=== param_mux_scanner ===
File: src/rtl/mux_scan_pkg.sv
// Shared types and constants for the parametrised mux/scanner.
//   state_t     : controller state (IDLE, DIRECT, SCAN)
//   MODE_DIRECT : mode input value selecting the external select
//   MODE_SCAN   : mode input value selecting the internal scan pointer
package mux_scan_pkg;

  typedef enum logic [1:0] {
    IDLE   = 2'd0,
    DIRECT = 2'd1,
    SCAN   = 2'd2
  } state_t;

  localparam logic MODE_DIRECT = 1'b0;
  localparam logic MODE_SCAN   = 1'b1;

endpackage

File: src/rtl/mux_scan_ctrl.sv
// Channel-selection controller: FSM, scan pointer and dwell counter.
// Ports:
//   clk, rst_n  : clock, asynchronous active-low reset
//   mode        : MODE_DIRECT / MODE_SCAN
//   sel         : direct select, or scan pointer load value
//   load_sel    : in SCAN, load the pointer from sel
//   dwell       : extra cycles each channel is held while scanning
//   en          : global enable
//   cur_ch      : channel to sample at the coming clock edge
//   cur_vld     : cur_ch names a real channel and a sample is taken
//   wrap_nxt    : this sample is the first ch0 sample after a wrap
//
// state  | meaning
// IDLE   | disabled; pointer, dwell count and outputs frozen
// DIRECT | sampling the channel named by sel
// SCAN   | sampling the channel named by the internal pointer
module mux_scan_ctrl
  import mux_scan_pkg::*;
#(
  parameter int NCH     = 4,
  parameter int SELW    = $clog2(NCH),
  parameter int DWELL_W = 8
) (
  input  logic               clk,
  input  logic               rst_n,
  input  logic               mode,
  input  logic [SELW-1:0]    sel,
  input  logic               load_sel,
  input  logic [DWELL_W-1:0] dwell,
  input  logic               en,
  output logic [SELW-1:0]    cur_ch,
  output logic               cur_vld,
  output logic               wrap_nxt
);

  localparam logic [SELW:0]   NCH_V = (SELW + 1)'(NCH);
  localparam logic [SELW-1:0] LAST  = SELW'(NCH - 1);

  state_t             state, state_nxt;
  logic [SELW-1:0]    ptr, ptr_nxt;
  logic [DWELL_W-1:0] dcnt, dcnt_nxt, dcnt_eff;
  logic               wrapped, wrapped_nxt;
  logic               sel_ok;

  // Pointer wraps modulo NCH, so select values NCH..2^SELW-1 are illegal.
  assign sel_ok = {1'b0, sel} < NCH_V;

  always_ff @(posedge clk or negedge rst_n) begin
    if (!rst_n) begin
      state   <= IDLE;
      ptr     <= '0;
      dcnt    <= '0;
      wrapped <= 1'b0;
    end else begin
      state   <= state_nxt;
      ptr     <= ptr_nxt;
      dcnt    <= dcnt_nxt;
      wrapped <= wrapped_nxt;
    end
  end

  always_comb begin
    state_nxt   = state;
    ptr_nxt     = ptr;
    dcnt_nxt    = dcnt;
    wrapped_nxt = wrapped;
    cur_ch      = ptr;
    cur_vld     = 1'b0;
    wrap_nxt    = 1'b0;
    // Entering SCAN from DIRECT always starts a fresh dwell.
    dcnt_eff    = (state == DIRECT) ? '0 : dcnt;

    if (!en)                    state_nxt = IDLE;
    else if (mode == MODE_SCAN) state_nxt = SCAN;
    else                        state_nxt = DIRECT;

    // Actions follow the state being entered so a sample is taken in the
    // same cycle the inputs ask for it (one-cycle latency to out_data).
    case (state_nxt)
      DIRECT: begin
        cur_ch      = sel;
        cur_vld     = sel_ok;
        if (sel_ok) ptr_nxt = sel;
        dcnt_nxt    = '0;
        wrapped_nxt = 1'b0;
      end
      SCAN: begin
        cur_ch      = ptr;
        cur_vld     = 1'b1;
        wrap_nxt    = wrapped;
        wrapped_nxt = 1'b0;
        if (load_sel && sel_ok) begin
          ptr_nxt  = sel;
          dcnt_nxt = '0;
        end else if (dcnt_eff >= dwell) begin
          // >= also covers a dwell that was lowered below the running count
          dcnt_nxt = '0;
          if (ptr == LAST) begin
            ptr_nxt     = '0;
            wrapped_nxt = 1'b1;
          end else begin
            ptr_nxt = ptr + SELW'(1);
          end
        end else begin
          dcnt_nxt = dcnt_eff + DWELL_W'(1);
        end
      end
      default: ;
    endcase
  end

endmodule

File: src/rtl/param_mux_scanner.sv
// NCH:1, WIDTH-bit multiplexer with registered output; channel chosen
// directly by sel or by a dwell-timed scan pointer.
// Ports:
//   clk, rst_n : clock, asynchronous active-low reset
//   in_data    : channel k at bits [k*WIDTH +: WIDTH]
//   mode       : 0 = DIRECT, 1 = SCAN
//   sel        : direct select / scan pointer load value
//   load_sel   : SCAN pointer load strobe
//   dwell      : each scanned channel is held dwell+1 cycles
//   en         : global enable
//   out_data   : registered selected channel
//   out_ch     : channel index that produced out_data
//   out_valid  : out_data/out_ch hold a valid sample
//   wrap       : one-cycle pulse with the first ch0 sample after a wrap
module param_mux_scanner
  import mux_scan_pkg::*;
#(
  parameter int WIDTH   = 8,
  parameter int NCH     = 4,
  parameter int SELW    = $clog2(NCH),
  parameter int DWELL_W = 8
) (
  input  logic                 clk,
  input  logic                 rst_n,
  input  logic [NCH*WIDTH-1:0] in_data,
  input  logic                 mode,
  input  logic [SELW-1:0]      sel,
  input  logic                 load_sel,
  input  logic [DWELL_W-1:0]   dwell,
  input  logic                 en,
  output logic [WIDTH-1:0]     out_data,
  output logic [SELW-1:0]      out_ch,
  output logic                 out_valid,
  output logic                 wrap
);

  localparam int IDXW = $clog2(NCH * WIDTH);

  logic [SELW-1:0]  cur_ch;
  logic             cur_vld;
  logic             wrap_nxt;
  logic [IDXW-1:0]  base;
  logic [WIDTH-1:0] ch_data;

  mux_scan_ctrl #(
    .NCH     (NCH),
    .SELW    (SELW),
    .DWELL_W (DWELL_W)
  ) u_ctrl (
    .clk      (clk),
    .rst_n    (rst_n),
    .mode     (mode),
    .sel      (sel),
    .load_sel (load_sel),
    .dwell    (dwell),
    .en       (en),
    .cur_ch   (cur_ch),
    .cur_vld  (cur_vld),
    .wrap_nxt (wrap_nxt)
  );

  assign base    = IDXW'(cur_ch) * IDXW'(WIDTH);
  assign ch_data = in_data[base +: WIDTH];

  // An illegal select may point past in_data; cur_vld gates it to zero.
  always_ff @(posedge clk or negedge rst_n) begin
    if (!rst_n) begin
      out_data  <= '0;
      out_ch    <= '0;
      out_valid <= 1'b0;
      wrap      <= 1'b0;
    end else if (en) begin
      out_data  <= cur_vld ? ch_data : '0;
      out_ch    <= cur_ch;
      out_valid <= cur_vld;
      wrap      <= wrap_nxt;
    end else begin
      out_valid <= 1'b0;
      wrap      <= 1'b0;
    end
  end

endmodule
File: config.mk
export PLATFORM = sky130hd
export DESIGN_NAME = param_mux_scanner
export DESIGN_NICKNAME = d
export VERILOG_FILES = /design/src/rtl/mux_scan_pkg.sv /design/src/rtl/mux_scan_ctrl.sv /design/src/rtl/param_mux_scanner.sv
export SDC_FILE = /design/constraint.sdc
export NUM_CORES = 1
export LEC_CHECK = 0
export CORE_MARGIN = 4
export CORE_UTILIZATION = 45
export DETAILED_ROUTE_END_ITERATION = 12
export PLACE_DENSITY = 0.8
export SYNTH_ARGS = -nofsm -noshare
export SYNTH_HDL_FRONTEND = slang
export SYNTH_SLANG_ARGS = --single-unit
export TNS_END_PERCENT = 10
File: constraint.sdc
create_clock -name clk -period 3.4 [get_ports clk]
set_clock_uncertainty 0.15 [all_clocks]
set_input_delay 0.34 -clock clk [delete_from_list [all_inputs] [get_ports clk]]
set_output_delay 0.34 -clock clk [all_outputs]
set_load 0.005 [all_outputs]
**param_mux_scanner: local utilization**

7 x 7 tiles, from black (low) to pale yellow (high), 0 to 100% covered.
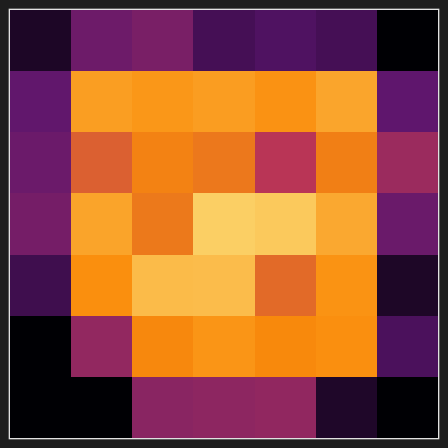
densest ninth of the die	middle
tiles over 75% full	31%
nearly empty tiles	10%
emptiest ninth of the die	bottom left
mean over tiles	48%
total core area: 3470 sq um
FP Util: 0.483
Util after Layout: 0.671

==> results.toml <==
# generated from flow reports
[run_status]
status = "finished clean"

[synthesis]
edf_count = 0
top_cell_area_share = 0.373
xor_share = 0.00523
most_common_cell = "dfrtp_1"

[clocking]
clock_latency_ns = 0.27
postCtsHoldBufs = 0
cts.sinks = 25

[routing]
final_antenna_net_count = 0
wl_mm = 4.16

[setup_path]
worstPathArrival_ns = 2.95
r2r_slack_ns = 0.47
cp-start-kind = "register"
cp.depth = 8
r2r_cells = 8

[final_layout]
lay_top_cells = "clkdlybuf4s50_1 (58), dfrtp_1 (25), inv_1 (20), mux2i_1 (15)"
syn_to_final_growth_pct = 38.9

[flow_run]
warnings = 26
cap_violations = 0

[hold_path]
holdPathEnd = "out_ch[1]$_DFFE_PN0P_"

[final_timing]
tightest_slew_ns = 1.15
setup_viol = 0

[global_route]
overflow = 0

[pwr]
p_sw_mw = 0.202
power_leader = "registers"
state kept, by name, indices dropped and copies added, names as in the netlist:
signal,flops
out_ch,2
out_data,8
out_valid,1
u_ctrl.dcnt,8
u_ctrl.ptr,2
u_ctrl.state,2
u_ctrl.wrapped,1
wrap,1
per-layer routing:
metal	share of wire	wire length, microns	up-vias	track usage
li1	-	-	708	-
met1	0.41	1710	692	0.205
met2	0.54	2260	31	0.338
met3	0.034	143	5	0.0291
met4	0.010	42	0	0.0607
met5	0	0	-	0
cell type report:
type / count / area share
clock buffers: 3 / 0.0177
repair buffers: 59 / 0.253
well taps: 46 / 0.0247
flip-flops and latches: 25 / 0.269
clock inverters: 1 / 0.00215
multi-input cells: 113 / 0.402
inverters: 20 / 0.0323
worst reg2reg max path: stages (launching register included):
cell and delay [ns]:
dfrtp_1 0.36, nand2b_1 0.31, and2_1 0.26, ha_1 0.37
and3_4 0.25, nand2_1 0.07, a31oi_2 0.50, o21ai_0 0.27
o221a_2 0.29
cell families after synthesis:
kind of cell | Yosys count
and+or+nand+nor | 47
AOI/OAI and AO/OA | 39
buffers and inverters | 28
DFF | 25
muxes | 16
adders and majority gates | 10
xor gates and xnor gates | 1

=== key_debounce_latch ===
**key_debounce_latch: where the registers sit**

Bar = 20 microns. Other sequential cells in the stronger gray, the rest of the logic in the fainter gray.
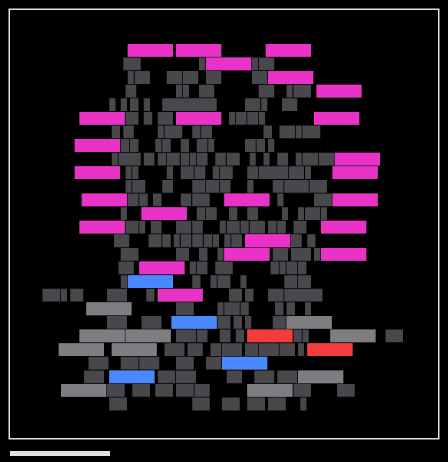
**key_debounce_latch: placed cells, one color a class**

Bar = 20 microns. Fill, decap, tap and diode cells in gray.
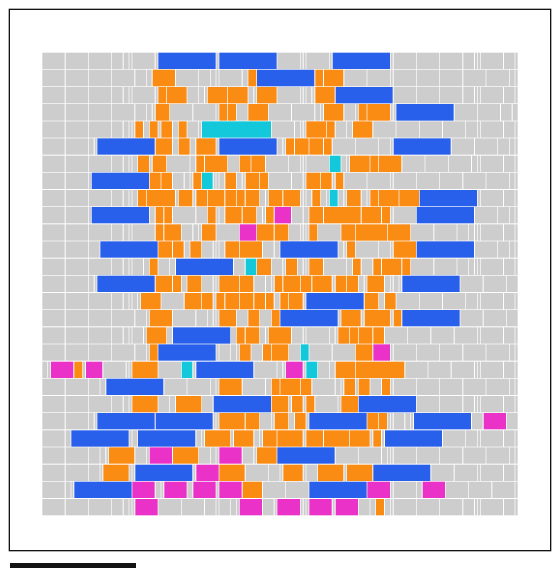
`src/rtl/key_debounce_latch.sv`:
```
// Debounces the keypad scan FSM output and shifts each accepted digit into a two-digit history.
// Optional auto-repeat while a key is held is enabled by defining KEY_REPEAT_EN.
module key_debounce_latch #(
   parameter int DEBOUNCE_CYCLES = 50000,
   parameter int REPEAT_CYCLES   = 5000000
) (
   input  logic       clk,
   input  logic       reset,
   input  logic [3:0] key_code,
   input  logic       key_valid,
   output logic [3:0] digit_new,
   output logic [3:0] digit_old,
   output logic       key_strobe,
   output logic       key_held
);

   localparam int MAX_CYCLES = (DEBOUNCE_CYCLES > REPEAT_CYCLES) ? DEBOUNCE_CYCLES : REPEAT_CYCLES;
   localparam int CNT_W      = $clog2(MAX_CYCLES) + 1;

   localparam logic [CNT_W-1:0] DEB_LAST = CNT_W'(DEBOUNCE_CYCLES - 1);
`ifdef KEY_REPEAT_EN
   localparam logic [CNT_W-1:0] REP_LAST = CNT_W'(REPEAT_CYCLES - 1);
`endif

   typedef enum logic [1:0] {
      IDLE     = 2'd0,
      DEBOUNCE = 2'd1,
      HELD     = 2'd2,
      RELEASE  = 2'd3
   } state_t;

   state_t           state_reg, state_next;
   logic [CNT_W-1:0] cnt_reg, cnt_next;
   logic [3:0]       code_reg, code_next;
   logic [3:0]       digit_new_reg, digit_old_reg;
   logic             strobe_reg, held_reg;
   logic             commit;

   always_ff @(posedge clk or posedge reset) begin
      if (reset) begin
         state_reg     <= IDLE;
         cnt_reg       <= '0;
         code_reg      <= 4'h0;
         digit_new_reg <= 4'h0;
         digit_old_reg <= 4'h0;
         strobe_reg    <= 1'b0;
         held_reg      <= 1'b0;
      end else begin
         state_reg  <= state_next;
         cnt_reg    <= cnt_next;
         code_reg   <= code_next;
         strobe_reg <= commit;
         // key_held is registered from the next state so it tracks HELD exactly
         held_reg   <= (state_next == HELD);
         if (commit) begin
            digit_old_reg <= digit_new_reg;
            digit_new_reg <= code_reg;
         end
      end
   end

   always_comb begin
      state_next = state_reg;
      cnt_next   = cnt_reg;
      code_next  = code_reg;
      commit     = 1'b0;
      case (state_reg)
         IDLE: begin
            if (key_valid) begin
               code_next  = key_code;
               cnt_next   = '0;
               state_next = DEBOUNCE;
            end
         end
         DEBOUNCE: begin
            if (key_valid && (key_code == code_reg)) begin
               if (cnt_reg == DEB_LAST) begin
                  commit     = 1'b1;
                  cnt_next   = '0;
                  state_next = HELD;
               end else begin
                  cnt_next = cnt_reg + CNT_W'(1);
               end
            end else begin
               state_next = IDLE;
            end
         end
         HELD: begin
            if (key_valid) begin
`ifdef KEY_REPEAT_EN
               if (cnt_reg == REP_LAST) begin
                  commit   = 1'b1;
                  cnt_next = '0;
               end else begin
                  cnt_next = cnt_reg + CNT_W'(1);
               end
`endif
            end else begin
               cnt_next   = '0;
               state_next = RELEASE;
            end
         end
         RELEASE: begin
            // a brief return of key_valid is treated as bounce, not a new press
            if (key_valid) begin
               cnt_next   = '0;
               state_next = HELD;
            end else if (cnt_reg == DEB_LAST) begin
               state_next = IDLE;
            end else begin
               cnt_next = cnt_reg + CNT_W'(1);
            end
         end
         default: begin
            state_next = IDLE;
            cnt_next   = '0;
         end
      endcase
   end

   assign digit_new  = digit_new_reg;
   assign digit_old  = digit_old_reg;
   assign key_strobe = strobe_reg;
   assign key_held   = held_reg;

endmodule

```
`config.mk`:
```
export PLATFORM = sky130hd
export DESIGN_NAME = key_debounce_latch
export DESIGN_NICKNAME = d
export VERILOG_FILES = /design/src/rtl/key_debounce_latch.sv
export SDC_FILE = /design/constraint.sdc
export NUM_CORES = 1
export LEC_CHECK = 0
export CAP_MARGIN = 10
export CORE_MARGIN = 5
export CORE_UTILIZATION = 40
export CTS_BUF_LIST = sky130_fd_sc_hd__clkbuf_2
export CTS_CLUSTER_DIAMETER = 60
export DETAILED_ROUTE_END_ITERATION = 10
export GPL_ROUTABILITY_DRIVEN = 1
export PLACE_DENSITY = 0.69
export SYNTH_ARGS = -nofsm -noshare
export SYNTH_HDL_FRONTEND = slang
export SYNTH_SLANG_ARGS = --single-unit
export TNS_END_PERCENT = 50
```
`constraint.sdc`:
```
create_clock -name clk -period 2.8 [get_ports clk]
set_input_delay 0.7 -clock clk [delete_from_list [all_inputs] [get_ports clk]]
set_output_delay 0.7 -clock clk [all_outputs]
set_load 0.005 [all_outputs]
```
==> results.toml <==
# generated from flow reports
[run_status]
status = "finished clean"

[setup_path]
slowest_delay_ns = 0.55
slowest_stage = "or4b_4"

[final_layout]
inv_count = 10
largest_reg_flops = 24
nClkBuffers = 5
fin_cells = 324

[final_timing]
tightest_slew_ns = 0.550
slew_violations = 0
holdWs_ns = 0.537

[pwr]
ir_worst_vdd_mv = 0.195

[floorplanning]
dieArea_sq_um = 7320

[synthesis]
synthTopCellsByCount = "dfrtp_1 (40), nand2_1 (22), nor2_1 (19)"

[global_route]
grt_pass1_vias = 1841

[flow_run]
cap_violations = 0
Notes on 'where the registers sit' of key_debounce_latch above:
color	signal	sequential cells
blue	`code_reg`	4
red	`state_reg`	2
magenta	`cnt_reg`	24

Notes on 'placed cells, one color a class' of key_debounce_latch above:
color	class	cells	share of their area
magenta	other buffers and delay cells	21	8.0%
orange	combinational and other logic	183	49%
blue	flops	40	40%
cyan	clock drivers and dummy loads	8	2.5%
total core area: 5540 sq um
Rows: 27
flop share of the area: 0.390
cell area after layout: 2570 sq um

==> path summary, 6_finish.rpt <==
check	from	to	cells past startpoint	slack (ns)
setup / recovery	cnt_reg[7]$_DFFE_PP0P_	digit_old[2]$_DFFE_PP0P_	5	0.49
hold / removal	digit_old[3]$_DFFE_PP0P_	digit_old[3]$_DFFE_PP0P_	1	0.54
setup reg to reg	cnt_reg[7]$_DFFE_PP0P_	digit_old[2]$_DFFE_PP0P_	5	0.49
hold reg to reg	digit_old[3]$_DFFE_PP0P_	digit_old[3]$_DFFE_PP0P_	1	0.54
max in group asynchronous	reset	cnt_reg[4]$_DFFE_PP0P_	3	1.77
min in group asynchronous	reset	digit_new[1]$_DFFE_PP0P_	3	0.69
==> through the flow <==
| stage | area [sq um] | setup WS, ns | utilization |
|---|---|---|---|
| 2_1_floorplan | 2280 | 0.739 | - |
| 6_report | 2570 | 0.493 | 0.464 |
| 3_3_place_gp | 2510 | 0.179 | 0.452 |
| 5_1_grt | 2570 | 0.354 | 0.464 |
| 3_5_place_dp | 2510 | 0.143 | 0.452 |
| 4_1_cts | 2570 | 0.486 | 0.464 |

=== pmem_arbiter ===
### src/rtl/pmem_arbiter.sv
// Arbitrates the I-cache and D-cache line ports onto one 256-bit memory port, one transaction at a time.
// Define PMEM_ARB_ROUND_ROBIN_EN for round-robin on simultaneous requests; otherwise the D-cache has fixed priority.
module pmem_arbiter #(
  parameter int ADDR_W = 32,
  parameter int LINE_W = 256
) (
  input  logic              clk,
  input  logic              rst_n,
  input  logic              i_pmem_read,
  input  logic [ADDR_W-1:0] i_pmem_addr,
  output logic [LINE_W-1:0] i_pmem_rdata,
  output logic              i_pmem_resp,
  input  logic              d_pmem_read,
  input  logic              d_pmem_write,
  input  logic [ADDR_W-1:0] d_pmem_addr,
  input  logic [LINE_W-1:0] d_pmem_wdata,
  output logic [LINE_W-1:0] d_pmem_rdata,
  output logic              d_pmem_resp,
  output logic              mem_read,
  output logic              mem_write,
  output logic [ADDR_W-1:0] mem_addr,
  output logic [LINE_W-1:0] mem_wdata,
  input  logic [LINE_W-1:0] mem_rdata,
  input  logic              mem_resp
);

  typedef enum logic [1:0] {IDLE, I_BUSY, D_BUSY, RESP} state_t;

  state_t            state_q, state_d;
  logic              grant_d_q, grant_d_d;
  logic [ADDR_W-1:0] addr_q, addr_d;
  logic [LINE_W-1:0] wdata_q, wdata_d;
  logic              mem_read_q, mem_read_d;
  logic              mem_write_q, mem_write_d;
  logic [LINE_W-1:0] i_rdata_q, i_rdata_d;
  logic [LINE_W-1:0] d_rdata_q, d_rdata_d;
  logic              i_resp_q, i_resp_d;
  logic              d_resp_q, d_resp_d;
  logic              i_req, d_req, pick_d;

  assign i_req = i_pmem_read;
  assign d_req = d_pmem_read | d_pmem_write;

`ifdef PMEM_ARB_ROUND_ROBIN_EN
  // last_d_q remembers whether the D-cache was the last requester served
  logic last_d_q, last_d_d;
  assign pick_d = d_req & (~i_req | ~last_d_q);
`else
  assign pick_d = d_req;
`endif

  always_comb begin
    state_d     = state_q;
    grant_d_d   = grant_d_q;
    addr_d      = addr_q;
    wdata_d     = wdata_q;
    mem_read_d  = mem_read_q;
    mem_write_d = mem_write_q;
    i_rdata_d   = i_rdata_q;
    d_rdata_d   = d_rdata_q;
    i_resp_d    = 1'b0;
    d_resp_d    = 1'b0;
`ifdef PMEM_ARB_ROUND_ROBIN_EN
    last_d_d    = last_d_q;
`endif
    unique case (state_q)
      IDLE: begin
        if (i_req || d_req) begin
          grant_d_d   = pick_d;
          addr_d      = pick_d ? d_pmem_addr : i_pmem_addr;
          wdata_d     = pick_d ? d_pmem_wdata : '0;
          // a read+write collision from the D-cache is treated as a write
          mem_write_d = pick_d & d_pmem_write;
          mem_read_d  = ~(pick_d & d_pmem_write);
          state_d     = pick_d ? D_BUSY : I_BUSY;
        end
      end
      I_BUSY, D_BUSY: begin
        if (mem_resp) begin
          mem_read_d  = 1'b0;
          mem_write_d = 1'b0;
          if (grant_d_q) begin
            d_rdata_d = mem_rdata;
            d_resp_d  = 1'b1;
          end else begin
            i_rdata_d = mem_rdata;
            i_resp_d  = 1'b1;
          end
`ifdef PMEM_ARB_ROUND_ROBIN_EN
          last_d_d = grant_d_q;
`endif
          state_d = RESP;
        end
      end
      RESP: state_d = IDLE;
      default: state_d = IDLE;
    endcase
  end

  always_ff @(posedge clk) begin
    if (!rst_n) begin
      state_q     <= IDLE;
      grant_d_q   <= 1'b0;
      addr_q      <= '0;
      wdata_q     <= '0;
      mem_read_q  <= 1'b0;
      mem_write_q <= 1'b0;
      i_rdata_q   <= '0;
      d_rdata_q   <= '0;
      i_resp_q    <= 1'b0;
      d_resp_q    <= 1'b0;
`ifdef PMEM_ARB_ROUND_ROBIN_EN
      last_d_q    <= 1'b0;
`endif
    end else begin
      state_q     <= state_d;
      grant_d_q   <= grant_d_d;
      addr_q      <= addr_d;
      wdata_q     <= wdata_d;
      mem_read_q  <= mem_read_d;
      mem_write_q <= mem_write_d;
      i_rdata_q   <= i_rdata_d;
      d_rdata_q   <= d_rdata_d;
      i_resp_q    <= i_resp_d;
      d_resp_q    <= d_resp_d;
`ifdef PMEM_ARB_ROUND_ROBIN_EN
      last_d_q    <= last_d_d;
`endif
    end
  end

  assign i_pmem_rdata = i_rdata_q;
  assign i_pmem_resp  = i_resp_q;
  assign d_pmem_rdata = d_rdata_q;
  assign d_pmem_resp  = d_resp_q;
  assign mem_read     = mem_read_q;
  assign mem_write    = mem_write_q;
  assign mem_addr     = addr_q;
  assign mem_wdata    = wdata_q;

endmodule

### config.mk
export PLATFORM = sky130hd
export DESIGN_NAME = pmem_arbiter
export DESIGN_NICKNAME = d
export VERILOG_FILES = /design/src/rtl/pmem_arbiter.sv
export SDC_FILE = /design/constraint.sdc
export NUM_CORES = 2
export LEC_CHECK = 0
export CORE_AREA = 2 2 543 545
export CTS_CLUSTER_SIZE = 40
export DETAILED_ROUTE_END_ITERATION = 12
export DIE_AREA = 0 0 545 547
export GPL_TIMING_DRIVEN = 0
export PLACE_DENSITY_LB_ADDON = 0.1
export SYNTH_ARGS = -nofsm -noshare
export SYNTH_HDL_FRONTEND = slang
export SYNTH_SLANG_ARGS = --single-unit
### constraint.sdc
create_clock -name clk -period 3.5 [get_ports clk]
set_input_delay 0.525 -clock clk [delete_from_list [all_inputs] [get_ports clk]]
set_output_delay 0.525 -clock clk [all_outputs]
set_load 0.05 [all_outputs]
**pmem_arbiter: local utilization**

27 x 27 tiles, from black (low) to pale yellow (high), 0 to 100% covered.
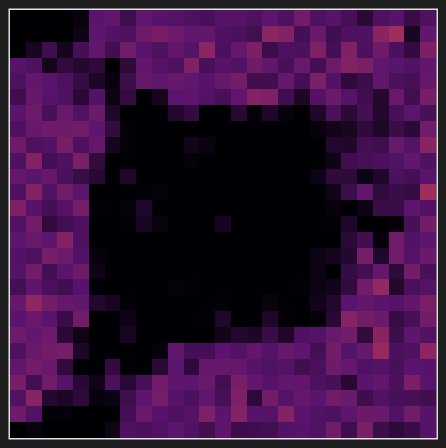
fullest tile	43%
densest ninth of the die	bottom right
mean over tiles	15%
emptiest ninth of the die	middle

**pmem_arbiter: placed cells, one color a class**

Bar = 200 microns. Fill, decap, tap and diode cells in gray.
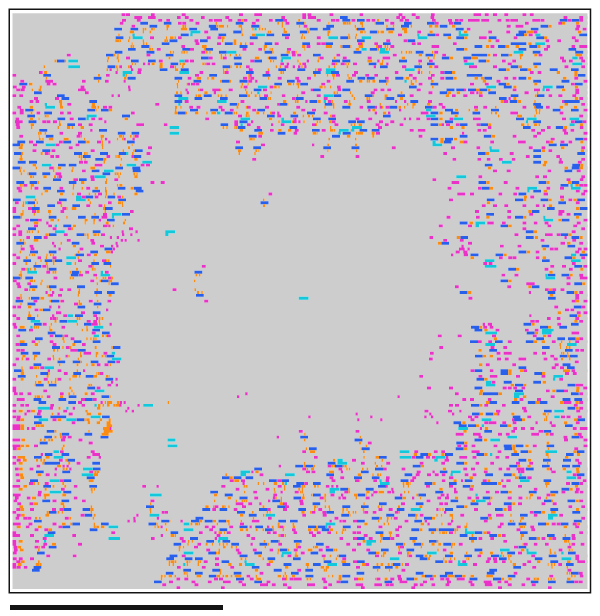
color	class	cells	share of their area
magenta	other buffers and delay cells	1,628	34%
cyan	clock drivers and dummy loads	216	8.9%
orange	combinational and other logic	1,925	21%
blue	flops	807	36%

==> results.toml <==
# generated from flow reports
[final_layout]
fillCellCount = 32813
fin_util = 0.170
nets = 5066
seq_share = 0.325

[routing]
wl_mm = 223
vias = 27840

[placed_design]
hpwl_mm = 183
gp_congestion = 0.793

[floorplanning]
core_area_sq_um = 293000

[pwr]
ir_worst_vdd_mv = 0.386
power_leakage_nw = 16.8

[setup_path]
r2r_cells = 8

[global_route]
use_met2 = 0.258

[run_status]
status = "finished clean"

[final_timing]
rsz0062_at_grt = "no"
holdWs_ns = 0.261

[synthesis]
ys_cells = 2975
**pmem_arbiter: congestion heat map**

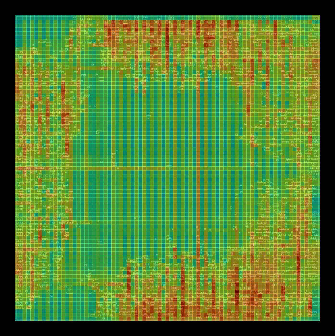
total track usage: 0.143
grt met1 use: 0.152
Most Crowded Layer GR: met2
Avg WL per Cell: 26.2 microns

[how the worst min path moves through the flow]
stage,from,endpoint,slack [ns],cells past startpoint
2_1_floorplan,state_q[1]$_SDFFE_PN0P_,state_q[1]$_SDFFE_PN0P_,0.45,2
3_3_place_gp,i_pmem_rdata[214]$_SDFFE_PN0P_,i_pmem_rdata[214]$_SDFFE_PN0P_,0.44,2
3_5_place_dp,i_pmem_rdata[42]$_SDFFE_PN0P_,i_pmem_rdata[42]$_SDFFE_PN0P_,0.45,2
4_1_cts,mem_rdata[123],d_pmem_rdata[123]$_SDFFE_PN0P_,0.17,3
5_1_grt,mem_rdata[30],d_pmem_rdata[30]$_SDFFE_PN0P_,0.22,3
6_report,mem_rdata[58],i_pmem_rdata[58]$_SDFFE_PN0P_,0.26,3
[cell families (layout without fill, tap and decap cells)]
kind of cell    after synthesis  in the layout  synth area share
compound gates              843            843             0.193
fa+ha+maj                     2              2          0.000930
buf+inv                     247           1848            0.0464
flops                       807            807             0.600
mux                          33             33            0.0123
other cells                   0             24                 0
simple gates               1043           1043             0.147
[power by group]
part	switching [mW]	total (mW)	internal, mW
clock network	4.98	12.5	7.56
registers	1.12	12.1	11.0
logic	12.4	17.6	5.13

=== check_score_counter_flat ===
**check_score_counter_flat: routed metal, one color a layer**

Bar = 20 microns. Only two layers are drawn.
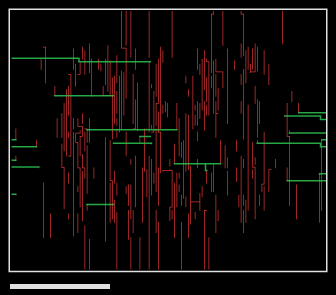
**check_score_counter_flat: placed cells, one color a class**

Bar = 20 microns. Fill, decap, tap and diode cells in gray.
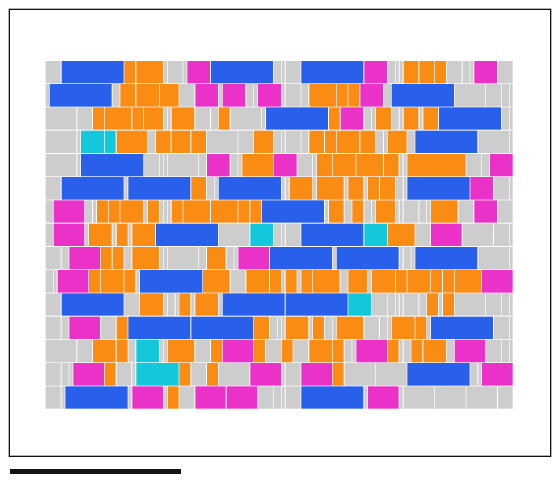
**config.mk**
```make
export PLATFORM = sky130hd
export DESIGN_NAME = check_score_counter_flat
export DESIGN_NICKNAME = d
export VERILOG_FILES = /design/src/rtl/check_score_counter_pkg.sv /design/src/rtl/check_score_counter_if.sv /design/src/rtl/check_score_counter_bcd_digit.sv /design/src/rtl/check_score_counter.sv /design/src/flat_wrapper.sv
export SDC_FILE = /design/constraint.sdc
export NUM_CORES = 1
export LEC_CHECK = 0
export ABC_CLOCK_PERIOD_IN_PS = 2950
export CORE_ASPECT_RATIO = 0.8
export CORE_MARGIN = 4
export CORE_UTILIZATION = 51
export CTS_CLUSTER_SIZE = 10
export DETAILED_ROUTE_END_ITERATION = 8
export GPL_TIMING_DRIVEN = 1
export PLACE_DENSITY = 0.83
export SLEW_MARGIN = 20
export SYNTH_ARGS = -nofsm -noshare
export SYNTH_HDL_FRONTEND = slang
export SYNTH_SLANG_ARGS = --single-unit
```
**constraint.sdc**
```tcl
create_clock -name iClk -period 2.95 [get_ports iClk]
set_input_delay 0.885 -clock iClk [delete_from_list [all_inputs] [get_ports iClk]]
set_output_delay 0.885 -clock iClk [all_outputs]
set_load 0.1 [all_outputs]
```
**src/rtl/check_score_counter_pkg.sv**
```systemverilog
// ---------------------------------------------------------------------------
// check_pkg : shared FSM state encoding and BCD constants for the scorer
// Revision  : 1.0
// ---------------------------------------------------------------------------
`default_nettype none

package check_pkg;

  localparam int        BCD_W   = 4;
  localparam logic [3:0] BCD_MAX = 4'd9;

  typedef enum logic [1:0] {
    IDLE = 2'd0,
    CMP  = 2'd1,
    INC  = 2'd2,
    MISS = 2'd3
  } check_state_t;

endpackage

`default_nettype wire

```
**src/rtl/check_score_counter_if.sv**
```systemverilog
// ---------------------------------------------------------------------------
// check_score_counter_if : sequencer <-> scorer request and score bundle
// Optional CHECK_MISS_CNT_EN adds the oMisses BCD miss count. Revision: 1.0
// ---------------------------------------------------------------------------
`default_nettype none

interface check_score_counter_if
  import check_pkg::*;
#(
  parameter int VALUE_W = 8,
  parameter int DIGITS  = 2
);

  logic                      iCheck;
  logic [VALUE_W-1:0]        iValue;
  logic [VALUE_W-1:0]        iSwitch;
  logic                      iClear;
  logic [BCD_W*DIGITS-1:0]   oDigits;
  logic                      oBusy;
  logic                      oMatch;
  logic                      oMiss;
  logic                      oOverflow;

`ifdef CHECK_MISS_CNT_EN
  logic [BCD_W*DIGITS-1:0]   oMisses;

  modport master (
    output iCheck, iValue, iSwitch, iClear,
    input  oDigits, oBusy, oMatch, oMiss, oOverflow, oMisses
  );
  modport slave (
    input  iCheck, iValue, iSwitch, iClear,
    output oDigits, oBusy, oMatch, oMiss, oOverflow, oMisses
  );
`else
  modport master (
    output iCheck, iValue, iSwitch, iClear,
    input  oDigits, oBusy, oMatch, oMiss, oOverflow
  );
  modport slave (
    input  iCheck, iValue, iSwitch, iClear,
    output oDigits, oBusy, oMatch, oMiss, oOverflow
  );
`endif

endinterface

`default_nettype wire

```
**src/rtl/check_score_counter_bcd_digit.sv**
```systemverilog
// ---------------------------------------------------------------------------
// bcd_digit : one 0..9 counter stage with carry-in/out, clear and hold
// Revision  : 1.0
// ---------------------------------------------------------------------------
`default_nettype none

module bcd_digit
  import check_pkg::*;
(
  input  wire logic             iClk,
  input  wire logic             iRst,
  input  wire logic             iInc,
  input  wire logic             iClear,
  input  wire logic             iHold,
  output logic [BCD_W-1:0]      oDigit,
  output logic                  oCarry
);

  logic [BCD_W-1:0] r_digit;

  // Carry depends only on the current digit, never on iHold, so a saturating
  // chain can feed its top carry back as the hold without a loop.
  assign oCarry = iInc && (r_digit == BCD_MAX);
  assign oDigit = r_digit;

  always_ff @(posedge iClk) begin
    if (!iRst) begin
      r_digit <= '0;
    end else if (iClear) begin
      r_digit <= '0;
    end else if (iInc && !iHold) begin
      r_digit <= (r_digit == BCD_MAX) ? '0 : r_digit + 4'd1;
    end
  end

endmodule

`default_nettype wire

```
**src/rtl/check_score_counter.sv**
```systemverilog
// ---------------------------------------------------------------------------
// check_score_counter : one-shot compare of switch word vs target, N-digit
// BCD match score. Optional CHECK_MISS_CNT_EN adds a BCD miss counter. Rev 1.0
// ---------------------------------------------------------------------------
`default_nettype none

module check_score_counter
  import check_pkg::*;
#(
  parameter int VALUE_W  = 8,
  parameter int DIGITS   = 2,
  parameter int SATURATE = 1
)(
  input  wire logic              iClk,
  input  wire logic              iRst,
  check_score_counter_if.slave   bus
);

  localparam bit c_sat = (SATURATE != 0);

  check_state_t            r_state;
  check_state_t            w_nextState;
  logic [VALUE_W-1:0]      r_value;
  logic [VALUE_W-1:0]      r_switch;
  logic                    r_match;
  logic                    r_miss;
  logic                    r_overflow;

  logic [DIGITS:0]         w_scoreCarry;
  logic                    w_scoreHold;
  logic [BCD_W*DIGITS-1:0] w_digits;

  always_ff @(posedge iClk) begin
    if (!iRst) begin
      r_state <= IDLE;
    end else if (bus.iClear) begin
      r_state <= IDLE;
    end else begin
      r_state <= w_nextState;
    end
  end

  always_comb begin
    w_nextState = r_state;
    case (r_state)
      IDLE:    if (bus.iCheck) w_nextState = CMP;
      CMP:     w_nextState = (r_value == r_switch) ? INC : MISS;
      INC:     w_nextState = IDLE;
      MISS:    w_nextState = IDLE;
      default: w_nextState = IDLE;
    endcase
  end

  // Operands are captured only on the accepting edge; later input changes are ignored.
  always_ff @(posedge iClk) begin
    if (!iRst) begin
      r_value  <= '0;
      r_switch <= '0;
    end else if ((r_state == IDLE) && bus.iCheck && !bus.iClear) begin
      r_value  <= bus.iValue;
      r_switch <= bus.iSwitch;
    end
  end

  always_ff @(posedge iClk) begin
    if (!iRst) begin
      r_match    <= 1'b0;
      r_miss     <= 1'b0;
      r_overflow <= 1'b0;
    end else if (bus.iClear) begin
      r_match    <= 1'b0;
      r_miss     <= 1'b0;
      r_overflow <= 1'b0;
    end else begin
      r_match <= (r_state == INC);
      r_miss  <= (r_state == MISS);
      if (w_scoreCarry[DIGITS]) r_overflow <= 1'b1;
    end
  end

  // A carry out of the top digit means every digit was 9 on this increment.
  assign w_scoreCarry[0] = (r_state == INC);
  assign w_scoreHold     = c_sat && w_scoreCarry[DIGITS];

  for (genvar g = 0; g < DIGITS; g++) begin : g_score
    bcd_digit u_digit (
      .iClk   (iClk),
      .iRst   (iRst),
      .iInc   (w_scoreCarry[g]),
      .iClear (bus.iClear),
      .iHold  (w_scoreHold),
      .oDigit (w_digits[g*BCD_W +: BCD_W]),
      .oCarry (w_scoreCarry[g+1])
    );
  end

`ifdef CHECK_MISS_CNT_EN
  logic [DIGITS:0]         w_missCarry;
  logic                    w_missHold;
  logic [BCD_W*DIGITS-1:0] w_misses;

  assign w_missCarry[0] = (r_state == MISS);
  assign w_missHold     = c_sat && w_missCarry[DIGITS];

  for (genvar g = 0; g < DIGITS; g++) begin : g_miss
    bcd_digit u_digit (
      .iClk   (iClk),
      .iRst   (iRst),
      .iInc   (w_missCarry[g]),
      .iClear (bus.iClear),
      .iHold  (w_missHold),
      .oDigit (w_misses[g*BCD_W +: BCD_W]),
      .oCarry (w_missCarry[g+1])
    );
  end

  assign bus.oMisses = w_misses;
`endif

  assign bus.oDigits   = w_digits;
  assign bus.oBusy     = (r_state != IDLE);
  assign bus.oMatch    = r_match;
  assign bus.oMiss     = r_miss;
  assign bus.oOverflow = r_overflow;

endmodule

`default_nettype wire

```
**src/flat_wrapper.sv**
```systemverilog
// flat-port wrapper written by rule: the top's interface ports become plain ports
module check_score_counter_flat import check_pkg::*;
#(
  parameter int VALUE_W  = 8,
  parameter int DIGITS   = 2,
  parameter int SATURATE = 1
)
  (iClk, iRst, bus_iCheck, bus_iValue, bus_iSwitch, bus_iClear, bus_oDigits, bus_oBusy, bus_oMatch, bus_oMiss, bus_oOverflow);
  check_score_counter_if #(.VALUE_W(VALUE_W), .DIGITS(DIGITS)) bus_i ();
  input  wire logic iClk;
  input  wire logic iRst;
  input wire logic [$bits(bus_i.iCheck)-1:0] bus_iCheck;
  input wire logic [$bits(bus_i.iValue)-1:0] bus_iValue;
  input wire logic [$bits(bus_i.iSwitch)-1:0] bus_iSwitch;
  input wire logic [$bits(bus_i.iClear)-1:0] bus_iClear;
  output wire logic [$bits(bus_i.oDigits)-1:0] bus_oDigits;
  output wire logic [$bits(bus_i.oBusy)-1:0] bus_oBusy;
  output wire logic [$bits(bus_i.oMatch)-1:0] bus_oMatch;
  output wire logic [$bits(bus_i.oMiss)-1:0] bus_oMiss;
  output wire logic [$bits(bus_i.oOverflow)-1:0] bus_oOverflow;
  assign bus_i.iCheck = bus_iCheck;
  assign bus_i.iValue = bus_iValue;
  assign bus_i.iSwitch = bus_iSwitch;
  assign bus_i.iClear = bus_iClear;
  assign bus_oDigits = bus_i.oDigits;
  assign bus_oBusy = bus_i.oBusy;
  assign bus_oMatch = bus_i.oMatch;
  assign bus_oMiss = bus_i.oMiss;
  assign bus_oOverflow = bus_i.oOverflow;
  check_score_counter #(.VALUE_W(VALUE_W), .DIGITS(DIGITS), .SATURATE(SATURATE)) u_core (.iClk(iClk), .iRst(iRst), .bus(bus_i));
endmodule
```
==> results.toml <==
# generated from flow reports
[run_status]
status = "finished clean"

[final_timing]
max_freq_mhz = 478
slew_violations = 0
rsz0062_at_grt = "no"

[synthesis]
edf_count = 0
synth.cell_area_sq_um = 1240
topCellsByArea = "dfxtp_1 (47%), nand2_1 (11%), xnor2_1 (7.0%), a21boi_1 (6.0%), a21boi_0 (3.6%)"
ys_cells = 143

[flow_run]
warnings = 26

[global_route]
overflow = 0
met3_usage = 0.0626

[final_layout]
fillCellCount = 190
syn_to_final_growth_pct = 26.8

[pwr]
ir_worst_vdd_mv = 0.267
power_leakage_nw = 0.590

[setup_path]
critPathCaptureType = "register"
## Picture notes: 'routed metal, one color a layer' of check_score_counter_flat
color	layer	wire length
green	metal 3	141 microns
red	metal 2	1,290 microns

## Picture notes: 'placed cells, one color a class' of check_score_counter_flat
color	class	cells	share of their area
magenta	other buffers and delay cells	32	19%
blue	flops	29	38%
orange	combinational and other logic	108	40%
cyan	clock drivers and dummy loads	7	3.6%

-- logic make-up (layout without fill, tap and decap cells) --
family,count (synthesis),count (layout),synth area share
AND/OR/NAND/NOR,66,66,0.262
flip-flops,29,29,0.467
AND-OR/OR-AND,26,26,0.140
XOR/XNOR,11,11,0.0775
buffers and inverters,10,43,0.0453
multiplexers,1,1,0.00806
-- power by group --
group | internal (mW) | switching, mW
Clock | 0.112 | 0.127
Combinational | 0.0470 | 0.0429
Sequential | 0.403 | 0.00826
Total | 0.563 | 0.178
-- final timing paths --
kind | endpoint | slack [ns]
worst max-delay path | u_core.r_switch[1]$_SDFFE_PN0P_ | 0.86
worst min-delay path | u_core.r_value[3]$_SDFFE_PN0P_ | 0.47
worst min register to register | u_core.r_value[3]$_SDFFE_PN0P_ | 0.47
worst max register to register | u_core.r_switch[1]$_SDFFE_PN0P_ | 1.32
-- worst max-delay path, stage by stage --
cell,delay [ns]
clkdlybuf4s50_1,0.49
nor3b_4,0.60
nand2_1,0.14
a21boi_0,0.20

=== shift_engine ===
**shift_engine: where the registers sit**

Bar = 20 microns. Other sequential cells in the stronger gray, the rest of the logic in the fainter gray.
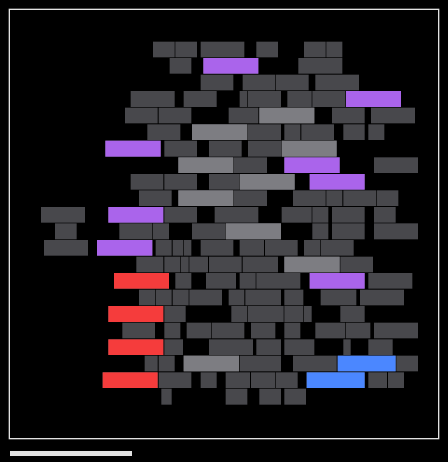
**config.mk**
```make
export PLATFORM = sky130hd
export DESIGN_NAME = shift_engine
export DESIGN_NICKNAME = d
export VERILOG_FILES = /design/src/rtl/shift_engine.sv
export SDC_FILE = /design/constraint.sdc
export NUM_CORES = 1
export LEC_CHECK = 0
export ABC_CLOCK_PERIOD_IN_PS = 1300
export CAP_MARGIN = 20
export CORE_MARGIN = 3
export CORE_UTILIZATION = 33
export CTS_CLUSTER_DIAMETER = 100
export DETAILED_ROUTE_END_ITERATION = 10
export SETUP_SLACK_MARGIN = 0.2
export SLEW_MARGIN = 20
export SYNTH_ARGS = -nofsm -noshare
export SYNTH_HDL_FRONTEND = slang
export SYNTH_SLANG_ARGS = --single-unit
```
**constraint.sdc**
```tcl
create_clock -name clk -period 1.3 [get_ports clk]
set_input_delay 0.26 -clock clk [delete_from_list [all_inputs] [get_ports clk]]
set_output_delay 0.26 -clock clk [all_outputs]
set_load 0.05 [all_outputs]
```
**src/rtl/shift_engine.sv**
```systemverilog
// Full-duplex serial shift engine: parallel load, paced LSB/MSB-first shift-out
// with simultaneous serial capture, one-cycle done pulse on completion.
module shift_engine #(
   parameter int unsigned width = 8
) (
   input  logic             clk,
   input  logic             rst_n,
   input  logic             load_valid,
   output logic             load_ready,
   input  logic [width-1:0] load_data,
   input  logic             msb_first,
   input  logic             shift_en,
   input  logic             serial_in,
   output logic             serial_out,
   input  logic             abort,
   output logic             busy,
   output logic             done,
   output logic [width-1:0] out_data
);

   localparam int unsigned cnt_w = $clog2(width + 1);

   typedef enum logic [1:0] {
      IDLE  = 2'd0,
      SHIFT = 2'd1,
      DONE  = 2'd2
   } state_t;

   state_t             r_state;
   logic [width-1:0]   r_shreg;
   logic [cnt_w-1:0]   r_cnt;
   logic               r_dir;
   logic [width-1:0]   r_out;

   state_t             w_state_nxt;
   logic [width-1:0]   w_shreg_nxt;
   logic [cnt_w-1:0]   w_cnt_nxt;
   logic               w_dir_nxt;
   logic [width-1:0]   w_out_nxt;
   logic [width-1:0]   w_shifted;
   logic               w_last;

   // Shift register value after one paced shift in the latched direction
   always_comb begin
      w_shifted = r_dir ? {r_shreg[width-2:0], serial_in}
                        : {serial_in, r_shreg[width-1:1]};
      w_last    = (r_cnt == cnt_w'(width - 1));
   end

   // Next-state and datapath update; abort beats a simultaneous final shift
   always_comb begin
      w_state_nxt = r_state;
      w_shreg_nxt = r_shreg;
      w_cnt_nxt   = r_cnt;
      w_dir_nxt   = r_dir;
      w_out_nxt   = r_out;
      case (r_state)
         IDLE: begin
            if (load_valid) begin
               w_shreg_nxt = load_data;
               w_dir_nxt   = msb_first;
               w_cnt_nxt   = '0;
               w_state_nxt = SHIFT;
            end
         end
         SHIFT: begin
            if (abort) begin
               w_state_nxt = IDLE;
            end else if (shift_en) begin
               w_shreg_nxt = w_shifted;
               if (w_last) begin
                  w_out_nxt   = w_shifted;
                  w_state_nxt = DONE;
               end else begin
                  w_cnt_nxt = cnt_w'(r_cnt + 1'b1);
               end
            end
         end
         DONE: begin
            w_state_nxt = IDLE;
         end
         default: begin
            w_state_nxt = IDLE;
         end
      endcase
   end

   // State and datapath registers
   always_ff @(posedge clk or negedge rst_n) begin
      if (!rst_n) begin
         r_state <= IDLE;
         r_shreg <= '0;
         r_cnt   <= '0;
         r_dir   <= 1'b0;
         r_out   <= '0;
      end else begin
         r_state <= w_state_nxt;
         r_shreg <= w_shreg_nxt;
         r_cnt   <= w_cnt_nxt;
         r_dir   <= w_dir_nxt;
         r_out   <= w_out_nxt;
      end
   end

   // Status outputs decoded from the state register only
   always_comb begin
      load_ready = (r_state == IDLE);
      busy       = (r_state == SHIFT);
      done       = (r_state == DONE);
      out_data   = r_out;
      serial_out = 1'b0;
      if (r_state == SHIFT) begin
         serial_out = r_dir ? r_shreg[width-1] : r_shreg[0];
      end
   end

endmodule

```
==> results.toml <==
# generated from flow reports
[clocking]
clk_pin_slew_ns = 0.08
postCtsHoldBufs = 0

[run_status]
status = "finished with violations"
violations = "negative setup slack"

[setup_path]
r2r_start = "r_dir$_DFFE_PN0P_"
r2r_slack_ns = -0.38
r2r_cells = 5
cp.required_ns = 1.04
crit_path_cell_trace = "buf_12 -> buf_4 -> mux2i_2 -> nor3_4 -> buf_12"
endpoint = "serial_out"

[synthesis]
synth.largest_area_cell = "dfrtp_1"
avgSynthCellArea_sq_um = 15.2
most_common_cell = "mux2_4"
top_cell_area_share = 0.420

[routing]
vias = 929
final_antenna_net_count = 0
drc_errors = 0
wirelength_met1_mm = 1.43

[floorplanning]
dieArea_sq_um = 4960
core_area_sq_um = 3830

[final_timing]
setup_ws_ns = -0.385
setup_viol = 26
tightest_slew_ns = 0.307
fin_crit_sh = 1.30

[final_layout]
fin_cells = 195
final_common_cell = "mux2_4"
fillCellCount = 293

[global_route]
grt_start_max_net_pins = 24

[flow_run]
cap_violations = 0

[hold_path]
holdCritPathClass = "in2async"
## Picture notes: 'where the registers sit' of shift_engine
color	signal	sequential cells
blue	`r_state`	2
red	`r_cnt`	4
purple	`out_data`	8
not colored	9
Flop+latch power: 1.02 mW
flop share of the area: 0.265
register area: 578 sq um

## final cells by class
type | count | area, sq um | share of cell area
well taps | 48 | 60.1 | 0.0275
multi-input cells | 61 | 821 | 0.376
repair buffers | 56 | 669 | 0.306
flip-flops and latches | 23 | 578 | 0.265
inverters | 3 | 11.3 | 0.00515
clock buffers | 4 | 45.0 | 0.0206
## stage by stage
stage,worst slack (ns),util,area [sq um]
after global placement,-0.352,0.520,1990
after CTS,-0.394,0.564,2160
after detailed placement,-0.397,0.520,1990
after global routing,-0.443,0.571,2180
final,-0.385,0.571,2180
after floorplan,-0.185,-,1410
## where the power goes
group | switching (mW) | internal, mW
combinational | 0.491 | 0.938
clock | 0.230 | 0.219
sequential | 0.147 | 0.871
total | 0.867 | 2.03
## registers in the layout, indices dropped and copies added, names as in the netlist
signal,count
r_shreg,8
r_dir,1
r_state,2
r_cnt,4
out_data,8
## repair_timing
item / CTS / global route
buffers inserted: 7 / 2
resized: 16 / 3
cloned: 1 / 0
pin swaps: 6 / 2
endpoints found under the setup margin: 34 / 35
## cell families after synthesis
kind of cell / count (synthesis)
mux: 35
compound gates: 9
fa+ha+maj: 1
simple gates: 15
buf+inv: 7
flops: 23

=== rpn_eval ===
**rpn_eval: local utilization**

24 x 24 tiles, from black (low) to pale yellow (high), 0 to 100% covered.
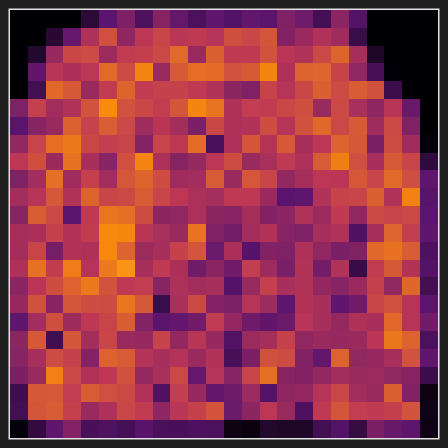
**rpn_eval: where the registers sit**

Bar = 50 microns. Other sequential cells in the stronger gray, the rest of the logic in the fainter gray.
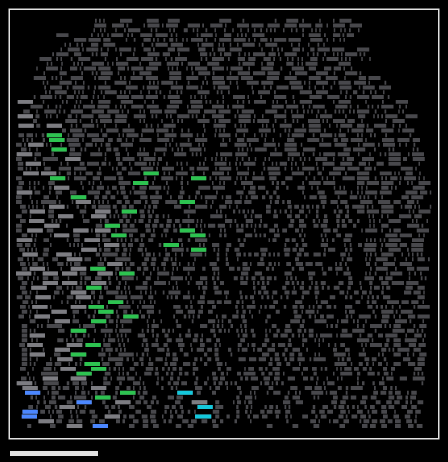
**rpn_eval: placed cells, one color a class**

Bar = 50 microns. Fill, decap, tap and diode cells in gray.
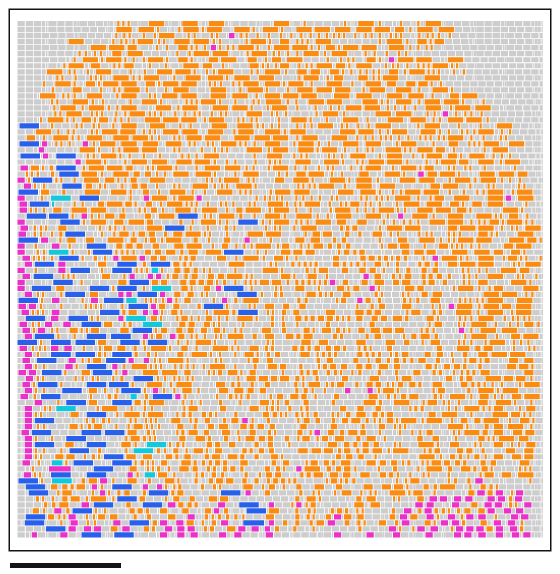
==> src/rtl/rpn_pkg.sv <==
// rpn_pkg: op encodings, FSM states and result width shared by the RPN evaluator.
package rpn_pkg;

    localparam int RES_W = 32;

    typedef enum logic [2:0] {
        OP_PUSH   = 3'd0,
        OP_ADD    = 3'd1,
        OP_SUB    = 3'd2,
        OP_MUL    = 3'd3,
        OP_AND    = 3'd4,
        OP_OR     = 3'd5,
        OP_XOR    = 3'd6,
        OP_RESULT = 3'd7
    } op_e;

    typedef enum logic [2:0] {
        IDLE   = 3'd0,
        POP_B  = 3'd1,
        POP_A  = 3'd2,
        CAP_A  = 3'd3,
        PUSH_R = 3'd4,
        POP_R  = 3'd5,
        CAP_R  = 3'd6
    } state_e;

endpackage

==> src/rtl/rpn_alu.sv <==
// rpn_alu: combinational A op B for the RPN evaluator.
// RPN_SAT_EN makes ADD/SUB signed-saturating; otherwise they wrap.
module rpn_alu
    import rpn_pkg::*;
#(
    parameter int WIDTH = RES_W
) (
    input  logic [WIDTH-1:0] a,
    input  logic [WIDTH-1:0] b,
    input  logic [2:0]       op,
    output logic [WIDTH-1:0] y
);

    logic [WIDTH-1:0] sum, dif, prd, add_r, sub_r;

    assign sum = a + b;
    assign dif = a - b;
    assign prd = a * b;

`ifdef RPN_SAT_EN
    localparam logic [WIDTH-1:0] MAX = {1'b0, {(WIDTH-1){1'b1}}};
    localparam logic [WIDTH-1:0] MIN = {1'b1, {(WIDTH-1){1'b0}}};
    logic add_ov, sub_ov;
    // Overflow only when the result sign disagrees with A under a compatible sign pair.
    assign add_ov = (a[WIDTH-1] == b[WIDTH-1]) && (sum[WIDTH-1] != a[WIDTH-1]);
    assign sub_ov = (a[WIDTH-1] != b[WIDTH-1]) && (dif[WIDTH-1] != a[WIDTH-1]);
    assign add_r  = add_ov ? (a[WIDTH-1] ? MIN : MAX) : sum;
    assign sub_r  = sub_ov ? (a[WIDTH-1] ? MIN : MAX) : dif;
`else
    assign add_r = sum;
    assign sub_r = dif;
`endif

    always_comb begin
        y = '0;
        case (op)
            OP_ADD:  y = add_r;
            OP_SUB:  y = sub_r;
            OP_MUL:  y = prd;
            OP_AND:  y = a & b;
            OP_OR:   y = a | b;
            OP_XOR:  y = a ^ b;
            default: y = '0;
        endcase
    end

endmodule

==> src/rtl/rpn_eval.sv <==
// rpn_eval: postfix token evaluator driving an external stack via push/pop.
// ADD/SUB saturation is selected by RPN_SAT_EN inside rpn_alu.
module rpn_eval
    import rpn_pkg::*;
#(
    parameter int WIDTH = RES_W,
    parameter int DEPTH = 16
) (
    input  logic                       CLK,
    input  logic                       RSTn,
    input  logic                       tok_valid,
    output logic                       tok_ready,
    input  logic [2:0]                 tok_op,
    input  logic [WIDTH-1:0]           tok_data,
    output logic                       stk_push,
    output logic                       stk_pop,
    output logic [WIDTH-1:0]           stk_d,
    input  logic [WIDTH-1:0]           stk_q,
    output logic [WIDTH-1:0]           res,
    output logic                       res_valid,
    output logic                       err,
    input  logic                       err_clr,
    output logic [$clog2(DEPTH+1)-1:0] depth
);

    localparam int DW = $clog2(DEPTH+1);
    localparam logic [DW-1:0] FULL = DW'(DEPTH);
    localparam logic [DW-1:0] TWO  = DW'(2);

    state_e           state, state_nx;
    logic [WIDTH-1:0] a_q, b_q, res_q, alu_y;
    logic [2:0]       op_q;
    logic             accept, is_push, is_res, ovf, unf;

    assign tok_ready = state == IDLE;
    assign accept    = tok_valid && tok_ready;
    assign is_push   = tok_op == OP_PUSH;
    assign is_res    = tok_op == OP_RESULT;
    assign ovf       = accept && is_push && depth == FULL;
    assign unf       = accept && (is_res ? depth == '0 : (!is_push && depth < TWO));

    rpn_alu #(.WIDTH(WIDTH)) u_alu (
        .a  (a_q),
        .b  (b_q),
        .op (op_q),
        .y  (alu_y)
    );

    always_ff @(posedge CLK or negedge RSTn) begin
        if (!RSTn) state <= IDLE;
        else       state <= state_nx;
    end

    always_comb begin
        state_nx = state;
        case (state)
            IDLE:    if (accept && !unf && !is_push) state_nx = is_res ? POP_R : POP_B;
            POP_B:   state_nx = POP_A;
            POP_A:   state_nx = CAP_A;
            CAP_A:   state_nx = PUSH_R;
            PUSH_R:  state_nx = IDLE;
            POP_R:   state_nx = CAP_R;
            CAP_R:   state_nx = IDLE;
            default: state_nx = IDLE;
        endcase
    end

    always_comb begin
        stk_push  = (state == PUSH_R) || (accept && is_push && !ovf);
        stk_pop   = state inside {POP_B, POP_A, POP_R};
        stk_d     = state == PUSH_R ? alu_y : (stk_push ? tok_data : '0);
        res_valid = state == CAP_R;
        res       = res_valid ? stk_q : res_q;
    end

    // Operands arrive on stk_q one cycle after each pop edge.
    always_ff @(posedge CLK or negedge RSTn) begin
        if (!RSTn) begin
            depth <= '0;
            err   <= 1'b0;
            res_q <= '0;
            a_q   <= '0;
            b_q   <= '0;
            op_q  <= '0;
        end else begin
            depth <= stk_push ? depth + 1'b1 : (stk_pop ? depth - 1'b1 : depth);
            err   <= err_clr ? 1'b0 : ((ovf || unf) ? 1'b1 : err);
            if (accept)          op_q  <= tok_op;
            if (state == POP_A)  b_q   <= stk_q;
            if (state == CAP_A)  a_q   <= stk_q;
            if (state == CAP_R)  res_q <= stk_q;
        end
    end

endmodule

==> config.mk <==
export PLATFORM = sky130hd
export DESIGN_NAME = rpn_eval
export DESIGN_NICKNAME = d
export VERILOG_FILES = /design/src/rtl/rpn_pkg.sv /design/src/rtl/rpn_alu.sv /design/src/rtl/rpn_eval.sv
export SDC_FILE = /design/constraint.sdc
export NUM_CORES = 2
export LEC_CHECK = 0
export CAP_MARGIN = 20
export CELL_PAD_IN_SITES_DETAIL_PLACEMENT = 1
export CELL_PAD_IN_SITES_GLOBAL_PLACEMENT = 2
export CORE_MARGIN = 3
export CORE_UTILIZATION = 42
export CTS_CLUSTER_DIAMETER = 80
export DETAILED_ROUTE_END_ITERATION = 8
export GPL_ROUTABILITY_DRIVEN = 0
export PLACE_DENSITY_LB_ADDON = 0.1
export SYNTH_ARGS = -nofsm -noshare
export SYNTH_HDL_FRONTEND = slang
export SYNTH_SLANG_ARGS = --single-unit
export TNS_END_PERCENT = 30
==> constraint.sdc <==
create_clock -name CLK -period 30.4 [get_ports CLK]
set_clock_uncertainty 0.1 [all_clocks]
set_input_delay 9.12 -clock CLK [delete_from_list [all_inputs] [get_ports CLK]]
set_output_delay 9.12 -clock CLK [all_outputs]
set_load 0.005 [all_outputs]
==> results.toml <==
# generated from flow reports
[routing]
dr_wl_met2_mm = 46.3
wl_mm = 97.7
final_antenna_net_count = 0
vias = 20694

[final_timing]
relSlewSlack = 0.275
max_freq_mhz = 48.2
slew_violations = 0
post-route-min-period_ns = 20.74
hold_violations = 0

[setup_path]
slowest_stage = "clkdlybuf4s50_1"
crit_path_frequent_cell = "clkdlybuf4s50_1"
cp-start-kind = "input port"
cp.buffers_inverters = 3
r2r_end = "depth[4]$_DFFE_PN0P_"
crit_path_cell_trace = "clkdlybuf4s50_1 -> or3_1 -> nor2_2 -> buf_4 -> a22oi_1 -> a31oi_1 -> a22o_1 -> clkdlybuf4s50_1"

[run_status]
status = "finished clean"

[synthesis]
fp_nets = 3517
top_cell_area_share = 0.345
synthTopCellsByCount = "nand2_1 (454), inv_1 (445), fa_1 (410)"
ys_types = 83

[flow_run]
warnings = 59

[global_route]
grt_pass1_vias = 22848
grt_start_max_net_pins = 67

[final_layout]
nets = 3588
## Picture notes: 'local utilization' of rpn_eval
tiles over 75% full	0.20%
densest ninth of the die	left middle
nearly empty tiles	5.0%
FP Util: 0.428
total core area: 55,600 sq um
Util after Layout: 0.475

## Picture notes: 'where the registers sit' of rpn_eval
color	signal	sequential cells
cyan	`op_q`	3
green	`b_q`	32
blue	`depth`	5

## Picture notes: 'placed cells, one color a class' of rpn_eval
color	class	cells	share of their area
magenta	other buffers and delay cells	207	7.6%
blue	flops	108	11%
orange	combinational and other logic	2,559	81%
cyan	clock drivers and dummy loads	15	1.1%
cell area after layout: 26,400 sq um
Rows: 86
flop share of the area: 0.102

## through the flow
| stage | instance area [sq um] | utilization | cells | setup slack [ns] |
|---|---|---|---|---|
| floorplan | 23800 | - | 2814 | 10.63 |
| global placement | 26100 | 0.469 | 3621 | 9.68 |
| detailed placement | 26100 | 0.469 | 3621 | 9.68 |
| CTS | 26400 | 0.475 | 3636 | 9.67 |
| global route | 26400 | 0.475 | 3637 | 9.54 |
| finish | 26400 | 0.475 | 3638 | 9.66 |
## cells in the final DEF (no fill, tap or decap), drive strengths merged, types with 21 or more instances in the layout
cell type and instances:
fa 410, nor2 343, clkdlybuf4s50 143, xor2 32
buf 64, o21ai 146, a21o 21, ha 222
mux2 36, nand2 454, a21oi 60, inv 452
xnor2 106, dfrtp 108
## flip-flops by register name (all words and copies together) (netlist names)
signal / flops
depth: 5
b_q: 32
err: 1
state: 3
a_q: 32
op_q: 3
res_q: 32
## final cells by class
class,count,area [sq um],area share
Clock inverter,2,17.5,0.000663
Antenna cell,1,2.50,0.0000947
Clock buffer,13,270,0.0102
Inverter,468,1760,0.0665
Tap cell,748,936,0.0354
Sequential cell,108,2700,0.102
Timing Repair Buffer,207,1930,0.0731
Multi-Input combinational cell,2091,18800,0.712

=== player_sprite_renderer_flat ===
**player_sprite_renderer_flat: routed metal, one color a layer**

Bar = 20 microns. Only two layers are drawn.
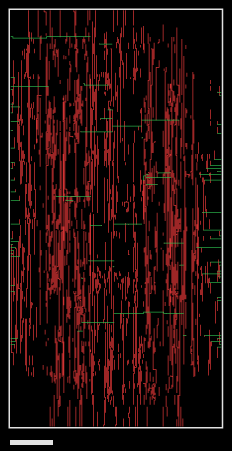
**player_sprite_renderer_flat: placed cells, one color a class**

Bar = 20 microns. Fill, decap, tap and diode cells in gray.
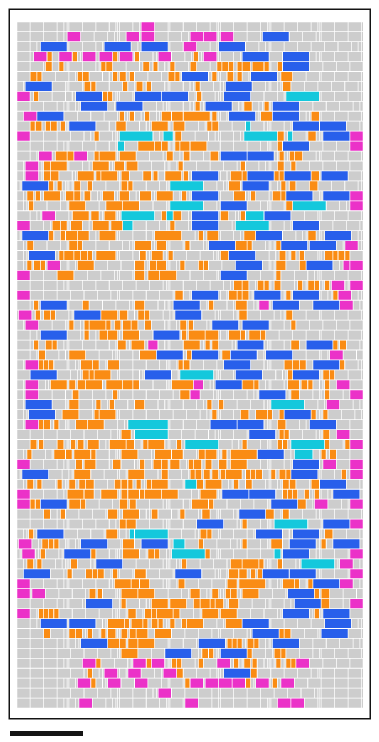
<file path="config.mk">
export PLATFORM = sky130hd
export DESIGN_NAME = player_sprite_renderer_flat
export DESIGN_NICKNAME = d
export VERILOG_FILES = /design/src/rtl/player_sprite_renderer_pkg.sv /design/src/rtl/player_sprite_renderer_if.sv /design/src/rtl/player_sprite_renderer_sprite_lane.sv /design/src/rtl/player_sprite_renderer.sv /design/src/flat_wrapper.sv
export SDC_FILE = /design/constraint.sdc
export NUM_CORES = 1
export LEC_CHECK = 0
export CAP_MARGIN = 20
export CELL_PAD_IN_SITES_DETAIL_PLACEMENT = 0
export CELL_PAD_IN_SITES_GLOBAL_PLACEMENT = 2
export CORE_ASPECT_RATIO = 2
export CORE_MARGIN = 1.5
export CORE_UTILIZATION = 35
export CTS_CLUSTER_DIAMETER = 100
export CTS_CLUSTER_SIZE = 24
export DETAILED_ROUTE_END_ITERATION = 8
export HOLD_SLACK_MARGIN = 0.12
export PLACE_DENSITY_LB_ADDON = 0.1
export SYNTH_ARGS = -nofsm -noshare
export SYNTH_HDL_FRONTEND = slang
export SYNTH_SLANG_ARGS = --single-unit
</file>
<file path="constraint.sdc">
create_clock -name pixel_clk_in -period 6.8 [get_ports pixel_clk_in]
set_clock_uncertainty 0.2 [all_clocks]
set_input_delay 1.7 -clock pixel_clk_in [delete_from_list [all_inputs] [get_ports pixel_clk_in]]
set_output_delay 1.7 -clock pixel_clk_in [all_outputs]
set_load 0.03 [all_outputs]
</file>
<file path="src/rtl/player_sprite_renderer_pkg.sv">
// Shared types, constants and ROM content functions for the chef sprite renderer.
// Atlas and palette contents are generated patterns so the ROMs need no init file.
package overcooked_pkg;

  typedef enum logic [1:0] {
    P_LEFT  = 2'd0,
    P_RIGHT = 2'd1,
    P_UP    = 2'd2,
    P_DOWN  = 2'd3
  } dir_t;

  typedef enum logic [3:0] {
    P_NOTHING    = 4'd0,
    P_WALK       = 4'd1,
    P_HOLD_FOOD  = 4'd2,
    P_HOLD_PLATE = 4'd3,
    P_CHOP       = 4'd4,
    P_WASH       = 4'd5,
    P_STIR       = 4'd6,
    P_HOLD_POT   = 4'd7,
    P_SERVE      = 4'd8,
    P_EXT_OFF    = 4'd9,
    P_EXT_ON     = 4'd10
  } pstate_t;

  localparam int PLAYER_PIPE_LAT = 4;

  // Atlas colour index: low address byte xor'd with the sprite-frame number.
  function automatic logic [7:0] atlas_idx(input logic [31:0] addr, input int frame_px);
    logic [31:0] frame_num;
    frame_num = addr / 32'(frame_px);
    return addr[7:0] ^ frame_num[7:0];
  endfunction

  function automatic logic [7:0] pal_r(input logic [7:0] idx);
    return idx;
  endfunction

  function automatic logic [7:0] pal_g(input logic [7:0] idx);
    return ~idx;
  endfunction

  function automatic logic [7:0] pal_b(input logic [7:0] idx);
    return {idx[3:0], idx[7:4]};
  endfunction

endpackage

</file>
<file path="src/rtl/player_sprite_renderer_if.sv">
// Pixel-stream and per-player control bundle between the game FSM, renderer and pixel mux.
interface player_sprite_renderer_if #(
  parameter int NUM_PLAYERS = 2
);
  localparam int ID_W = (NUM_PLAYERS > 1) ? $clog2(NUM_PLAYERS) : 1;

  logic [10:0]               hcount_in;
  logic [9:0]                vcount_in;
  logic [NUM_PLAYERS*11-1:0] x_in;
  logic [NUM_PLAYERS*10-1:0] y_in;
  logic [NUM_PLAYERS*2-1:0]  player_direction;
  logic [NUM_PLAYERS*4-1:0]  player_state;
  logic [NUM_PLAYERS-1:0]    player_en_in;
  logic [11:0]               pixel_out;
  logic                      hit_out;
  logic [ID_W-1:0]           hit_id_out;

  modport master (
    output hcount_in, vcount_in, x_in, y_in, player_direction, player_state, player_en_in,
    input  pixel_out, hit_out, hit_id_out
  );

  modport slave (
    input  hcount_in, vcount_in, x_in, y_in, player_direction, player_state, player_en_in,
    output pixel_out, hit_out, hit_id_out
  );
endinterface

</file>
<file path="src/rtl/player_sprite_renderer_sprite_lane.sv">
// One player's lane: frame-latched shadows, box test, atlas address and atlas ROM.
// in_box/idx describe the pixel presented two cycles earlier.
module sprite_lane import overcooked_pkg::*; #(
  parameter int NUM_STATES  = 11,
  parameter int ANIM_FRAMES = 2,
  parameter int WIDTH       = 32,
  parameter int HEIGHT      = 32,
  parameter int FRAME_W     = 1
) (
  input  logic               pixel_clk_in,
  input  logic               rst_in,
  input  logic               frame_start,
  input  logic [FRAME_W-1:0] anim_frame,
  input  logic [10:0]        hcount,
  input  logic [9:0]         vcount,
  input  logic [10:0]        x,
  input  logic [9:0]         y,
  input  logic [1:0]         direction,
  input  logic [3:0]         state,
  input  logic               en,
  output logic               in_box,
  output logic [7:0]         idx
);
  localparam int ADDR_W = $clog2(NUM_STATES * 4 * ANIM_FRAMES * WIDTH * HEIGHT);
  localparam int DX_W   = (WIDTH > 1) ? $clog2(WIDTH) : 1;
  localparam int DY_W   = (HEIGHT > 1) ? $clog2(HEIGHT) : 1;

  logic [10:0]       x_sh_r;
  logic [9:0]        y_sh_r;
  dir_t              dir_sh_r;
  logic [3:0]        st_sh_r;
  logic              en_sh_r;
  logic              shadow_valid_r;
  logic              box_s;
  logic [DX_W-1:0]   dx_s;
  logic [DY_W-1:0]   dy_s;
  pstate_t           st_eff_s;
  logic [ADDR_W-1:0] addr_s;
  logic              box1_r;
  logic              box2_r;
  logic [ADDR_W-1:0] addr_r;
  logic [7:0]        idx_r;

  // Shadow registers only follow the inputs at frame start, so a frame never tears.
  always_ff @(posedge pixel_clk_in) begin
    if (rst_in) begin
      x_sh_r         <= 11'd0;
      y_sh_r         <= 10'd0;
      dir_sh_r       <= P_LEFT;
      st_sh_r        <= 4'd0;
      en_sh_r        <= 1'b0;
      shadow_valid_r <= 1'b0;
    end else if (frame_start) begin
      x_sh_r         <= x;
      y_sh_r         <= y;
      dir_sh_r       <= dir_t'(direction);
      st_sh_r        <= state;
      en_sh_r        <= en;
      shadow_valid_r <= 1'b1;
    end
  end

  // Box test is widened by one bit so sprites near the right/bottom edge cannot wrap.
  always_comb begin
    box_s = ({1'b0, hcount} >= {1'b0, x_sh_r}) &&
            ({1'b0, hcount} <  ({1'b0, x_sh_r} + 12'(WIDTH))) &&
            ({1'b0, vcount} >= {1'b0, y_sh_r}) &&
            ({1'b0, vcount} <  ({1'b0, y_sh_r} + 11'(HEIGHT))) &&
            en_sh_r && shadow_valid_r;
    dx_s     = DX_W'(hcount - x_sh_r);
    dy_s     = DY_W'(vcount - y_sh_r);
    st_eff_s = (int'(st_sh_r) < NUM_STATES) ? pstate_t'(st_sh_r) : P_NOTHING;
    addr_s   = ((((ADDR_W'(st_eff_s) * ADDR_W'(3'd4) + ADDR_W'(dir_sh_r))
                * ADDR_W'(ANIM_FRAMES) + ADDR_W'(anim_frame))
                * ADDR_W'(HEIGHT) + ADDR_W'(dy_s))
                * ADDR_W'(WIDTH) + ADDR_W'(dx_s));
  end

  // Address stage followed by the one-cycle atlas ROM read.
  always_ff @(posedge pixel_clk_in) begin
    if (rst_in) begin
      box1_r <= 1'b0;
      box2_r <= 1'b0;
      addr_r <= {ADDR_W{1'b0}};
      idx_r  <= 8'h00;
    end else begin
      box1_r <= box_s;
      addr_r <= addr_s;
      box2_r <= box1_r;
      idx_r  <= atlas_idx(32'(addr_r), WIDTH * HEIGHT);
    end
  end

  assign in_box = box2_r;
  assign idx    = idx_r;

endmodule

</file>
<file path="src/rtl/player_sprite_renderer.sv">
// Renders NUM_PLAYERS chef sprites over the pixel stream with a fixed 4-cycle latency.
// Lower player index wins overlapping opaque pixels; transparent pixels fall through.
module player_sprite_renderer import overcooked_pkg::*; #(
  parameter int         NUM_PLAYERS = 2,
  parameter int         WIDTH       = 32,
  parameter int         HEIGHT      = 32,
  parameter int         NUM_STATES  = 11,
  parameter int         ANIM_FRAMES = 2,
  parameter int         ANIM_DIV    = 8,
  parameter logic [7:0] TRANSP_IDX  = 8'h00
) (
  input logic                      pixel_clk_in,
  input logic                      rst_in,
  player_sprite_renderer_if.slave  bus
);
  localparam int ID_W    = (NUM_PLAYERS > 1) ? $clog2(NUM_PLAYERS) : 1;
  localparam int FRAME_W = (ANIM_FRAMES > 1) ? $clog2(ANIM_FRAMES) : 1;
  localparam int DIV_W   = (ANIM_DIV > 1) ? $clog2(ANIM_DIV) : 1;

  logic                   frame_start_s;
  logic [DIV_W-1:0]       anim_div_cnt_r;
  logic [FRAME_W-1:0]     anim_frame_r;
  logic [NUM_PLAYERS-1:0] lane_box_s;
  logic [7:0]             lane_idx_s [NUM_PLAYERS];
  logic [NUM_PLAYERS-1:0] opaque_s;
  logic                   win_hit_s;
  logic [ID_W-1:0]        win_id_s;
  logic [7:0]             win_idx_s;
  logic                   hit3_r;
  logic [ID_W-1:0]        id3_r;
  logic [7:0]             idx3_r;
  logic [7:0]             rcm_s;
  logic [7:0]             gcm_s;
  logic [7:0]             bcm_s;
  logic [11:0]            pixel_r;
  logic                   hit_r;
  logic [ID_W-1:0]        id_r;

  assign frame_start_s = (bus.hcount_in == 11'd0) && (bus.vcount_in == 10'd0);

  // Animation advances at frame start, so the new frame index applies to the frame just latched.
  always_ff @(posedge pixel_clk_in) begin
    if (rst_in) begin
      anim_div_cnt_r <= {DIV_W{1'b0}};
      anim_frame_r   <= {FRAME_W{1'b0}};
    end else if (frame_start_s) begin
      if (int'(anim_div_cnt_r) == ANIM_DIV - 1) begin
        anim_div_cnt_r <= {DIV_W{1'b0}};
        anim_frame_r   <= (int'(anim_frame_r) == ANIM_FRAMES - 1) ? {FRAME_W{1'b0}}
                                                                  : anim_frame_r + FRAME_W'(1'b1);
      end else begin
        anim_div_cnt_r <= anim_div_cnt_r + DIV_W'(1'b1);
      end
    end
  end

  for (genvar p = 0; p < NUM_PLAYERS; p++) begin : g_lane
    sprite_lane #(
      .NUM_STATES  (NUM_STATES),
      .ANIM_FRAMES (ANIM_FRAMES),
      .WIDTH       (WIDTH),
      .HEIGHT      (HEIGHT),
      .FRAME_W     (FRAME_W)
    ) u_lane (
      .pixel_clk_in (pixel_clk_in),
      .rst_in       (rst_in),
      .frame_start  (frame_start_s),
      .anim_frame   (anim_frame_r),
      .hcount       (bus.hcount_in),
      .vcount       (bus.vcount_in),
      .x            (bus.x_in[p*11 +: 11]),
      .y            (bus.y_in[p*10 +: 10]),
      .direction    (bus.player_direction[p*2 +: 2]),
      .state        (bus.player_state[p*4 +: 4]),
      .en           (bus.player_en_in[p]),
      .in_box       (lane_box_s[p]),
      .idx          (lane_idx_s[p])
    );
    assign opaque_s[p] = lane_box_s[p] && (lane_idx_s[p] != TRANSP_IDX);
  end

  // Scanning from the top index down leaves the lowest opaque player as the winner.
  always_comb begin
    win_hit_s = 1'b0;
    win_id_s  = {ID_W{1'b0}};
    win_idx_s = 8'h00;
    for (int p = NUM_PLAYERS - 1; p >= 0; p--) begin
      win_hit_s = opaque_s[p] ? 1'b1          : win_hit_s;
      win_id_s  = opaque_s[p] ? ID_W'(p)      : win_id_s;
      win_idx_s = opaque_s[p] ? lane_idx_s[p] : win_idx_s;
    end
  end

  // Winner stage feeding the shared palette ROMs.
  always_ff @(posedge pixel_clk_in) begin
    if (rst_in) begin
      hit3_r <= 1'b0;
      id3_r  <= {ID_W{1'b0}};
      idx3_r <= 8'h00;
    end else begin
      hit3_r <= win_hit_s;
      id3_r  <= win_id_s;
      idx3_r <= win_idx_s;
    end
  end

  assign rcm_s = pal_r(idx3_r);
  assign gcm_s = pal_g(idx3_r);
  assign bcm_s = pal_b(idx3_r);

  // Palette read and output register; everything is forced to zero on a miss.
  always_ff @(posedge pixel_clk_in) begin
    if (rst_in) begin
      pixel_r <= 12'h000;
      hit_r   <= 1'b0;
      id_r    <= {ID_W{1'b0}};
    end else begin
      pixel_r <= hit3_r ? {rcm_s[7:4], gcm_s[7:4], bcm_s[7:4]} : 12'h000;
      hit_r   <= hit3_r;
      id_r    <= hit3_r ? id3_r : {ID_W{1'b0}};
    end
  end

  assign bus.pixel_out  = pixel_r;
  assign bus.hit_out    = hit_r;
  assign bus.hit_id_out = id_r;

endmodule
</file>
<file path="src/flat_wrapper.sv">
// flat-port wrapper written by rule: the top's interface ports become plain ports
module player_sprite_renderer_flat import overcooked_pkg::*;
#(
  parameter int         NUM_PLAYERS = 2,
  parameter int         WIDTH       = 32,
  parameter int         HEIGHT      = 32,
  parameter int         NUM_STATES  = 11,
  parameter int         ANIM_FRAMES = 2,
  parameter int         ANIM_DIV    = 8,
  parameter logic [7:0] TRANSP_IDX  = 8'h00
)
  (pixel_clk_in, rst_in, bus_hcount_in, bus_vcount_in, bus_x_in, bus_y_in, bus_player_direction, bus_player_state, bus_player_en_in, bus_pixel_out, bus_hit_out, bus_hit_id_out);
  player_sprite_renderer_if #(.NUM_PLAYERS(NUM_PLAYERS)) bus_i ();
  input logic pixel_clk_in;
  input logic rst_in;
  input wire logic [$bits(bus_i.hcount_in)-1:0] bus_hcount_in;
  input wire logic [$bits(bus_i.vcount_in)-1:0] bus_vcount_in;
  input wire logic [$bits(bus_i.x_in)-1:0] bus_x_in;
  input wire logic [$bits(bus_i.y_in)-1:0] bus_y_in;
  input wire logic [$bits(bus_i.player_direction)-1:0] bus_player_direction;
  input wire logic [$bits(bus_i.player_state)-1:0] bus_player_state;
  input wire logic [$bits(bus_i.player_en_in)-1:0] bus_player_en_in;
  output wire logic [$bits(bus_i.pixel_out)-1:0] bus_pixel_out;
  output wire logic [$bits(bus_i.hit_out)-1:0] bus_hit_out;
  output wire logic [$bits(bus_i.hit_id_out)-1:0] bus_hit_id_out;
  assign bus_i.hcount_in = bus_hcount_in;
  assign bus_i.vcount_in = bus_vcount_in;
  assign bus_i.x_in = bus_x_in;
  assign bus_i.y_in = bus_y_in;
  assign bus_i.player_direction = bus_player_direction;
  assign bus_i.player_state = bus_player_state;
  assign bus_i.player_en_in = bus_player_en_in;
  assign bus_pixel_out = bus_i.pixel_out;
  assign bus_hit_out = bus_i.hit_out;
  assign bus_hit_id_out = bus_i.hit_id_out;
  player_sprite_renderer #(.NUM_PLAYERS(NUM_PLAYERS), .WIDTH(WIDTH), .HEIGHT(HEIGHT), .NUM_STATES(NUM_STATES), .ANIM_FRAMES(ANIM_FRAMES), .ANIM_DIV(ANIM_DIV), .TRANSP_IDX(TRANSP_IDX)) u_core (.pixel_clk_in(pixel_clk_in), .rst_in(rst_in), .bus(bus_i));
endmodule
</file>
==> results.toml <==
# generated from flow reports
[global_route]
overflow = 0
grt_antenna_before_repair = 0

[placed_design]
hpwl_mm = 12.5
dp.cells = 1027
gp_congestion = 0.843

[run_status]
status = "finished clean"

[setup_path]
r2r_cells = 10
cp_max_fo = 44
crit_family = "simple AND/OR/NAND/NOR gates"
crit_path_frequent_cell = "nand2_1"

[routing]
dr_wl_met2_mm = 9.48
drt_iter0_markers = 125

[clocking]
clk_pin_slew_ns = 0.06
cts.sinks = 134

[synthesis]
edf_count = 0
top_cell_area_share = 0.422

[floorplanning]
die_h_microns = 194

[pwr]
ir_worst_vdd_mv = 0.152

[final_layout]
lay_top_cells = "nand2_1 (143), dfxtp_1 (134), clkdlybuf4s50_1 (91), a21oi_1 (88), ha_1 (70)"

[final_timing]
holdWs_ns = 0.197
About 'routed metal, one color a layer' of player_sprite_renderer_flat:
color	layer	wire length
green	metal 3	428 microns
red	metal 2	9,480 microns

About 'placed cells, one color a class' of player_sprite_renderer_flat:
color	class	cells	share of their area
blue	flops	134	35%
orange	combinational and other logic	584	46%
magenta	other buffers and delay cells	96	12%
cyan	clock drivers and dummy loads	30	7.0%
cell area after layout: 8000 sq um
Util after Layout: 0.450
total core area: 17,800 sq um

-- report_power, final --
part           internal (mW)  total [mW]  switching (mW)
clock                  0.516       0.848           0.332
sequential             0.796       0.800         0.00479
combinational         0.0753       0.140          0.0651
total                   1.39        1.79           0.402
-- cell type report --
| cell class | count | share of cell area |
|---|---|---|
| Timing Repair Buffer | 96 | 0.118 |
| Clock buffer | 22 | 0.0580 |
| Clock inverter | 8 | 0.00970 |
| Multi-Input combinational cell | 530 | 0.420 |
| Inverter | 54 | 0.0253 |
| Tap cell | 213 | 0.0333 |
| Sequential cell | 134 | 0.335 |
-- sequential cells by signal (all words and copies together), names as in the netlist, 2 cells and up --
register	count
u_core.g_lane.u_lane.dir_sh_r	4
u_core.g_lane.u_lane.idx	16
u_core.g_lane.u_lane.in_box	2
u_core.idx3_r	8
u_core.g_lane.u_lane.addr_r	29
u_core.g_lane.u_lane.box1_r	2
u_core.g_lane.u_lane.y_sh_r	20
u_core.g_lane.u_lane.en_sh_r	2
u_core.g_lane.u_lane.st_sh_r	8
u_core.anim_div_cnt_r	3
u_core.g_lane.u_lane.x_sh_r	22
u_core.bus.pixel_out	12

=== particle_transform_scheduler ===
===== config.mk =====
export PLATFORM = sky130hd
export DESIGN_NAME = particle_transform_scheduler
export DESIGN_NICKNAME = d
export VERILOG_FILES = /design/src/rtl/particle_transform_scheduler.sv
export SDC_FILE = /design/constraint.sdc
export NUM_CORES = 1
export LEC_CHECK = 0
export CORE_ASPECT_RATIO = 0.8
export CORE_UTILIZATION = 35
export CTS_CLUSTER_DIAMETER = 200
export DETAILED_ROUTE_END_ITERATION = 8
export RECOVER_POWER = 100
export SYNTH_ARGS = -nofsm -noshare
export SYNTH_HDL_FRONTEND = slang
export SYNTH_SLANG_ARGS = --single-unit

===== constraint.sdc =====
create_clock -name clk_in -period 9.5 [get_ports clk_in]
set_input_delay 1.9 -clock clk_in [delete_from_list [all_inputs] [get_ports clk_in]]
set_output_delay 1.9 -clock clk_in [all_outputs]
set_load 0.1 [all_outputs]

===== src/rtl/particle_transform_scheduler.sv =====
// particle_transform_scheduler
//   Walks one frame of particle positions out of particle BRAM, feeds them to
//   the shared transform_position pipeline and buffers the screen-space
//   results in a small FIFO in front of the pixel writer.
//
//   Issue is credit based: a read is only started when the reads still in
//   flight plus the words already in the FIFO leave room for its result.
//   This matters because the transform pipeline cannot be stalled.
//
// Ports
//   clk_in, rst          clock, synchronous active-high reset
//   frame_start_in       pulse, starts a frame (IDLE only)
//   num_particles_in     particle count, sampled with frame_start_in
//   particle_addr_out    BRAM read address (current issue index)
//   particle_rd_en_out   BRAM read strobe
//   particle_data_in     BRAM data, MEM_LATENCY cycles after the strobe
//   xform_f_out          combinational copy of particle_data_in
//   xform_valid_out      read strobe delayed to line up with particle_data_in
//   xform_result_in      transform result
//   xform_valid_in       transform result valid
//   pixel_out            FIFO head entry
//   pixel_valid_out      FIFO non-empty
//   pixel_ready_in       pixel writer accepts pixel_out
//   busy_out             high whenever the FSM is not IDLE
//   frame_done_out       one-cycle pulse when a frame has fully drained
//
// Handshake: a pixel transfers in every cycle where pixel_valid_out and
// pixel_ready_in are both high; pixel_out is held stable while
// pixel_valid_out is high and pixel_ready_in is low.
module particle_transform_scheduler #(
    parameter int DIMS        = 2,
    parameter int ADDR_W      = 12,
    parameter int MEM_LATENCY = 2,
    parameter int FIFO_DEPTH  = 8
) (
    input  logic                 clk_in,
    input  logic                 rst,
    input  logic                 frame_start_in,
    input  logic [ADDR_W:0]      num_particles_in,
    output logic [ADDR_W-1:0]    particle_addr_out,
    output logic                 particle_rd_en_out,
    input  logic [DIMS*16-1:0]   particle_data_in,
    output logic [DIMS*16-1:0]   xform_f_out,
    output logic                 xform_valid_out,
    input  logic [DIMS*32-1:0]   xform_result_in,
    input  logic                 xform_valid_in,
    output logic [DIMS*32-1:0]   pixel_out,
    output logic                 pixel_valid_out,
    input  logic                 pixel_ready_in,
    output logic                 busy_out,
    output logic                 frame_done_out
);

    localparam int PW = $clog2(FIFO_DEPTH);
    localparam int CW = PW + 1;

    typedef enum logic [1:0] {IDLE, ISSUE, DRAIN, DONE} state_t;

    state_t                 state, state_nx;
    logic [ADDR_W:0]        n_q;
    logic [ADDR_W:0]        issued;
    logic [CW-1:0]          inflight;
    logic [CW-1:0]          fifo_count;
    logic [MEM_LATENCY-1:0] vld_sr;
    logic [DIMS*32-1:0]     mem [FIFO_DEPTH];
    logic [PW-1:0]          wr_ptr, rd_ptr;
    logic                   frame_done_q;

    logic credit_ok, issue, accept_res, pop, push, full;

    // Every read holds one credit until its result lands in the FIFO, and
    // every FIFO word holds one until the pixel writer takes it.
    assign credit_ok  = ({1'b0, inflight} + {1'b0, fifo_count}) < (CW+1)'(FIFO_DEPTH);
    assign issue      = (state == ISSUE) && (issued < n_q) && credit_ok;
    // A result with nothing in flight is left over from before a reset.
    assign accept_res = xform_valid_in && (inflight != '0);
    assign pop        = (fifo_count != '0) && pixel_ready_in;
    assign full       = (fifo_count == CW'(FIFO_DEPTH));
    // Push into a full FIFO only works when the head leaves the same cycle;
    // otherwise the word is dropped (cannot happen while credits hold).
    assign push       = accept_res && (!full || pop);

    assign particle_rd_en_out = issue;
    assign particle_addr_out  = issued[ADDR_W-1:0];
    assign xform_f_out        = particle_data_in;
    assign xform_valid_out    = vld_sr[MEM_LATENCY-1];
    assign pixel_out          = mem[rd_ptr];
    assign pixel_valid_out    = (fifo_count != '0);
    assign busy_out           = (state != IDLE);
    assign frame_done_out     = frame_done_q;

    always_comb begin
        state_nx = state;
        case (state)
            IDLE: begin
                if (frame_start_in) begin
                    state_nx = (num_particles_in == '0) ? DONE : ISSUE;
                end
            end
            ISSUE: begin
                if (issued == n_q) state_nx = DRAIN;
            end
            DRAIN: begin
                if ((inflight == '0) && (fifo_count == '0)) state_nx = DONE;
            end
            DONE:    state_nx = IDLE;
            default: state_nx = IDLE;
        endcase
    end

    always_ff @(posedge clk_in) begin
        if (rst) begin
            state        <= IDLE;
            n_q          <= '0;
            issued       <= '0;
            inflight     <= '0;
            fifo_count   <= '0;
            vld_sr       <= '0;
            wr_ptr       <= '0;
            rd_ptr       <= '0;
            frame_done_q <= 1'b0;
            for (int i = 0; i < FIFO_DEPTH; i++) mem[i] <= '0;
        end else begin
            state <= state_nx;
            // The pulse is registered so it appears in the first IDLE cycle,
            // i.e. together with busy_out falling.
            frame_done_q <= (state == DONE);

            if ((state == IDLE) && frame_start_in) begin
                n_q    <= num_particles_in;
                issued <= '0;
            end else if (issue) begin
                issued <= issued + 1'b1;
            end

            vld_sr[0] <= issue;
            for (int i = 1; i < MEM_LATENCY; i++) vld_sr[i] <= vld_sr[i-1];

            case ({issue, accept_res})
                2'b10:   inflight <= inflight + 1'b1;
                2'b01:   inflight <= inflight - 1'b1;
                default: inflight <= inflight;
            endcase

            if (push) begin
                mem[wr_ptr] <= xform_result_in;
                wr_ptr      <= wr_ptr + 1'b1;
            end
            if (pop) rd_ptr <= rd_ptr + 1'b1;

            case ({push, pop})
                2'b10:   fifo_count <= fifo_count + 1'b1;
                2'b01:   fifo_count <= fifo_count - 1'b1;
                default: fifo_count <= fifo_count;
            endcase
        end
    end

endmodule

==> results.toml <==
# generated from flow reports
[global_route]
grt_antenna_before_repair = 9
grt_start_max_net_pins = 97

[clocking]
postCtsSetupBuffers = 0

[run_status]
status = "finished with violations"
violations = "max-capacitance violations, max-slew violations"

[flow_run]
cap_violations = 18

[pwr]
power.internal_mw = 4.87
sw_frac_of_total = 0.344

[synthesis]
fp_nets = 1818

[floorplanning]
dieWidth_microns = 306

[setup_path]
r2r_cells = 6

[final_timing]
fin_skew_ns = 0.0182
setup_ws_ns = 2.19
holdWs_ns = 0.442
slew_violations = 854

[placed_design]
port_buffers = 162
[cells by family (layout without fill, tap and decap cells)]
kind of cell,count (synthesis),after routing,share of synthesized area
compound gates,47,47,0.0121
xor+xnor,16,16,0.00542
fa+ha+maj,31,31,0.0156
buf+inv,175,316,0.0402
flops,560,560,0.632
mux,197,197,0.141
other cells,0,1,0
simple gates,647,647,0.153
[sequential cells by signal, summed over array words and instances (netlist names), 2 cells and up, named ones only]
| register | flops |
|---|---|
| mem | 512 |
| issued | 13 |
| n_q | 13 |
| fifo_count | 4 |
| inflight | 4 |
| rd_ptr | 3 |
| wr_ptr | 3 |
| state | 2 |
| vld_sr | 2 |
[layout make-up]
cell class                 instances  area, sq um
clock inverter                    28          335
tap                              945         1180
clock buffer                      75         1530
sequential                       560        16300
inverter                          29          109
multi-input combinational        938         8410
timing repair buffer             184         1750
fill                            6574        42900
antenna                            1         2.50
**particle_transform_scheduler: local utilization**

31 x 25 tiles, from black (low) to pale yellow (high), 0 to 100% covered.
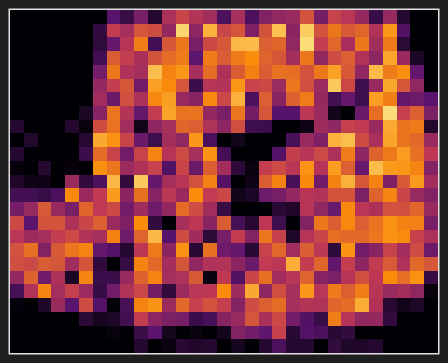
fullest tile	93%
tiles over 75% full	7.1%
emptiest ninth of the die	top left
mean over tiles	38%
nearly empty tiles	18%
total core area: 72,600 sq um
FP Util: 0.356
Util after Layout: 0.409

**particle_transform_scheduler: congestion heat map**

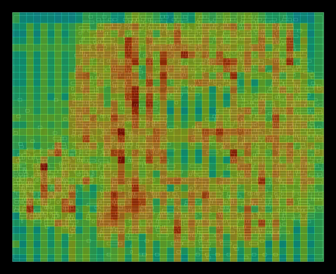
met2 Track Usage GR: 0.289
total track usage: 0.173
Most Crowded Layer GR: met2

**particle_transform_scheduler: where the registers sit**

Bar = 100 microns. Other sequential cells in the stronger gray, the rest of the logic in the fainter gray.
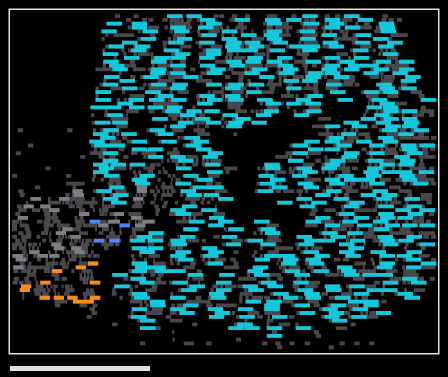
color	signal	sequential cells
orange	`issued`	13
blue	`inflight`	4
cyan	`mem`	512
not colored	31
register area: 16,300 sq um
flop share of the area: 0.551
Flop+latch power: 2.99 mW


=== rrat_flat ===
### config.mk
export PLATFORM = sky130hd
export DESIGN_NAME = rrat_flat
export DESIGN_NICKNAME = d
export VERILOG_FILES = /design/src/rtl/rrat_pkg.sv /design/src/rtl/rrat_if.sv /design/src/rtl/rrat.sv /design/src/flat_wrapper.sv
export SDC_FILE = /design/constraint.sdc
export NUM_CORES = 1
export LEC_CHECK = 0
export CAP_MARGIN = 25
export CORE_MARGIN = 3
export CORE_UTILIZATION = 41
export DETAILED_ROUTE_END_ITERATION = 16
export MAX_ROUTING_LAYER = met4
export PLACE_DENSITY_LB_ADDON = 0.25
export SETUP_SLACK_MARGIN = 0.2
export SLEW_MARGIN = 5
export SYNTH_ARGS = -nofsm -noshare
export SYNTH_HDL_FRONTEND = slang
export SYNTH_SLANG_ARGS = --single-unit
### constraint.sdc
create_clock -name clk -period 5.66 [get_ports clk]
set_input_delay 1.415 -clock clk [delete_from_list [all_inputs] [get_ports clk]]
set_output_delay 1.415 -clock clk [all_outputs]
set_load 0.05 [all_outputs]
### src/rtl/rrat_pkg.sv
// Retirement RAT shared types and sizing.
// Commit slot fields are extracted by the ROB-facing wrapper.
package rrat_pkg;

    localparam int SS_DEF        = 2;
    localparam int ARCH_REGS_DEF = 32;
    localparam int PHYS_REGS_DEF = 64;

    localparam int ARCH_REG_IDX_W = $clog2(ARCH_REGS_DEF);
    localparam int PHYS_REG_IDX_W = $clog2(PHYS_REGS_DEF);

    typedef struct packed {
        logic                      valid;
        logic                      regf_we;
        logic [ARCH_REG_IDX_W-1:0] rd;
        logic [PHYS_REG_IDX_W-1:0] pd;
    } commit_slot_t;

endpackage

### src/rtl/rrat_if.sv
// Commit-in / free-out bundle between ROB, RRAT and free list.
// The ROB side is the master; the RRAT is the slave.
interface rrat_if #(
    parameter int SS = 2,
    parameter int AW = 5,
    parameter int PW = 6
);

    logic [SS-1:0]         commit_valid;
    logic [SS-1:0][AW-1:0] commit_rd;
    logic [SS-1:0][PW-1:0] commit_pd;
    logic [SS-1:0]         commit_regf_we;
    logic [SS-1:0]         free_push;
    logic [SS-1:0][PW-1:0] free_preg;

    modport master (
        output commit_valid, commit_rd, commit_pd, commit_regf_we,
        input  free_push, free_preg
    );

    modport slave (
        input  commit_valid, commit_rd, commit_pd, commit_regf_we,
        output free_push, free_preg
    );

endinterface

### src/rtl/rrat.sv
// Retirement register alias table: committed arch->phys map,
// returns superseded physical registers to the free list.
module rrat
    import rrat_pkg::*;
#(
    parameter int SS        = SS_DEF,
    parameter int ARCH_REGS = ARCH_REGS_DEF,
    parameter int PHYS_REGS = PHYS_REGS_DEF
) (
    input  logic                                     clk,
    input  logic                                     rst,
    rrat_if.slave                                    cm,
    output logic [ARCH_REGS-1:0][$clog2(PHYS_REGS)-1:0] arch_map,
    output logic [63:0]                              retired_count
);

    localparam int AW = $clog2(ARCH_REGS);
    localparam int PW = $clog2(PHYS_REGS);

    logic [SS-1:0]                eff;
    logic [SS-1:0][PW-1:0]        old;
    logic [ARCH_REGS-1:0][PW-1:0] nxt;
    logic [63:0]                  cnt;

    always_comb begin
        eff = '0;
        old = '0;
        nxt = arch_map;
        cnt = '0;
        for (int i = 0; i < SS; i++) begin
            eff[i] = cm.commit_valid[i] && cm.commit_regf_we[i]
                     && (cm.commit_rd[i] != '0);
            cnt    = cnt + 64'(cm.commit_valid[i]);
        end
        // Older slots in the same group shadow the table; youngest wins.
        for (int i = 0; i < SS; i++) begin
            old[i] = arch_map[cm.commit_rd[i]];
            for (int j = 0; j < i; j++) begin
                if (eff[j] && cm.commit_rd[j] == cm.commit_rd[i])
                    old[i] = cm.commit_pd[j];
            end
        end
        for (int i = 0; i < SS; i++) begin
            if (eff[i])
                nxt[cm.commit_rd[i]] = cm.commit_pd[i];
        end
        nxt[0] = '0;
    end

    always_ff @(posedge clk) begin
        if (rst) begin
            for (int i = 0; i < ARCH_REGS; i++)
                arch_map[i] <= PW'(i);
            cm.free_push  <= '0;
            cm.free_preg  <= '0;
            retired_count <= '0;
        end else begin
            arch_map      <= nxt;
            cm.free_push  <= eff;
            for (int i = 0; i < SS; i++)
                cm.free_preg[i] <= eff[i] ? old[i] : '0;
            retired_count <= retired_count + cnt;
        end
    end

    always_ff @(posedge clk) begin
        if (!rst) begin
            for (int i = 1; i < SS; i++)
                assert (!cm.commit_valid[i] || cm.commit_valid[i-1]);
            for (int i = 0; i < SS; i++) begin
                assert (!eff[i] || cm.commit_pd[i] != '0);
                for (int j = 0; j < i; j++)
                    assert (!(eff[i] && eff[j]
                              && cm.commit_pd[i] == cm.commit_pd[j]));
            end
        end
    end

endmodule

### src/flat_wrapper.sv
// flat-port wrapper written by rule: the top's interface ports become plain ports
module rrat_flat import rrat_pkg::*;
#(
    parameter int SS        = SS_DEF,
    parameter int ARCH_REGS = ARCH_REGS_DEF,
    parameter int PHYS_REGS = PHYS_REGS_DEF
)
  (clk, rst, arch_map, retired_count, cm_commit_valid, cm_commit_rd, cm_commit_pd, cm_commit_regf_we, cm_free_push, cm_free_preg);
  rrat_if #(.SS(SS), .AW(5), .PW(6)) cm_i ();
  input  logic clk;
  input  logic rst;
  output logic [ARCH_REGS-1:0][$clog2(PHYS_REGS)-1:0] arch_map;
  output logic [63:0] retired_count;
  input wire logic [$bits(cm_i.commit_valid)-1:0] cm_commit_valid;
  input wire logic [$bits(cm_i.commit_rd)-1:0] cm_commit_rd;
  input wire logic [$bits(cm_i.commit_pd)-1:0] cm_commit_pd;
  input wire logic [$bits(cm_i.commit_regf_we)-1:0] cm_commit_regf_we;
  output wire logic [$bits(cm_i.free_push)-1:0] cm_free_push;
  output wire logic [$bits(cm_i.free_preg)-1:0] cm_free_preg;
  assign cm_i.commit_valid = cm_commit_valid;
  assign cm_i.commit_rd = cm_commit_rd;
  assign cm_i.commit_pd = cm_commit_pd;
  assign cm_i.commit_regf_we = cm_commit_regf_we;
  assign cm_free_push = cm_i.free_push;
  assign cm_free_preg = cm_i.free_preg;
  rrat #(.SS(SS), .ARCH_REGS(ARCH_REGS), .PHYS_REGS(PHYS_REGS)) u_core (.clk(clk), .rst(rst), .cm(cm_i), .arch_map(arch_map), .retired_count(retired_count));
endmodule
==> results.toml <==
# generated from flow reports
[run_status]
status = "finished clean"

[floorplanning]
num_rows = 70
fp_util = 0.422

[setup_path]
cp_max_fo = 27
r2r_slack_ns = 2.67
r2r_cells = 5

[pwr]
power_leakage_nw = 6.62
ir_worst_vdd_mv = 0.244
total_power_mw = 4.36
clkPwrFrac = 0.448
sw_frac_of_total = 0.273

[clocking]
root_buffer = "clkbuf_16"

[final_layout]
nets = 2040
fillCellCount = 3406
nClkBuffers = 39
comb_area_sq_um = 9580
inv_count = 13

[flow_run]
warnings = 28

[global_route]
grt_pass1_vias = 14971

[routing]
vias = 16042
via_per_inst = 6.32
wl_mm = 62.6

[synthesis]
avgSynthCellArea_sq_um = 8.54
ys.flop_type = "dfxtp_1"

[final_timing]
tightest_slew_ns = 1.05
setup_viol = 0
[Yosys cell counts, types with 33 or more instances]
master,instances
dfxtp_1,264
nor2_1,257
clkbuf_1,164
nand2_1,139
mux2i_1,133
a21oi_1,126
o21ai_0,95
or2_2,81
a311oi_1,77
mux4_2,66
nand3_1,42
a211oi_1,33
[critical path: stages]
cell and delay [ns]:
clkdlybuf4s50_1 0.51, ha_1 0.35, ha_1 0.16, inv_1 0.06, fa_1 0.46, nor2b_1 0.17
nand4_1 0.16, or4_4 0.70, or4_1 0.55, a21oi_1 0.17
[metal layers]
| metal | track usage | up-vias | part of all wire |
|---|---|---|---|
| met1 | 0.390 | 7702 | 0.40 |
| met4 | 0.130 | 0 | 0.047 |
| met3 | 0.0550 | 180 | 0.10 |
| met5 | - | - | 0 |
| met2 | 0.467 | 1069 | 0.46 |
| li1 | - | 7091 | - |
[logic make-up (layout without fill, tap and decap cells)]
group	count (synthesis)	after routing	synth area share
AND-OR/OR-AND	416	416	0.173
other	1	11	0.000240
flip-flops	264	264	0.338
multiplexers	225	225	0.199
adder cells (fa/ha/maj)	4	4	0.00368
AND/OR/NAND/NOR	690	690	0.218
XOR/XNOR	33	33	0.0185
buffers and inverters	197	390	0.0501
**rrat_flat: routed metal, one color a layer**

Bar = 50 microns. Only two layers are drawn.
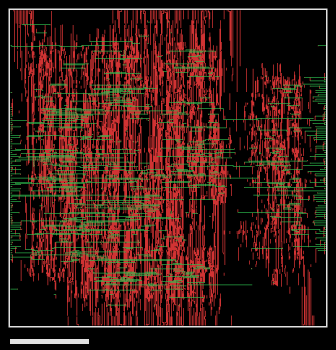
color	layer	wire length
red	metal 2	28.6 mm
green	metal 3	6,350 microns

**rrat_flat: placed cells, one color a class**

Bar = 50 microns. Fill, decap, tap and diode cells in gray.
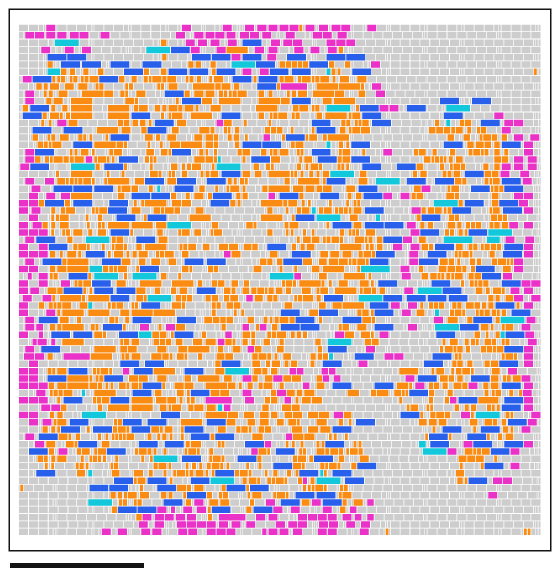
color	class	cells	share of their area
blue	flops	264	28%
orange	combinational and other logic	1,387	50%
cyan	clock drivers and dummy loads	53	5.1%
magenta	other buffers and delay cells	324	17%


=== anton_neopixel_apb_bridge ===
$ cat src/rtl/anton_neopixel_apb_bridge.sv
// APB3 completer that turns each APB transfer into a single native-bus strobe
// for the neopixel register block and frame buffer.

`ifndef BUFFER_END_DEFAULT
`define BUFFER_END_DEFAULT 299
`endif

module anton_neopixel_apb_bridge #(
    parameter int unsigned BUFFER_END = `BUFFER_END_DEFAULT
) (
    input  logic        busClk,
    input  logic        busRstN,
    input  logic        psel,
    input  logic        penable,
    input  logic        pwrite,
    input  logic [15:0] paddr,
    input  logic [31:0] pwdata,
    output logic        pready,
    output logic [31:0] prdata,
    output logic        pslverr,
    output logic [13:0] busAddr,
    output logic [7:0]  busDataIn,
    output logic        busWrite,
    output logic        busRead,
    input  logic [7:0]  busDataOut,
    output logic [7:0]  errCount
);

    localparam int unsigned ADDR_W = 14;
    localparam int unsigned DATA_W = 8;
    localparam int unsigned CNT_W  = 8;

    typedef enum logic [2:0] {
        IDLE = 3'd0,
        WR   = 3'd1,
        RD1  = 3'd2,
        RD2  = 3'd3,
        ERR  = 3'd4
    } stateT;

    stateT              state;
    stateT              stateNext;
    logic               preadyNext;
    logic               pslverrNext;
    logic               busWriteNext;
    logic               busReadNext;
    logic [ADDR_W-1:0]  busAddrNext;
    logic [DATA_W-1:0]  busDataInNext;
    logic [CNT_W-1:0]   errCountNext;

    logic isReg;
    logic illegal;
    logic setupPhase;
    logic unusedBits;

    assign unusedBits = ^pwdata[31:8];

    // Address decode: register space is paddr[15]=1 with only four byte registers, index 3 read-only.
    assign isReg      = paddr[15];
    assign setupPhase = psel && !penable;
    assign illegal    = (paddr[1:0] != 2'b00)
                     || (!isReg && (32'(paddr[14:2]) > BUFFER_END))
                     || (isReg && (paddr[14:5] != 10'd0))
                     || (isReg && (paddr[4:2] > 3'd3))
                     || (isReg && pwrite && (paddr[4:2] == 3'd3));

    // Read data is forwarded straight from the target during the completing read cycle.
    assign prdata = (state == RD2) ? {24'd0, busDataOut} : 32'd0;

    always_comb begin
        stateNext     = state;
        preadyNext    = 1'b0;
        pslverrNext   = 1'b0;
        busWriteNext  = 1'b0;
        busReadNext   = 1'b0;
        busAddrNext   = busAddr;
        busDataInNext = busDataIn;
        errCountNext  = errCount;
        case (state)
            IDLE: begin
                if (setupPhase) begin
                    busAddrNext   = paddr[15:2];
                    busDataInNext = pwdata[7:0];
                    if (illegal) begin
                        stateNext   = ERR;
                        preadyNext  = 1'b1;
                        pslverrNext = 1'b1;
                        if (errCount != {CNT_W{1'b1}}) begin
                            errCountNext = errCount + CNT_W'(1);
                        end
                    end else if (pwrite) begin
                        stateNext    = WR;
                        busWriteNext = 1'b1;
                        preadyNext   = 1'b1;
                    end else begin
                        stateNext   = RD1;
                        busReadNext = 1'b1;
                    end
                end
            end
            RD1: begin
                if (psel) begin
                    stateNext  = RD2;
                    preadyNext = 1'b1;
                end else begin
                    stateNext = IDLE;
                end
            end
            WR, RD2, ERR: stateNext = IDLE;
            default:      stateNext = IDLE;
        endcase
    end

    always_ff @(posedge busClk or negedge busRstN) begin
        if (!busRstN) begin
            state     <= IDLE;
            pready    <= 1'b0;
            pslverr   <= 1'b0;
            busWrite  <= 1'b0;
            busRead   <= 1'b0;
            busAddr   <= '0;
            busDataIn <= '0;
            errCount  <= '0;
        end else begin
            state     <= stateNext;
            pready    <= preadyNext;
            pslverr   <= pslverrNext;
            busWrite  <= busWriteNext;
            busRead   <= busReadNext;
            busAddr   <= busAddrNext;
            busDataIn <= busDataInNext;
            errCount  <= errCountNext;
        end
    end

endmodule

$ cat config.mk
export PLATFORM = sky130hd
export DESIGN_NAME = anton_neopixel_apb_bridge
export DESIGN_NICKNAME = d
export VERILOG_FILES = /design/src/rtl/anton_neopixel_apb_bridge.sv
export SDC_FILE = /design/constraint.sdc
export NUM_CORES = 1
export LEC_CHECK = 0
export CAP_MARGIN = 0
export CELL_PAD_IN_SITES_DETAIL_PLACEMENT = 0
export CELL_PAD_IN_SITES_GLOBAL_PLACEMENT = 1
export CORE_UTILIZATION = 24
export DETAILED_ROUTE_END_ITERATION = 10
export PLACE_DENSITY = 0.8
export SLEW_MARGIN = 5
export SYNTH_ARGS = -nofsm -noshare
export SYNTH_HDL_FRONTEND = slang
export SYNTH_SLANG_ARGS = --single-unit
$ cat constraint.sdc
create_clock -name busClk -period 2.5 [get_ports busClk]
set_clock_uncertainty 0.2 [all_clocks]
set_input_delay 0.5 -clock busClk [delete_from_list [all_inputs] [get_ports busClk]]
set_output_delay 0.5 -clock busClk [all_outputs]
set_load 0.03 [all_outputs]
**anton_neopixel_apb_bridge: where the registers sit**

Bar = 20 microns. Other sequential cells in the stronger gray, the rest of the logic in the fainter gray.
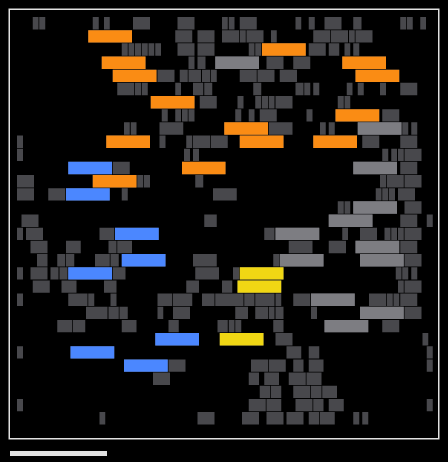
color	signal	sequential cells
blue	`errCount`	8
orange	`busAddr`	14
yellow	`state`	3
not colored	12
register area: 926 sq um
Util after Layout: 0.372
flop share of the area: 0.343
Flop+latch power: 0.786 mW

**anton_neopixel_apb_bridge: routed metal, one color a layer**

Bar = 20 microns. Only two layers are drawn.
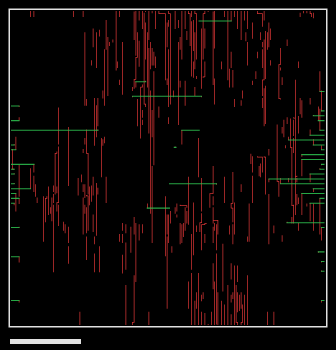
color	layer	wire length
red	metal 2	2,100 microns
green	metal 3	209 microns

==> results.toml <==
# generated from flow reports
[run_status]
status = "finished clean"

[synthesis]
yosysSeqAreaShare = 0.517
top_cell_area_share = 0.517
ys_types = 32
synth.largest_area_cell = "dfrtp_1"
synthTopCellsByCount = "nand2_1 (69), dfrtp_1 (37), buf_4 (24)"

[routing]
via_per_inst = 3.97
firstDrtPassIters = 4

[final_layout]
drive_gt1_frac = 0.0709
fillCellCount = 750

[flow_run]
warnings = 50

[final_timing]
setup_ws_ns = 0.199
max_freq_mhz = 435
tightest_slew_ns = 0.828
hold_violations = 0
post-route-min-period_ns = 2.30

[floorplanning]
fp_util = 0.247

[global_route]
track_usage = 0.116

[setup_path]
r2r_cells = 7
crit_path_cell_trace = "clkdlybuf4s50_1 -> or3b_4 -> buf_4 -> nor3_4 -> o21ai_2 -> buf_4 -> nor3_1 -> xor2_1"
crit_path_frequent_cell = "buf_4"

[pwr]
clkPwrFrac = 0.224
**anton_neopixel_apb_bridge: congestion heat map**

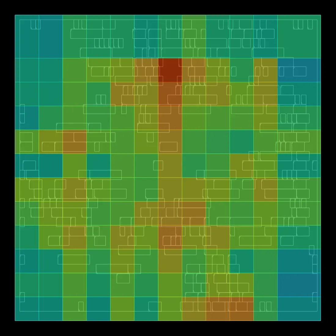
met3 Usage GRT: 0.0271
grt met1 use: 0.145
Most Crowded Layer GR: met2
Avg WL per Cell: 11.2 microns

-- area by class of cell --
cell class | count | area [sq um] | share of cell area
Clock buffer | 7 | 86.3 | 0.0320
Inverter | 1 | 3.75 | 0.00139
Multi-Input combinational cell | 153 | 746 | 0.277
Tap cell | 99 | 124 | 0.0459
Sequential cell | 37 | 926 | 0.343
Timing Repair Buffer | 84 | 811 | 0.301
-- layer usage --
layer	part of all wire	track usage	wire [microns]
met1	0.45	0.145	1920
met2	0.49	0.198	2090
met3	0.049	0.0271	209
met4	0.014	0.0396	61
met5	0	0	0
-- sequential cells by signal (all words and copies together) (netlist names) --
signal     count
state          3
pready         1
errCount       8
busWrite       1
pslverr        1
busDataIn      8
busAddr       14
busRead        1
-- timing repair --
| action | 4_1_cts | 5_1_grt |
|---|---|---|
| gates resized | 9 | 0 |
| hold buffers | 0 | 0 |
| setup endpoints to repair | 8 | 0 |
-- cells by family after synthesis --
group                      count (synthesis)  synth area share
and+or+nand+nor                          112             0.285
DFF                                       37             0.517
buffers and inverters                     31             0.117
AOI/OAI and AO/OA                          8            0.0307
xor gates and xnor gates                   6            0.0293
muxes                                      2            0.0126
adders and majority gates                  1           0.00698
other                                      1           0.00209

=== kbd_scan_ctrl_flat ===
**kbd_scan_ctrl_flat: where the registers sit**

Bar = 20 microns. Other sequential cells in the stronger gray, the rest of the logic in the fainter gray.
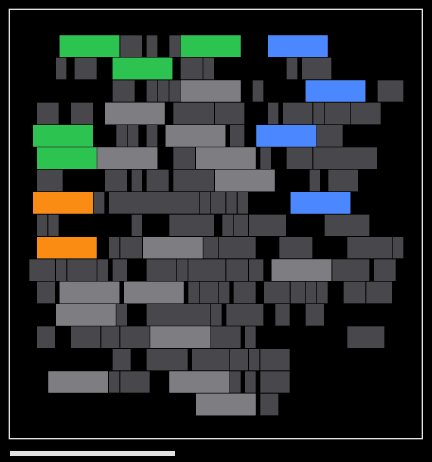
**kbd_scan_ctrl_flat: congestion heat map**

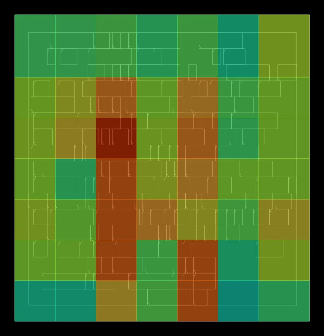
**kbd_scan_ctrl_flat: routed metal, one color a layer**

Bar = 20 microns. Only two layers are drawn.
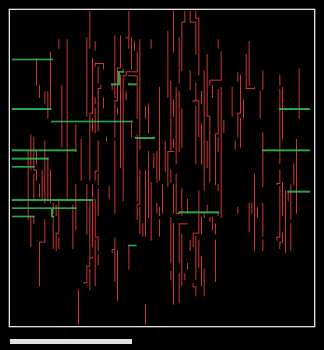
`config.mk`:
```
export PLATFORM = sky130hd
export DESIGN_NAME = kbd_scan_ctrl_flat
export DESIGN_NICKNAME = d
export VERILOG_FILES = /design/src/rtl/kbd_scan_ctrl_if.sv /design/src/rtl/kbd_scan_ctrl.sv /design/src/flat_wrapper.sv
export SDC_FILE = /design/constraint.sdc
export NUM_CORES = 1
export LEC_CHECK = 0
export CORE_AREA = 2 2 48 50
export CTS_BUF_LIST = sky130_fd_sc_hd__clkbuf_8
export CTS_CLUSTER_SIZE = 24
export DETAILED_ROUTE_END_ITERATION = 16
export DIE_AREA = 0 0 50 52
export DONT_BUFFER_PORTS = 1
export HOLD_SLACK_MARGIN = 0.06
export PLACE_DENSITY = 0.75
export SLEW_MARGIN = 10
export SYNTH_ARGS = -nofsm -noshare
export SYNTH_HDL_FRONTEND = slang
export SYNTH_SLANG_ARGS = --single-unit
export TNS_END_PERCENT = 20
```
`constraint.sdc`:
```
create_clock -name clk -period 1.91 [get_ports clk]
set_clock_uncertainty 0.05 [all_clocks]
set_input_delay 0.2865 -clock clk [delete_from_list [all_inputs] [get_ports clk]]
set_output_delay 0.2865 -clock clk [all_outputs]
set_load 0.05 [all_outputs]
```
`src/rtl/kbd_scan_ctrl_if.sv`:
```
// Keypad scanner bus: row sense in, column drive and accepted-key reporting out.
// The scanner itself uses the slave modport; the keypad/consumer side uses master.
interface kbd_scan_ctrl_if;
  logic [3:0] fila;
  logic [3:0] col;
  logic [4:0] key_code;
  logic       key_valid;
  logic [1:0] key_count;
  logic       busy;

  modport master (
    output fila,
    input  col, key_code, key_valid, key_count, busy
  );

  modport slave (
    input  fila,
    output col, key_code, key_valid, key_count, busy
  );
endinterface

```
`src/rtl/kbd_scan_ctrl.sv`:
```
// 4x4 keypad scanner: rotates one-hot column drive, debounces press/release, reports key codes.
// Optional auto-repeat of a held key is enabled by defining KBD_AUTOREPEAT_EN.
module kbd_scan_ctrl #(
  parameter int SCAN_DIV   = 4,
  parameter int DEB_CNT    = 3,
  parameter int REPEAT_CYC = 16
) (
  input  logic            clk,
  input  logic            rst,
  kbd_scan_ctrl_if.slave  kbd
);

  localparam int DW = (SCAN_DIV > 1) ? $clog2(SCAN_DIV) : 1;
  localparam int CW = (DEB_CNT > 1) ? $clog2(DEB_CNT) : 1;
  localparam logic [DW-1:0] DWELL_LAST = DW'(SCAN_DIV - 1);
  localparam logic [CW-1:0] CNT_LAST   = CW'(DEB_CNT - 1);

  typedef enum logic [1:0] {SCAN, DEBOUNCE, PRESSED, RELEASE} state_t;

  state_t        state_reg, state_next;
  logic [3:0]    col_reg, col_next;
  logic [DW-1:0] dwell_reg, dwell_next;
  logic [CW-1:0] cnt_reg, cnt_next;
  logic [3:0]    row_reg, row_next;
  logic [3:0]    pend_code_reg, pend_code_next;
  logic [4:0]    key_code_reg, key_code_next;
  logic          key_valid_reg, key_valid_next;
  logic [1:0]    key_count_reg, key_count_next;

  logic [1:0]    row_idx, col_idx;
  logic          fila_one_hot;
  logic [3:0]    col_rot;

`ifdef KBD_AUTOREPEAT_EN
  localparam int RW = (REPEAT_CYC > 1) ? $clog2(REPEAT_CYC) : 1;
  localparam logic [RW-1:0] REP_LAST = RW'(REPEAT_CYC - 1);
  logic [RW-1:0] rep_reg, rep_next;
`else
  // REPEAT_CYC has no effect when auto-repeat is compiled out.
  logic unused_repeat_cyc;
  assign unused_repeat_cyc = ^REPEAT_CYC;
`endif

  assign fila_one_hot = (kbd.fila != 4'd0) && ((kbd.fila & (kbd.fila - 4'd1)) == 4'd0);
  assign col_rot      = {col_reg[2:0], col_reg[3]};

  always_comb begin
    row_idx = 2'd0;
    col_idx = 2'd0;
    for (int i = 0; i < 4; i++) begin
      if (kbd.fila[i]) row_idx = 2'(i);
      if (col_reg[i])  col_idx = 2'(i);
    end
  end

  always_comb begin
    state_next     = state_reg;
    col_next       = col_reg;
    dwell_next     = dwell_reg;
    cnt_next       = cnt_reg;
    row_next       = row_reg;
    pend_code_next = pend_code_reg;
    key_code_next  = key_code_reg;
    key_valid_next = 1'b0;
    key_count_next = key_count_reg;
`ifdef KBD_AUTOREPEAT_EN
    rep_next       = rep_reg;
`endif

    case (state_reg)
      SCAN: begin
        // Rows are only looked at on the last dwell cycle so the column drive has settled.
        if (dwell_reg == DWELL_LAST) begin
          dwell_next = '0;
          if (fila_one_hot) begin
            row_next       = kbd.fila;
            pend_code_next = {row_idx, col_idx};
            cnt_next       = '0;
            state_next     = DEBOUNCE;
          end else begin
            col_next = col_rot;
          end
        end else begin
          dwell_next = dwell_reg + 1'b1;
        end
      end

      DEBOUNCE: begin
        if (kbd.fila == row_reg) begin
          if (cnt_reg == CNT_LAST) state_next = PRESSED;
          else                     cnt_next   = cnt_reg + 1'b1;
        end else begin
          state_next = SCAN;
          col_next   = col_rot;
          dwell_next = '0;
        end
      end

      PRESSED: begin
        key_valid_next = 1'b1;
        key_code_next  = {1'b0, pend_code_reg};
        key_count_next = key_count_reg + 1'b1;
        cnt_next       = '0;
        state_next     = RELEASE;
`ifdef KBD_AUTOREPEAT_EN
        rep_next       = '0;
`endif
      end

      RELEASE: begin
        if (kbd.fila == 4'd0) begin
          if (cnt_reg == CNT_LAST) begin
            state_next = SCAN;
            col_next   = col_rot;
            dwell_next = '0;
          end else begin
            cnt_next = cnt_reg + 1'b1;
          end
        end else begin
          cnt_next = '0;
        end
`ifdef KBD_AUTOREPEAT_EN
        if (kbd.fila == row_reg) begin
          if (rep_reg == REP_LAST) begin
            rep_next       = '0;
            key_valid_next = 1'b1;
            key_count_next = key_count_reg + 1'b1;
          end else begin
            rep_next = rep_reg + 1'b1;
          end
        end else begin
          rep_next = '0;
        end
`endif
      end

      default: state_next = SCAN;
    endcase
  end

  always_ff @(posedge clk) begin
    if (rst) begin
      state_reg     <= SCAN;
      col_reg       <= 4'b0001;
      dwell_reg     <= '0;
      cnt_reg       <= '0;
      row_reg       <= '0;
      pend_code_reg <= '0;
      key_code_reg  <= 5'h1F;
      key_valid_reg <= 1'b0;
      key_count_reg <= '0;
    end else begin
      state_reg     <= state_next;
      col_reg       <= col_next;
      dwell_reg     <= dwell_next;
      cnt_reg       <= cnt_next;
      row_reg       <= row_next;
      pend_code_reg <= pend_code_next;
      key_code_reg  <= key_code_next;
      key_valid_reg <= key_valid_next;
      key_count_reg <= key_count_next;
    end
  end

`ifdef KBD_AUTOREPEAT_EN
  always_ff @(posedge clk) begin
    if (rst) rep_reg <= '0;
    else     rep_reg <= rep_next;
  end
`endif

  assign kbd.col       = col_reg;
  assign kbd.key_code  = key_code_reg;
  assign kbd.key_valid = key_valid_reg;
  assign kbd.key_count = key_count_reg;
  assign kbd.busy      = (state_reg != SCAN);

endmodule

```
`src/flat_wrapper.sv`:
```
// flat-port wrapper written by rule: the top's interface ports become plain ports
module kbd_scan_ctrl_flat 
#(
  parameter int SCAN_DIV   = 4,
  parameter int DEB_CNT    = 3,
  parameter int REPEAT_CYC = 16
)
  (clk, rst, kbd_fila, kbd_col, kbd_key_code, kbd_key_valid, kbd_key_count, kbd_busy);
  kbd_scan_ctrl_if kbd_i ();
  input  logic clk;
  input  logic rst;
  input wire logic [$bits(kbd_i.fila)-1:0] kbd_fila;
  output wire logic [$bits(kbd_i.col)-1:0] kbd_col;
  output wire logic [$bits(kbd_i.key_code)-1:0] kbd_key_code;
  output wire logic [$bits(kbd_i.key_valid)-1:0] kbd_key_valid;
  output wire logic [$bits(kbd_i.key_count)-1:0] kbd_key_count;
  output wire logic [$bits(kbd_i.busy)-1:0] kbd_busy;
  assign kbd_i.fila = kbd_fila;
  assign kbd_col = kbd_i.col;
  assign kbd_key_code = kbd_i.key_code;
  assign kbd_key_valid = kbd_i.key_valid;
  assign kbd_key_count = kbd_i.key_count;
  assign kbd_busy = kbd_i.busy;
  kbd_scan_ctrl #(.SCAN_DIV(SCAN_DIV), .DEB_CNT(DEB_CNT), .REPEAT_CYC(REPEAT_CYC)) u_core (.clk(clk), .rst(rst), .kbd(kbd_i));
endmodule
```
==> results.toml <==
# generated from flow reports
[final_timing]
max_freq_mhz = 609

[final_layout]
comb_cells = 93
comb_area_sq_um = 667
syn_to_final_growth_pct = 8.04
fin_area_sq_um = 1360
nets = 145

[synthesis]
ys_ff = 26
yosysWarnings = 0
synth.cell_area_sq_um = 1260

[routing]
drt_iter0_markers = 11
via_per_inst = 5.53

[clocking]
root_buffer = "clkbuf_8"

[global_route]
overflow = 0
track_usage = 0.200

[run_status]
status = "finished clean"

[floorplanning]
num_rows = 17
## Picture notes: 'where the registers sit' of kbd_scan_ctrl_flat
color	signal	sequential cells
blue	`u_core.row_reg`	4
orange	`u_core.kbd.key_count`	2
green	`u_core.kbd.key_code`	5

## Picture notes: 'congestion heat map' of kbd_scan_ctrl_flat
grt met1 use: 0.245
Avg WL per Cell: 14.2 microns
Most Crowded Layer GR: met2
met3 Usage GRT: 0.0345
Util after Layout: 0.647

## Picture notes: 'routed metal, one color a layer' of kbd_scan_ctrl_flat
color	layer	wire length
red	metal 2	1,110 microns
green	metal 3	105 microns

## cells in the final DEF, fill, tap and decap left out
cell            n
a21oi_1         6
nor4_4          1
nand2b_1        7
bufinv_16       1
a21bo_1         1
mux2i_1        10
xnor2_1         1
o31ai_2         1
nand3_1         1
a41o_4          1
nor2_1         21
ha_1            3
nand4_1         1
a21o_1          1
dfxtp_1        26
buf_4           3
inv_2           1
dlygate4sd3_1   2
nor4b_2         3
nand2_1        13
inv_1           6
clkbuf_8        3
o21ai_1         1
o21a_1          1
a211oi_1        5
xor2_1          6
nand3b_1        4
a211oi_2        2
a221oi_1        1
or4_4           1
nor3b_2         1
## worst max-delay path, cell delays in order (launching register included)
cell,delay [ns]
dfxtp_1,0.33
xor2_1,0.18
nor4_4,0.44
a211oi_2,0.14
a41o_4,0.28
mux2i_1,0.12
## cell usage after synthesis (2+ instances only)
master	number
a211oi_1	5
a211oi_2	2
a21oi_1	6
buf_2	2
clkbuf_1	5
dfxtp_1	26
ha_1	3
inv_1	6
mux2i_1	10
nand2_1	13
nand2b_1	7
nand3b_1	4
nor2_1	21
nor4b_2	3
xor2_1	6


## Gallery

Congestion heat map.
picture 1
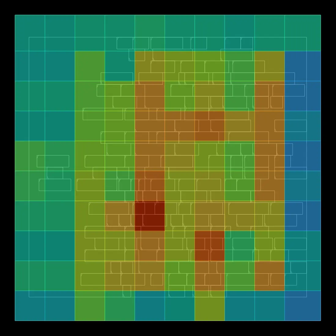
picture 2
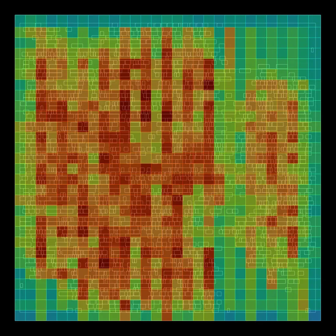
picture 3
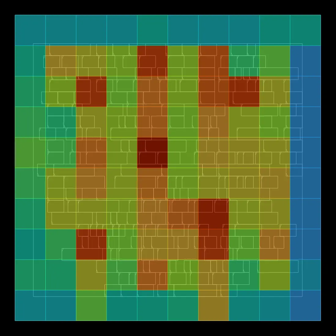
picture 4
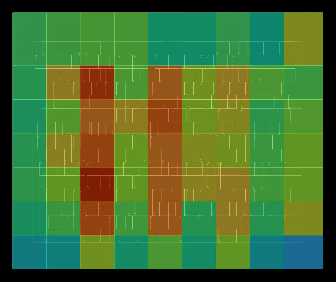
picture 5
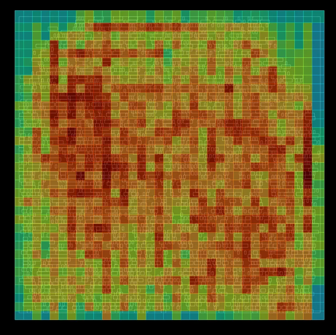
picture 6
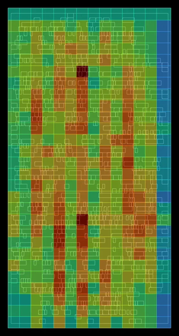
For param_mux_scanner, see picture 3.
For check_score_counter_flat, see picture 4.
For rpn_eval, see picture 5.
For shift_engine, see picture 1.
For rrat_flat, see picture 2.
For player_sprite_renderer_flat, see picture 6.
Of these, lowest track usage: picture 1
Of these, least wire per cell: picture 4


==> screenshots <==
Local utilization.
(a)
10 x 19 tiles, from black (low) to pale yellow (high), 0 to 100% covered.
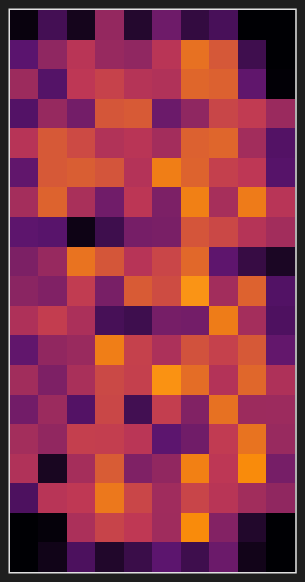
(b)
10 x 10 tiles, from black (low) to pale yellow (high), 0 to 100% covered.
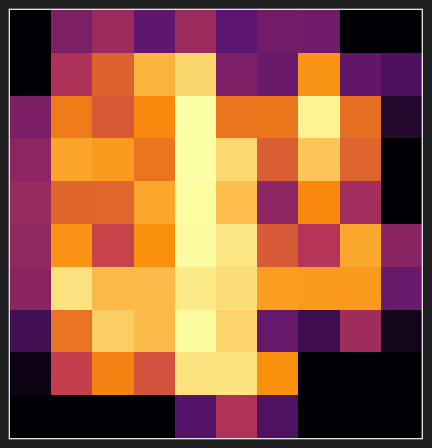
(c)
9 x 9 tiles, from black (low) to pale yellow (high), 0 to 100% covered.
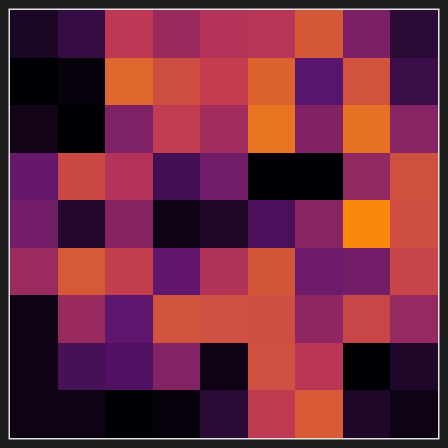
(d)
6 x 5 tiles, from black (low) to pale yellow (high), 0 to 100% covered.
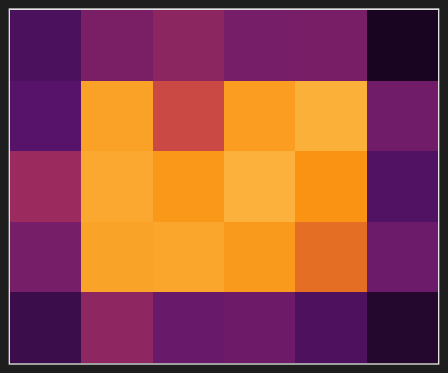
(e)
9 x 9 tiles, from black (low) to pale yellow (high), 0 to 100% covered.
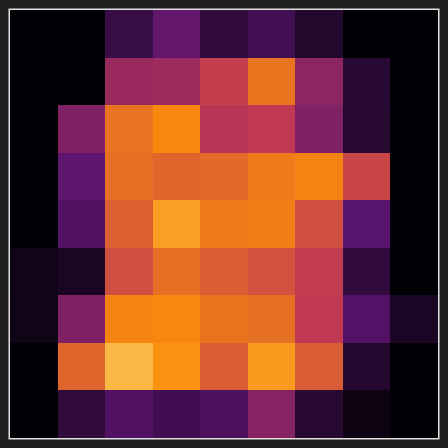
(f)
7 x 7 tiles, from black (low) to pale yellow (high), 0 to 100% covered.
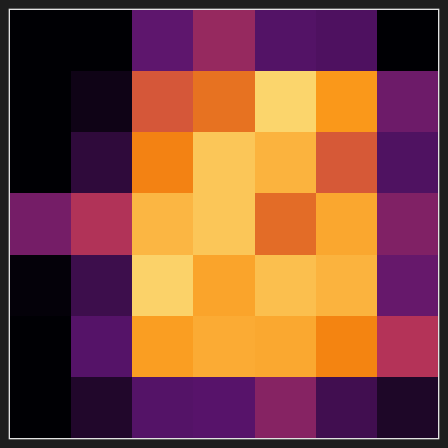
(c) is anton_neopixel_apb_bridge.
(a) is player_sprite_renderer_flat.
(b) is kbd_scan_ctrl_flat.
(d) is check_score_counter_flat.
(f) is shift_engine.
(e) is key_debounce_latch.
- lowest utilization: (c)

Power is estimated from default activity; no workload was simulated.
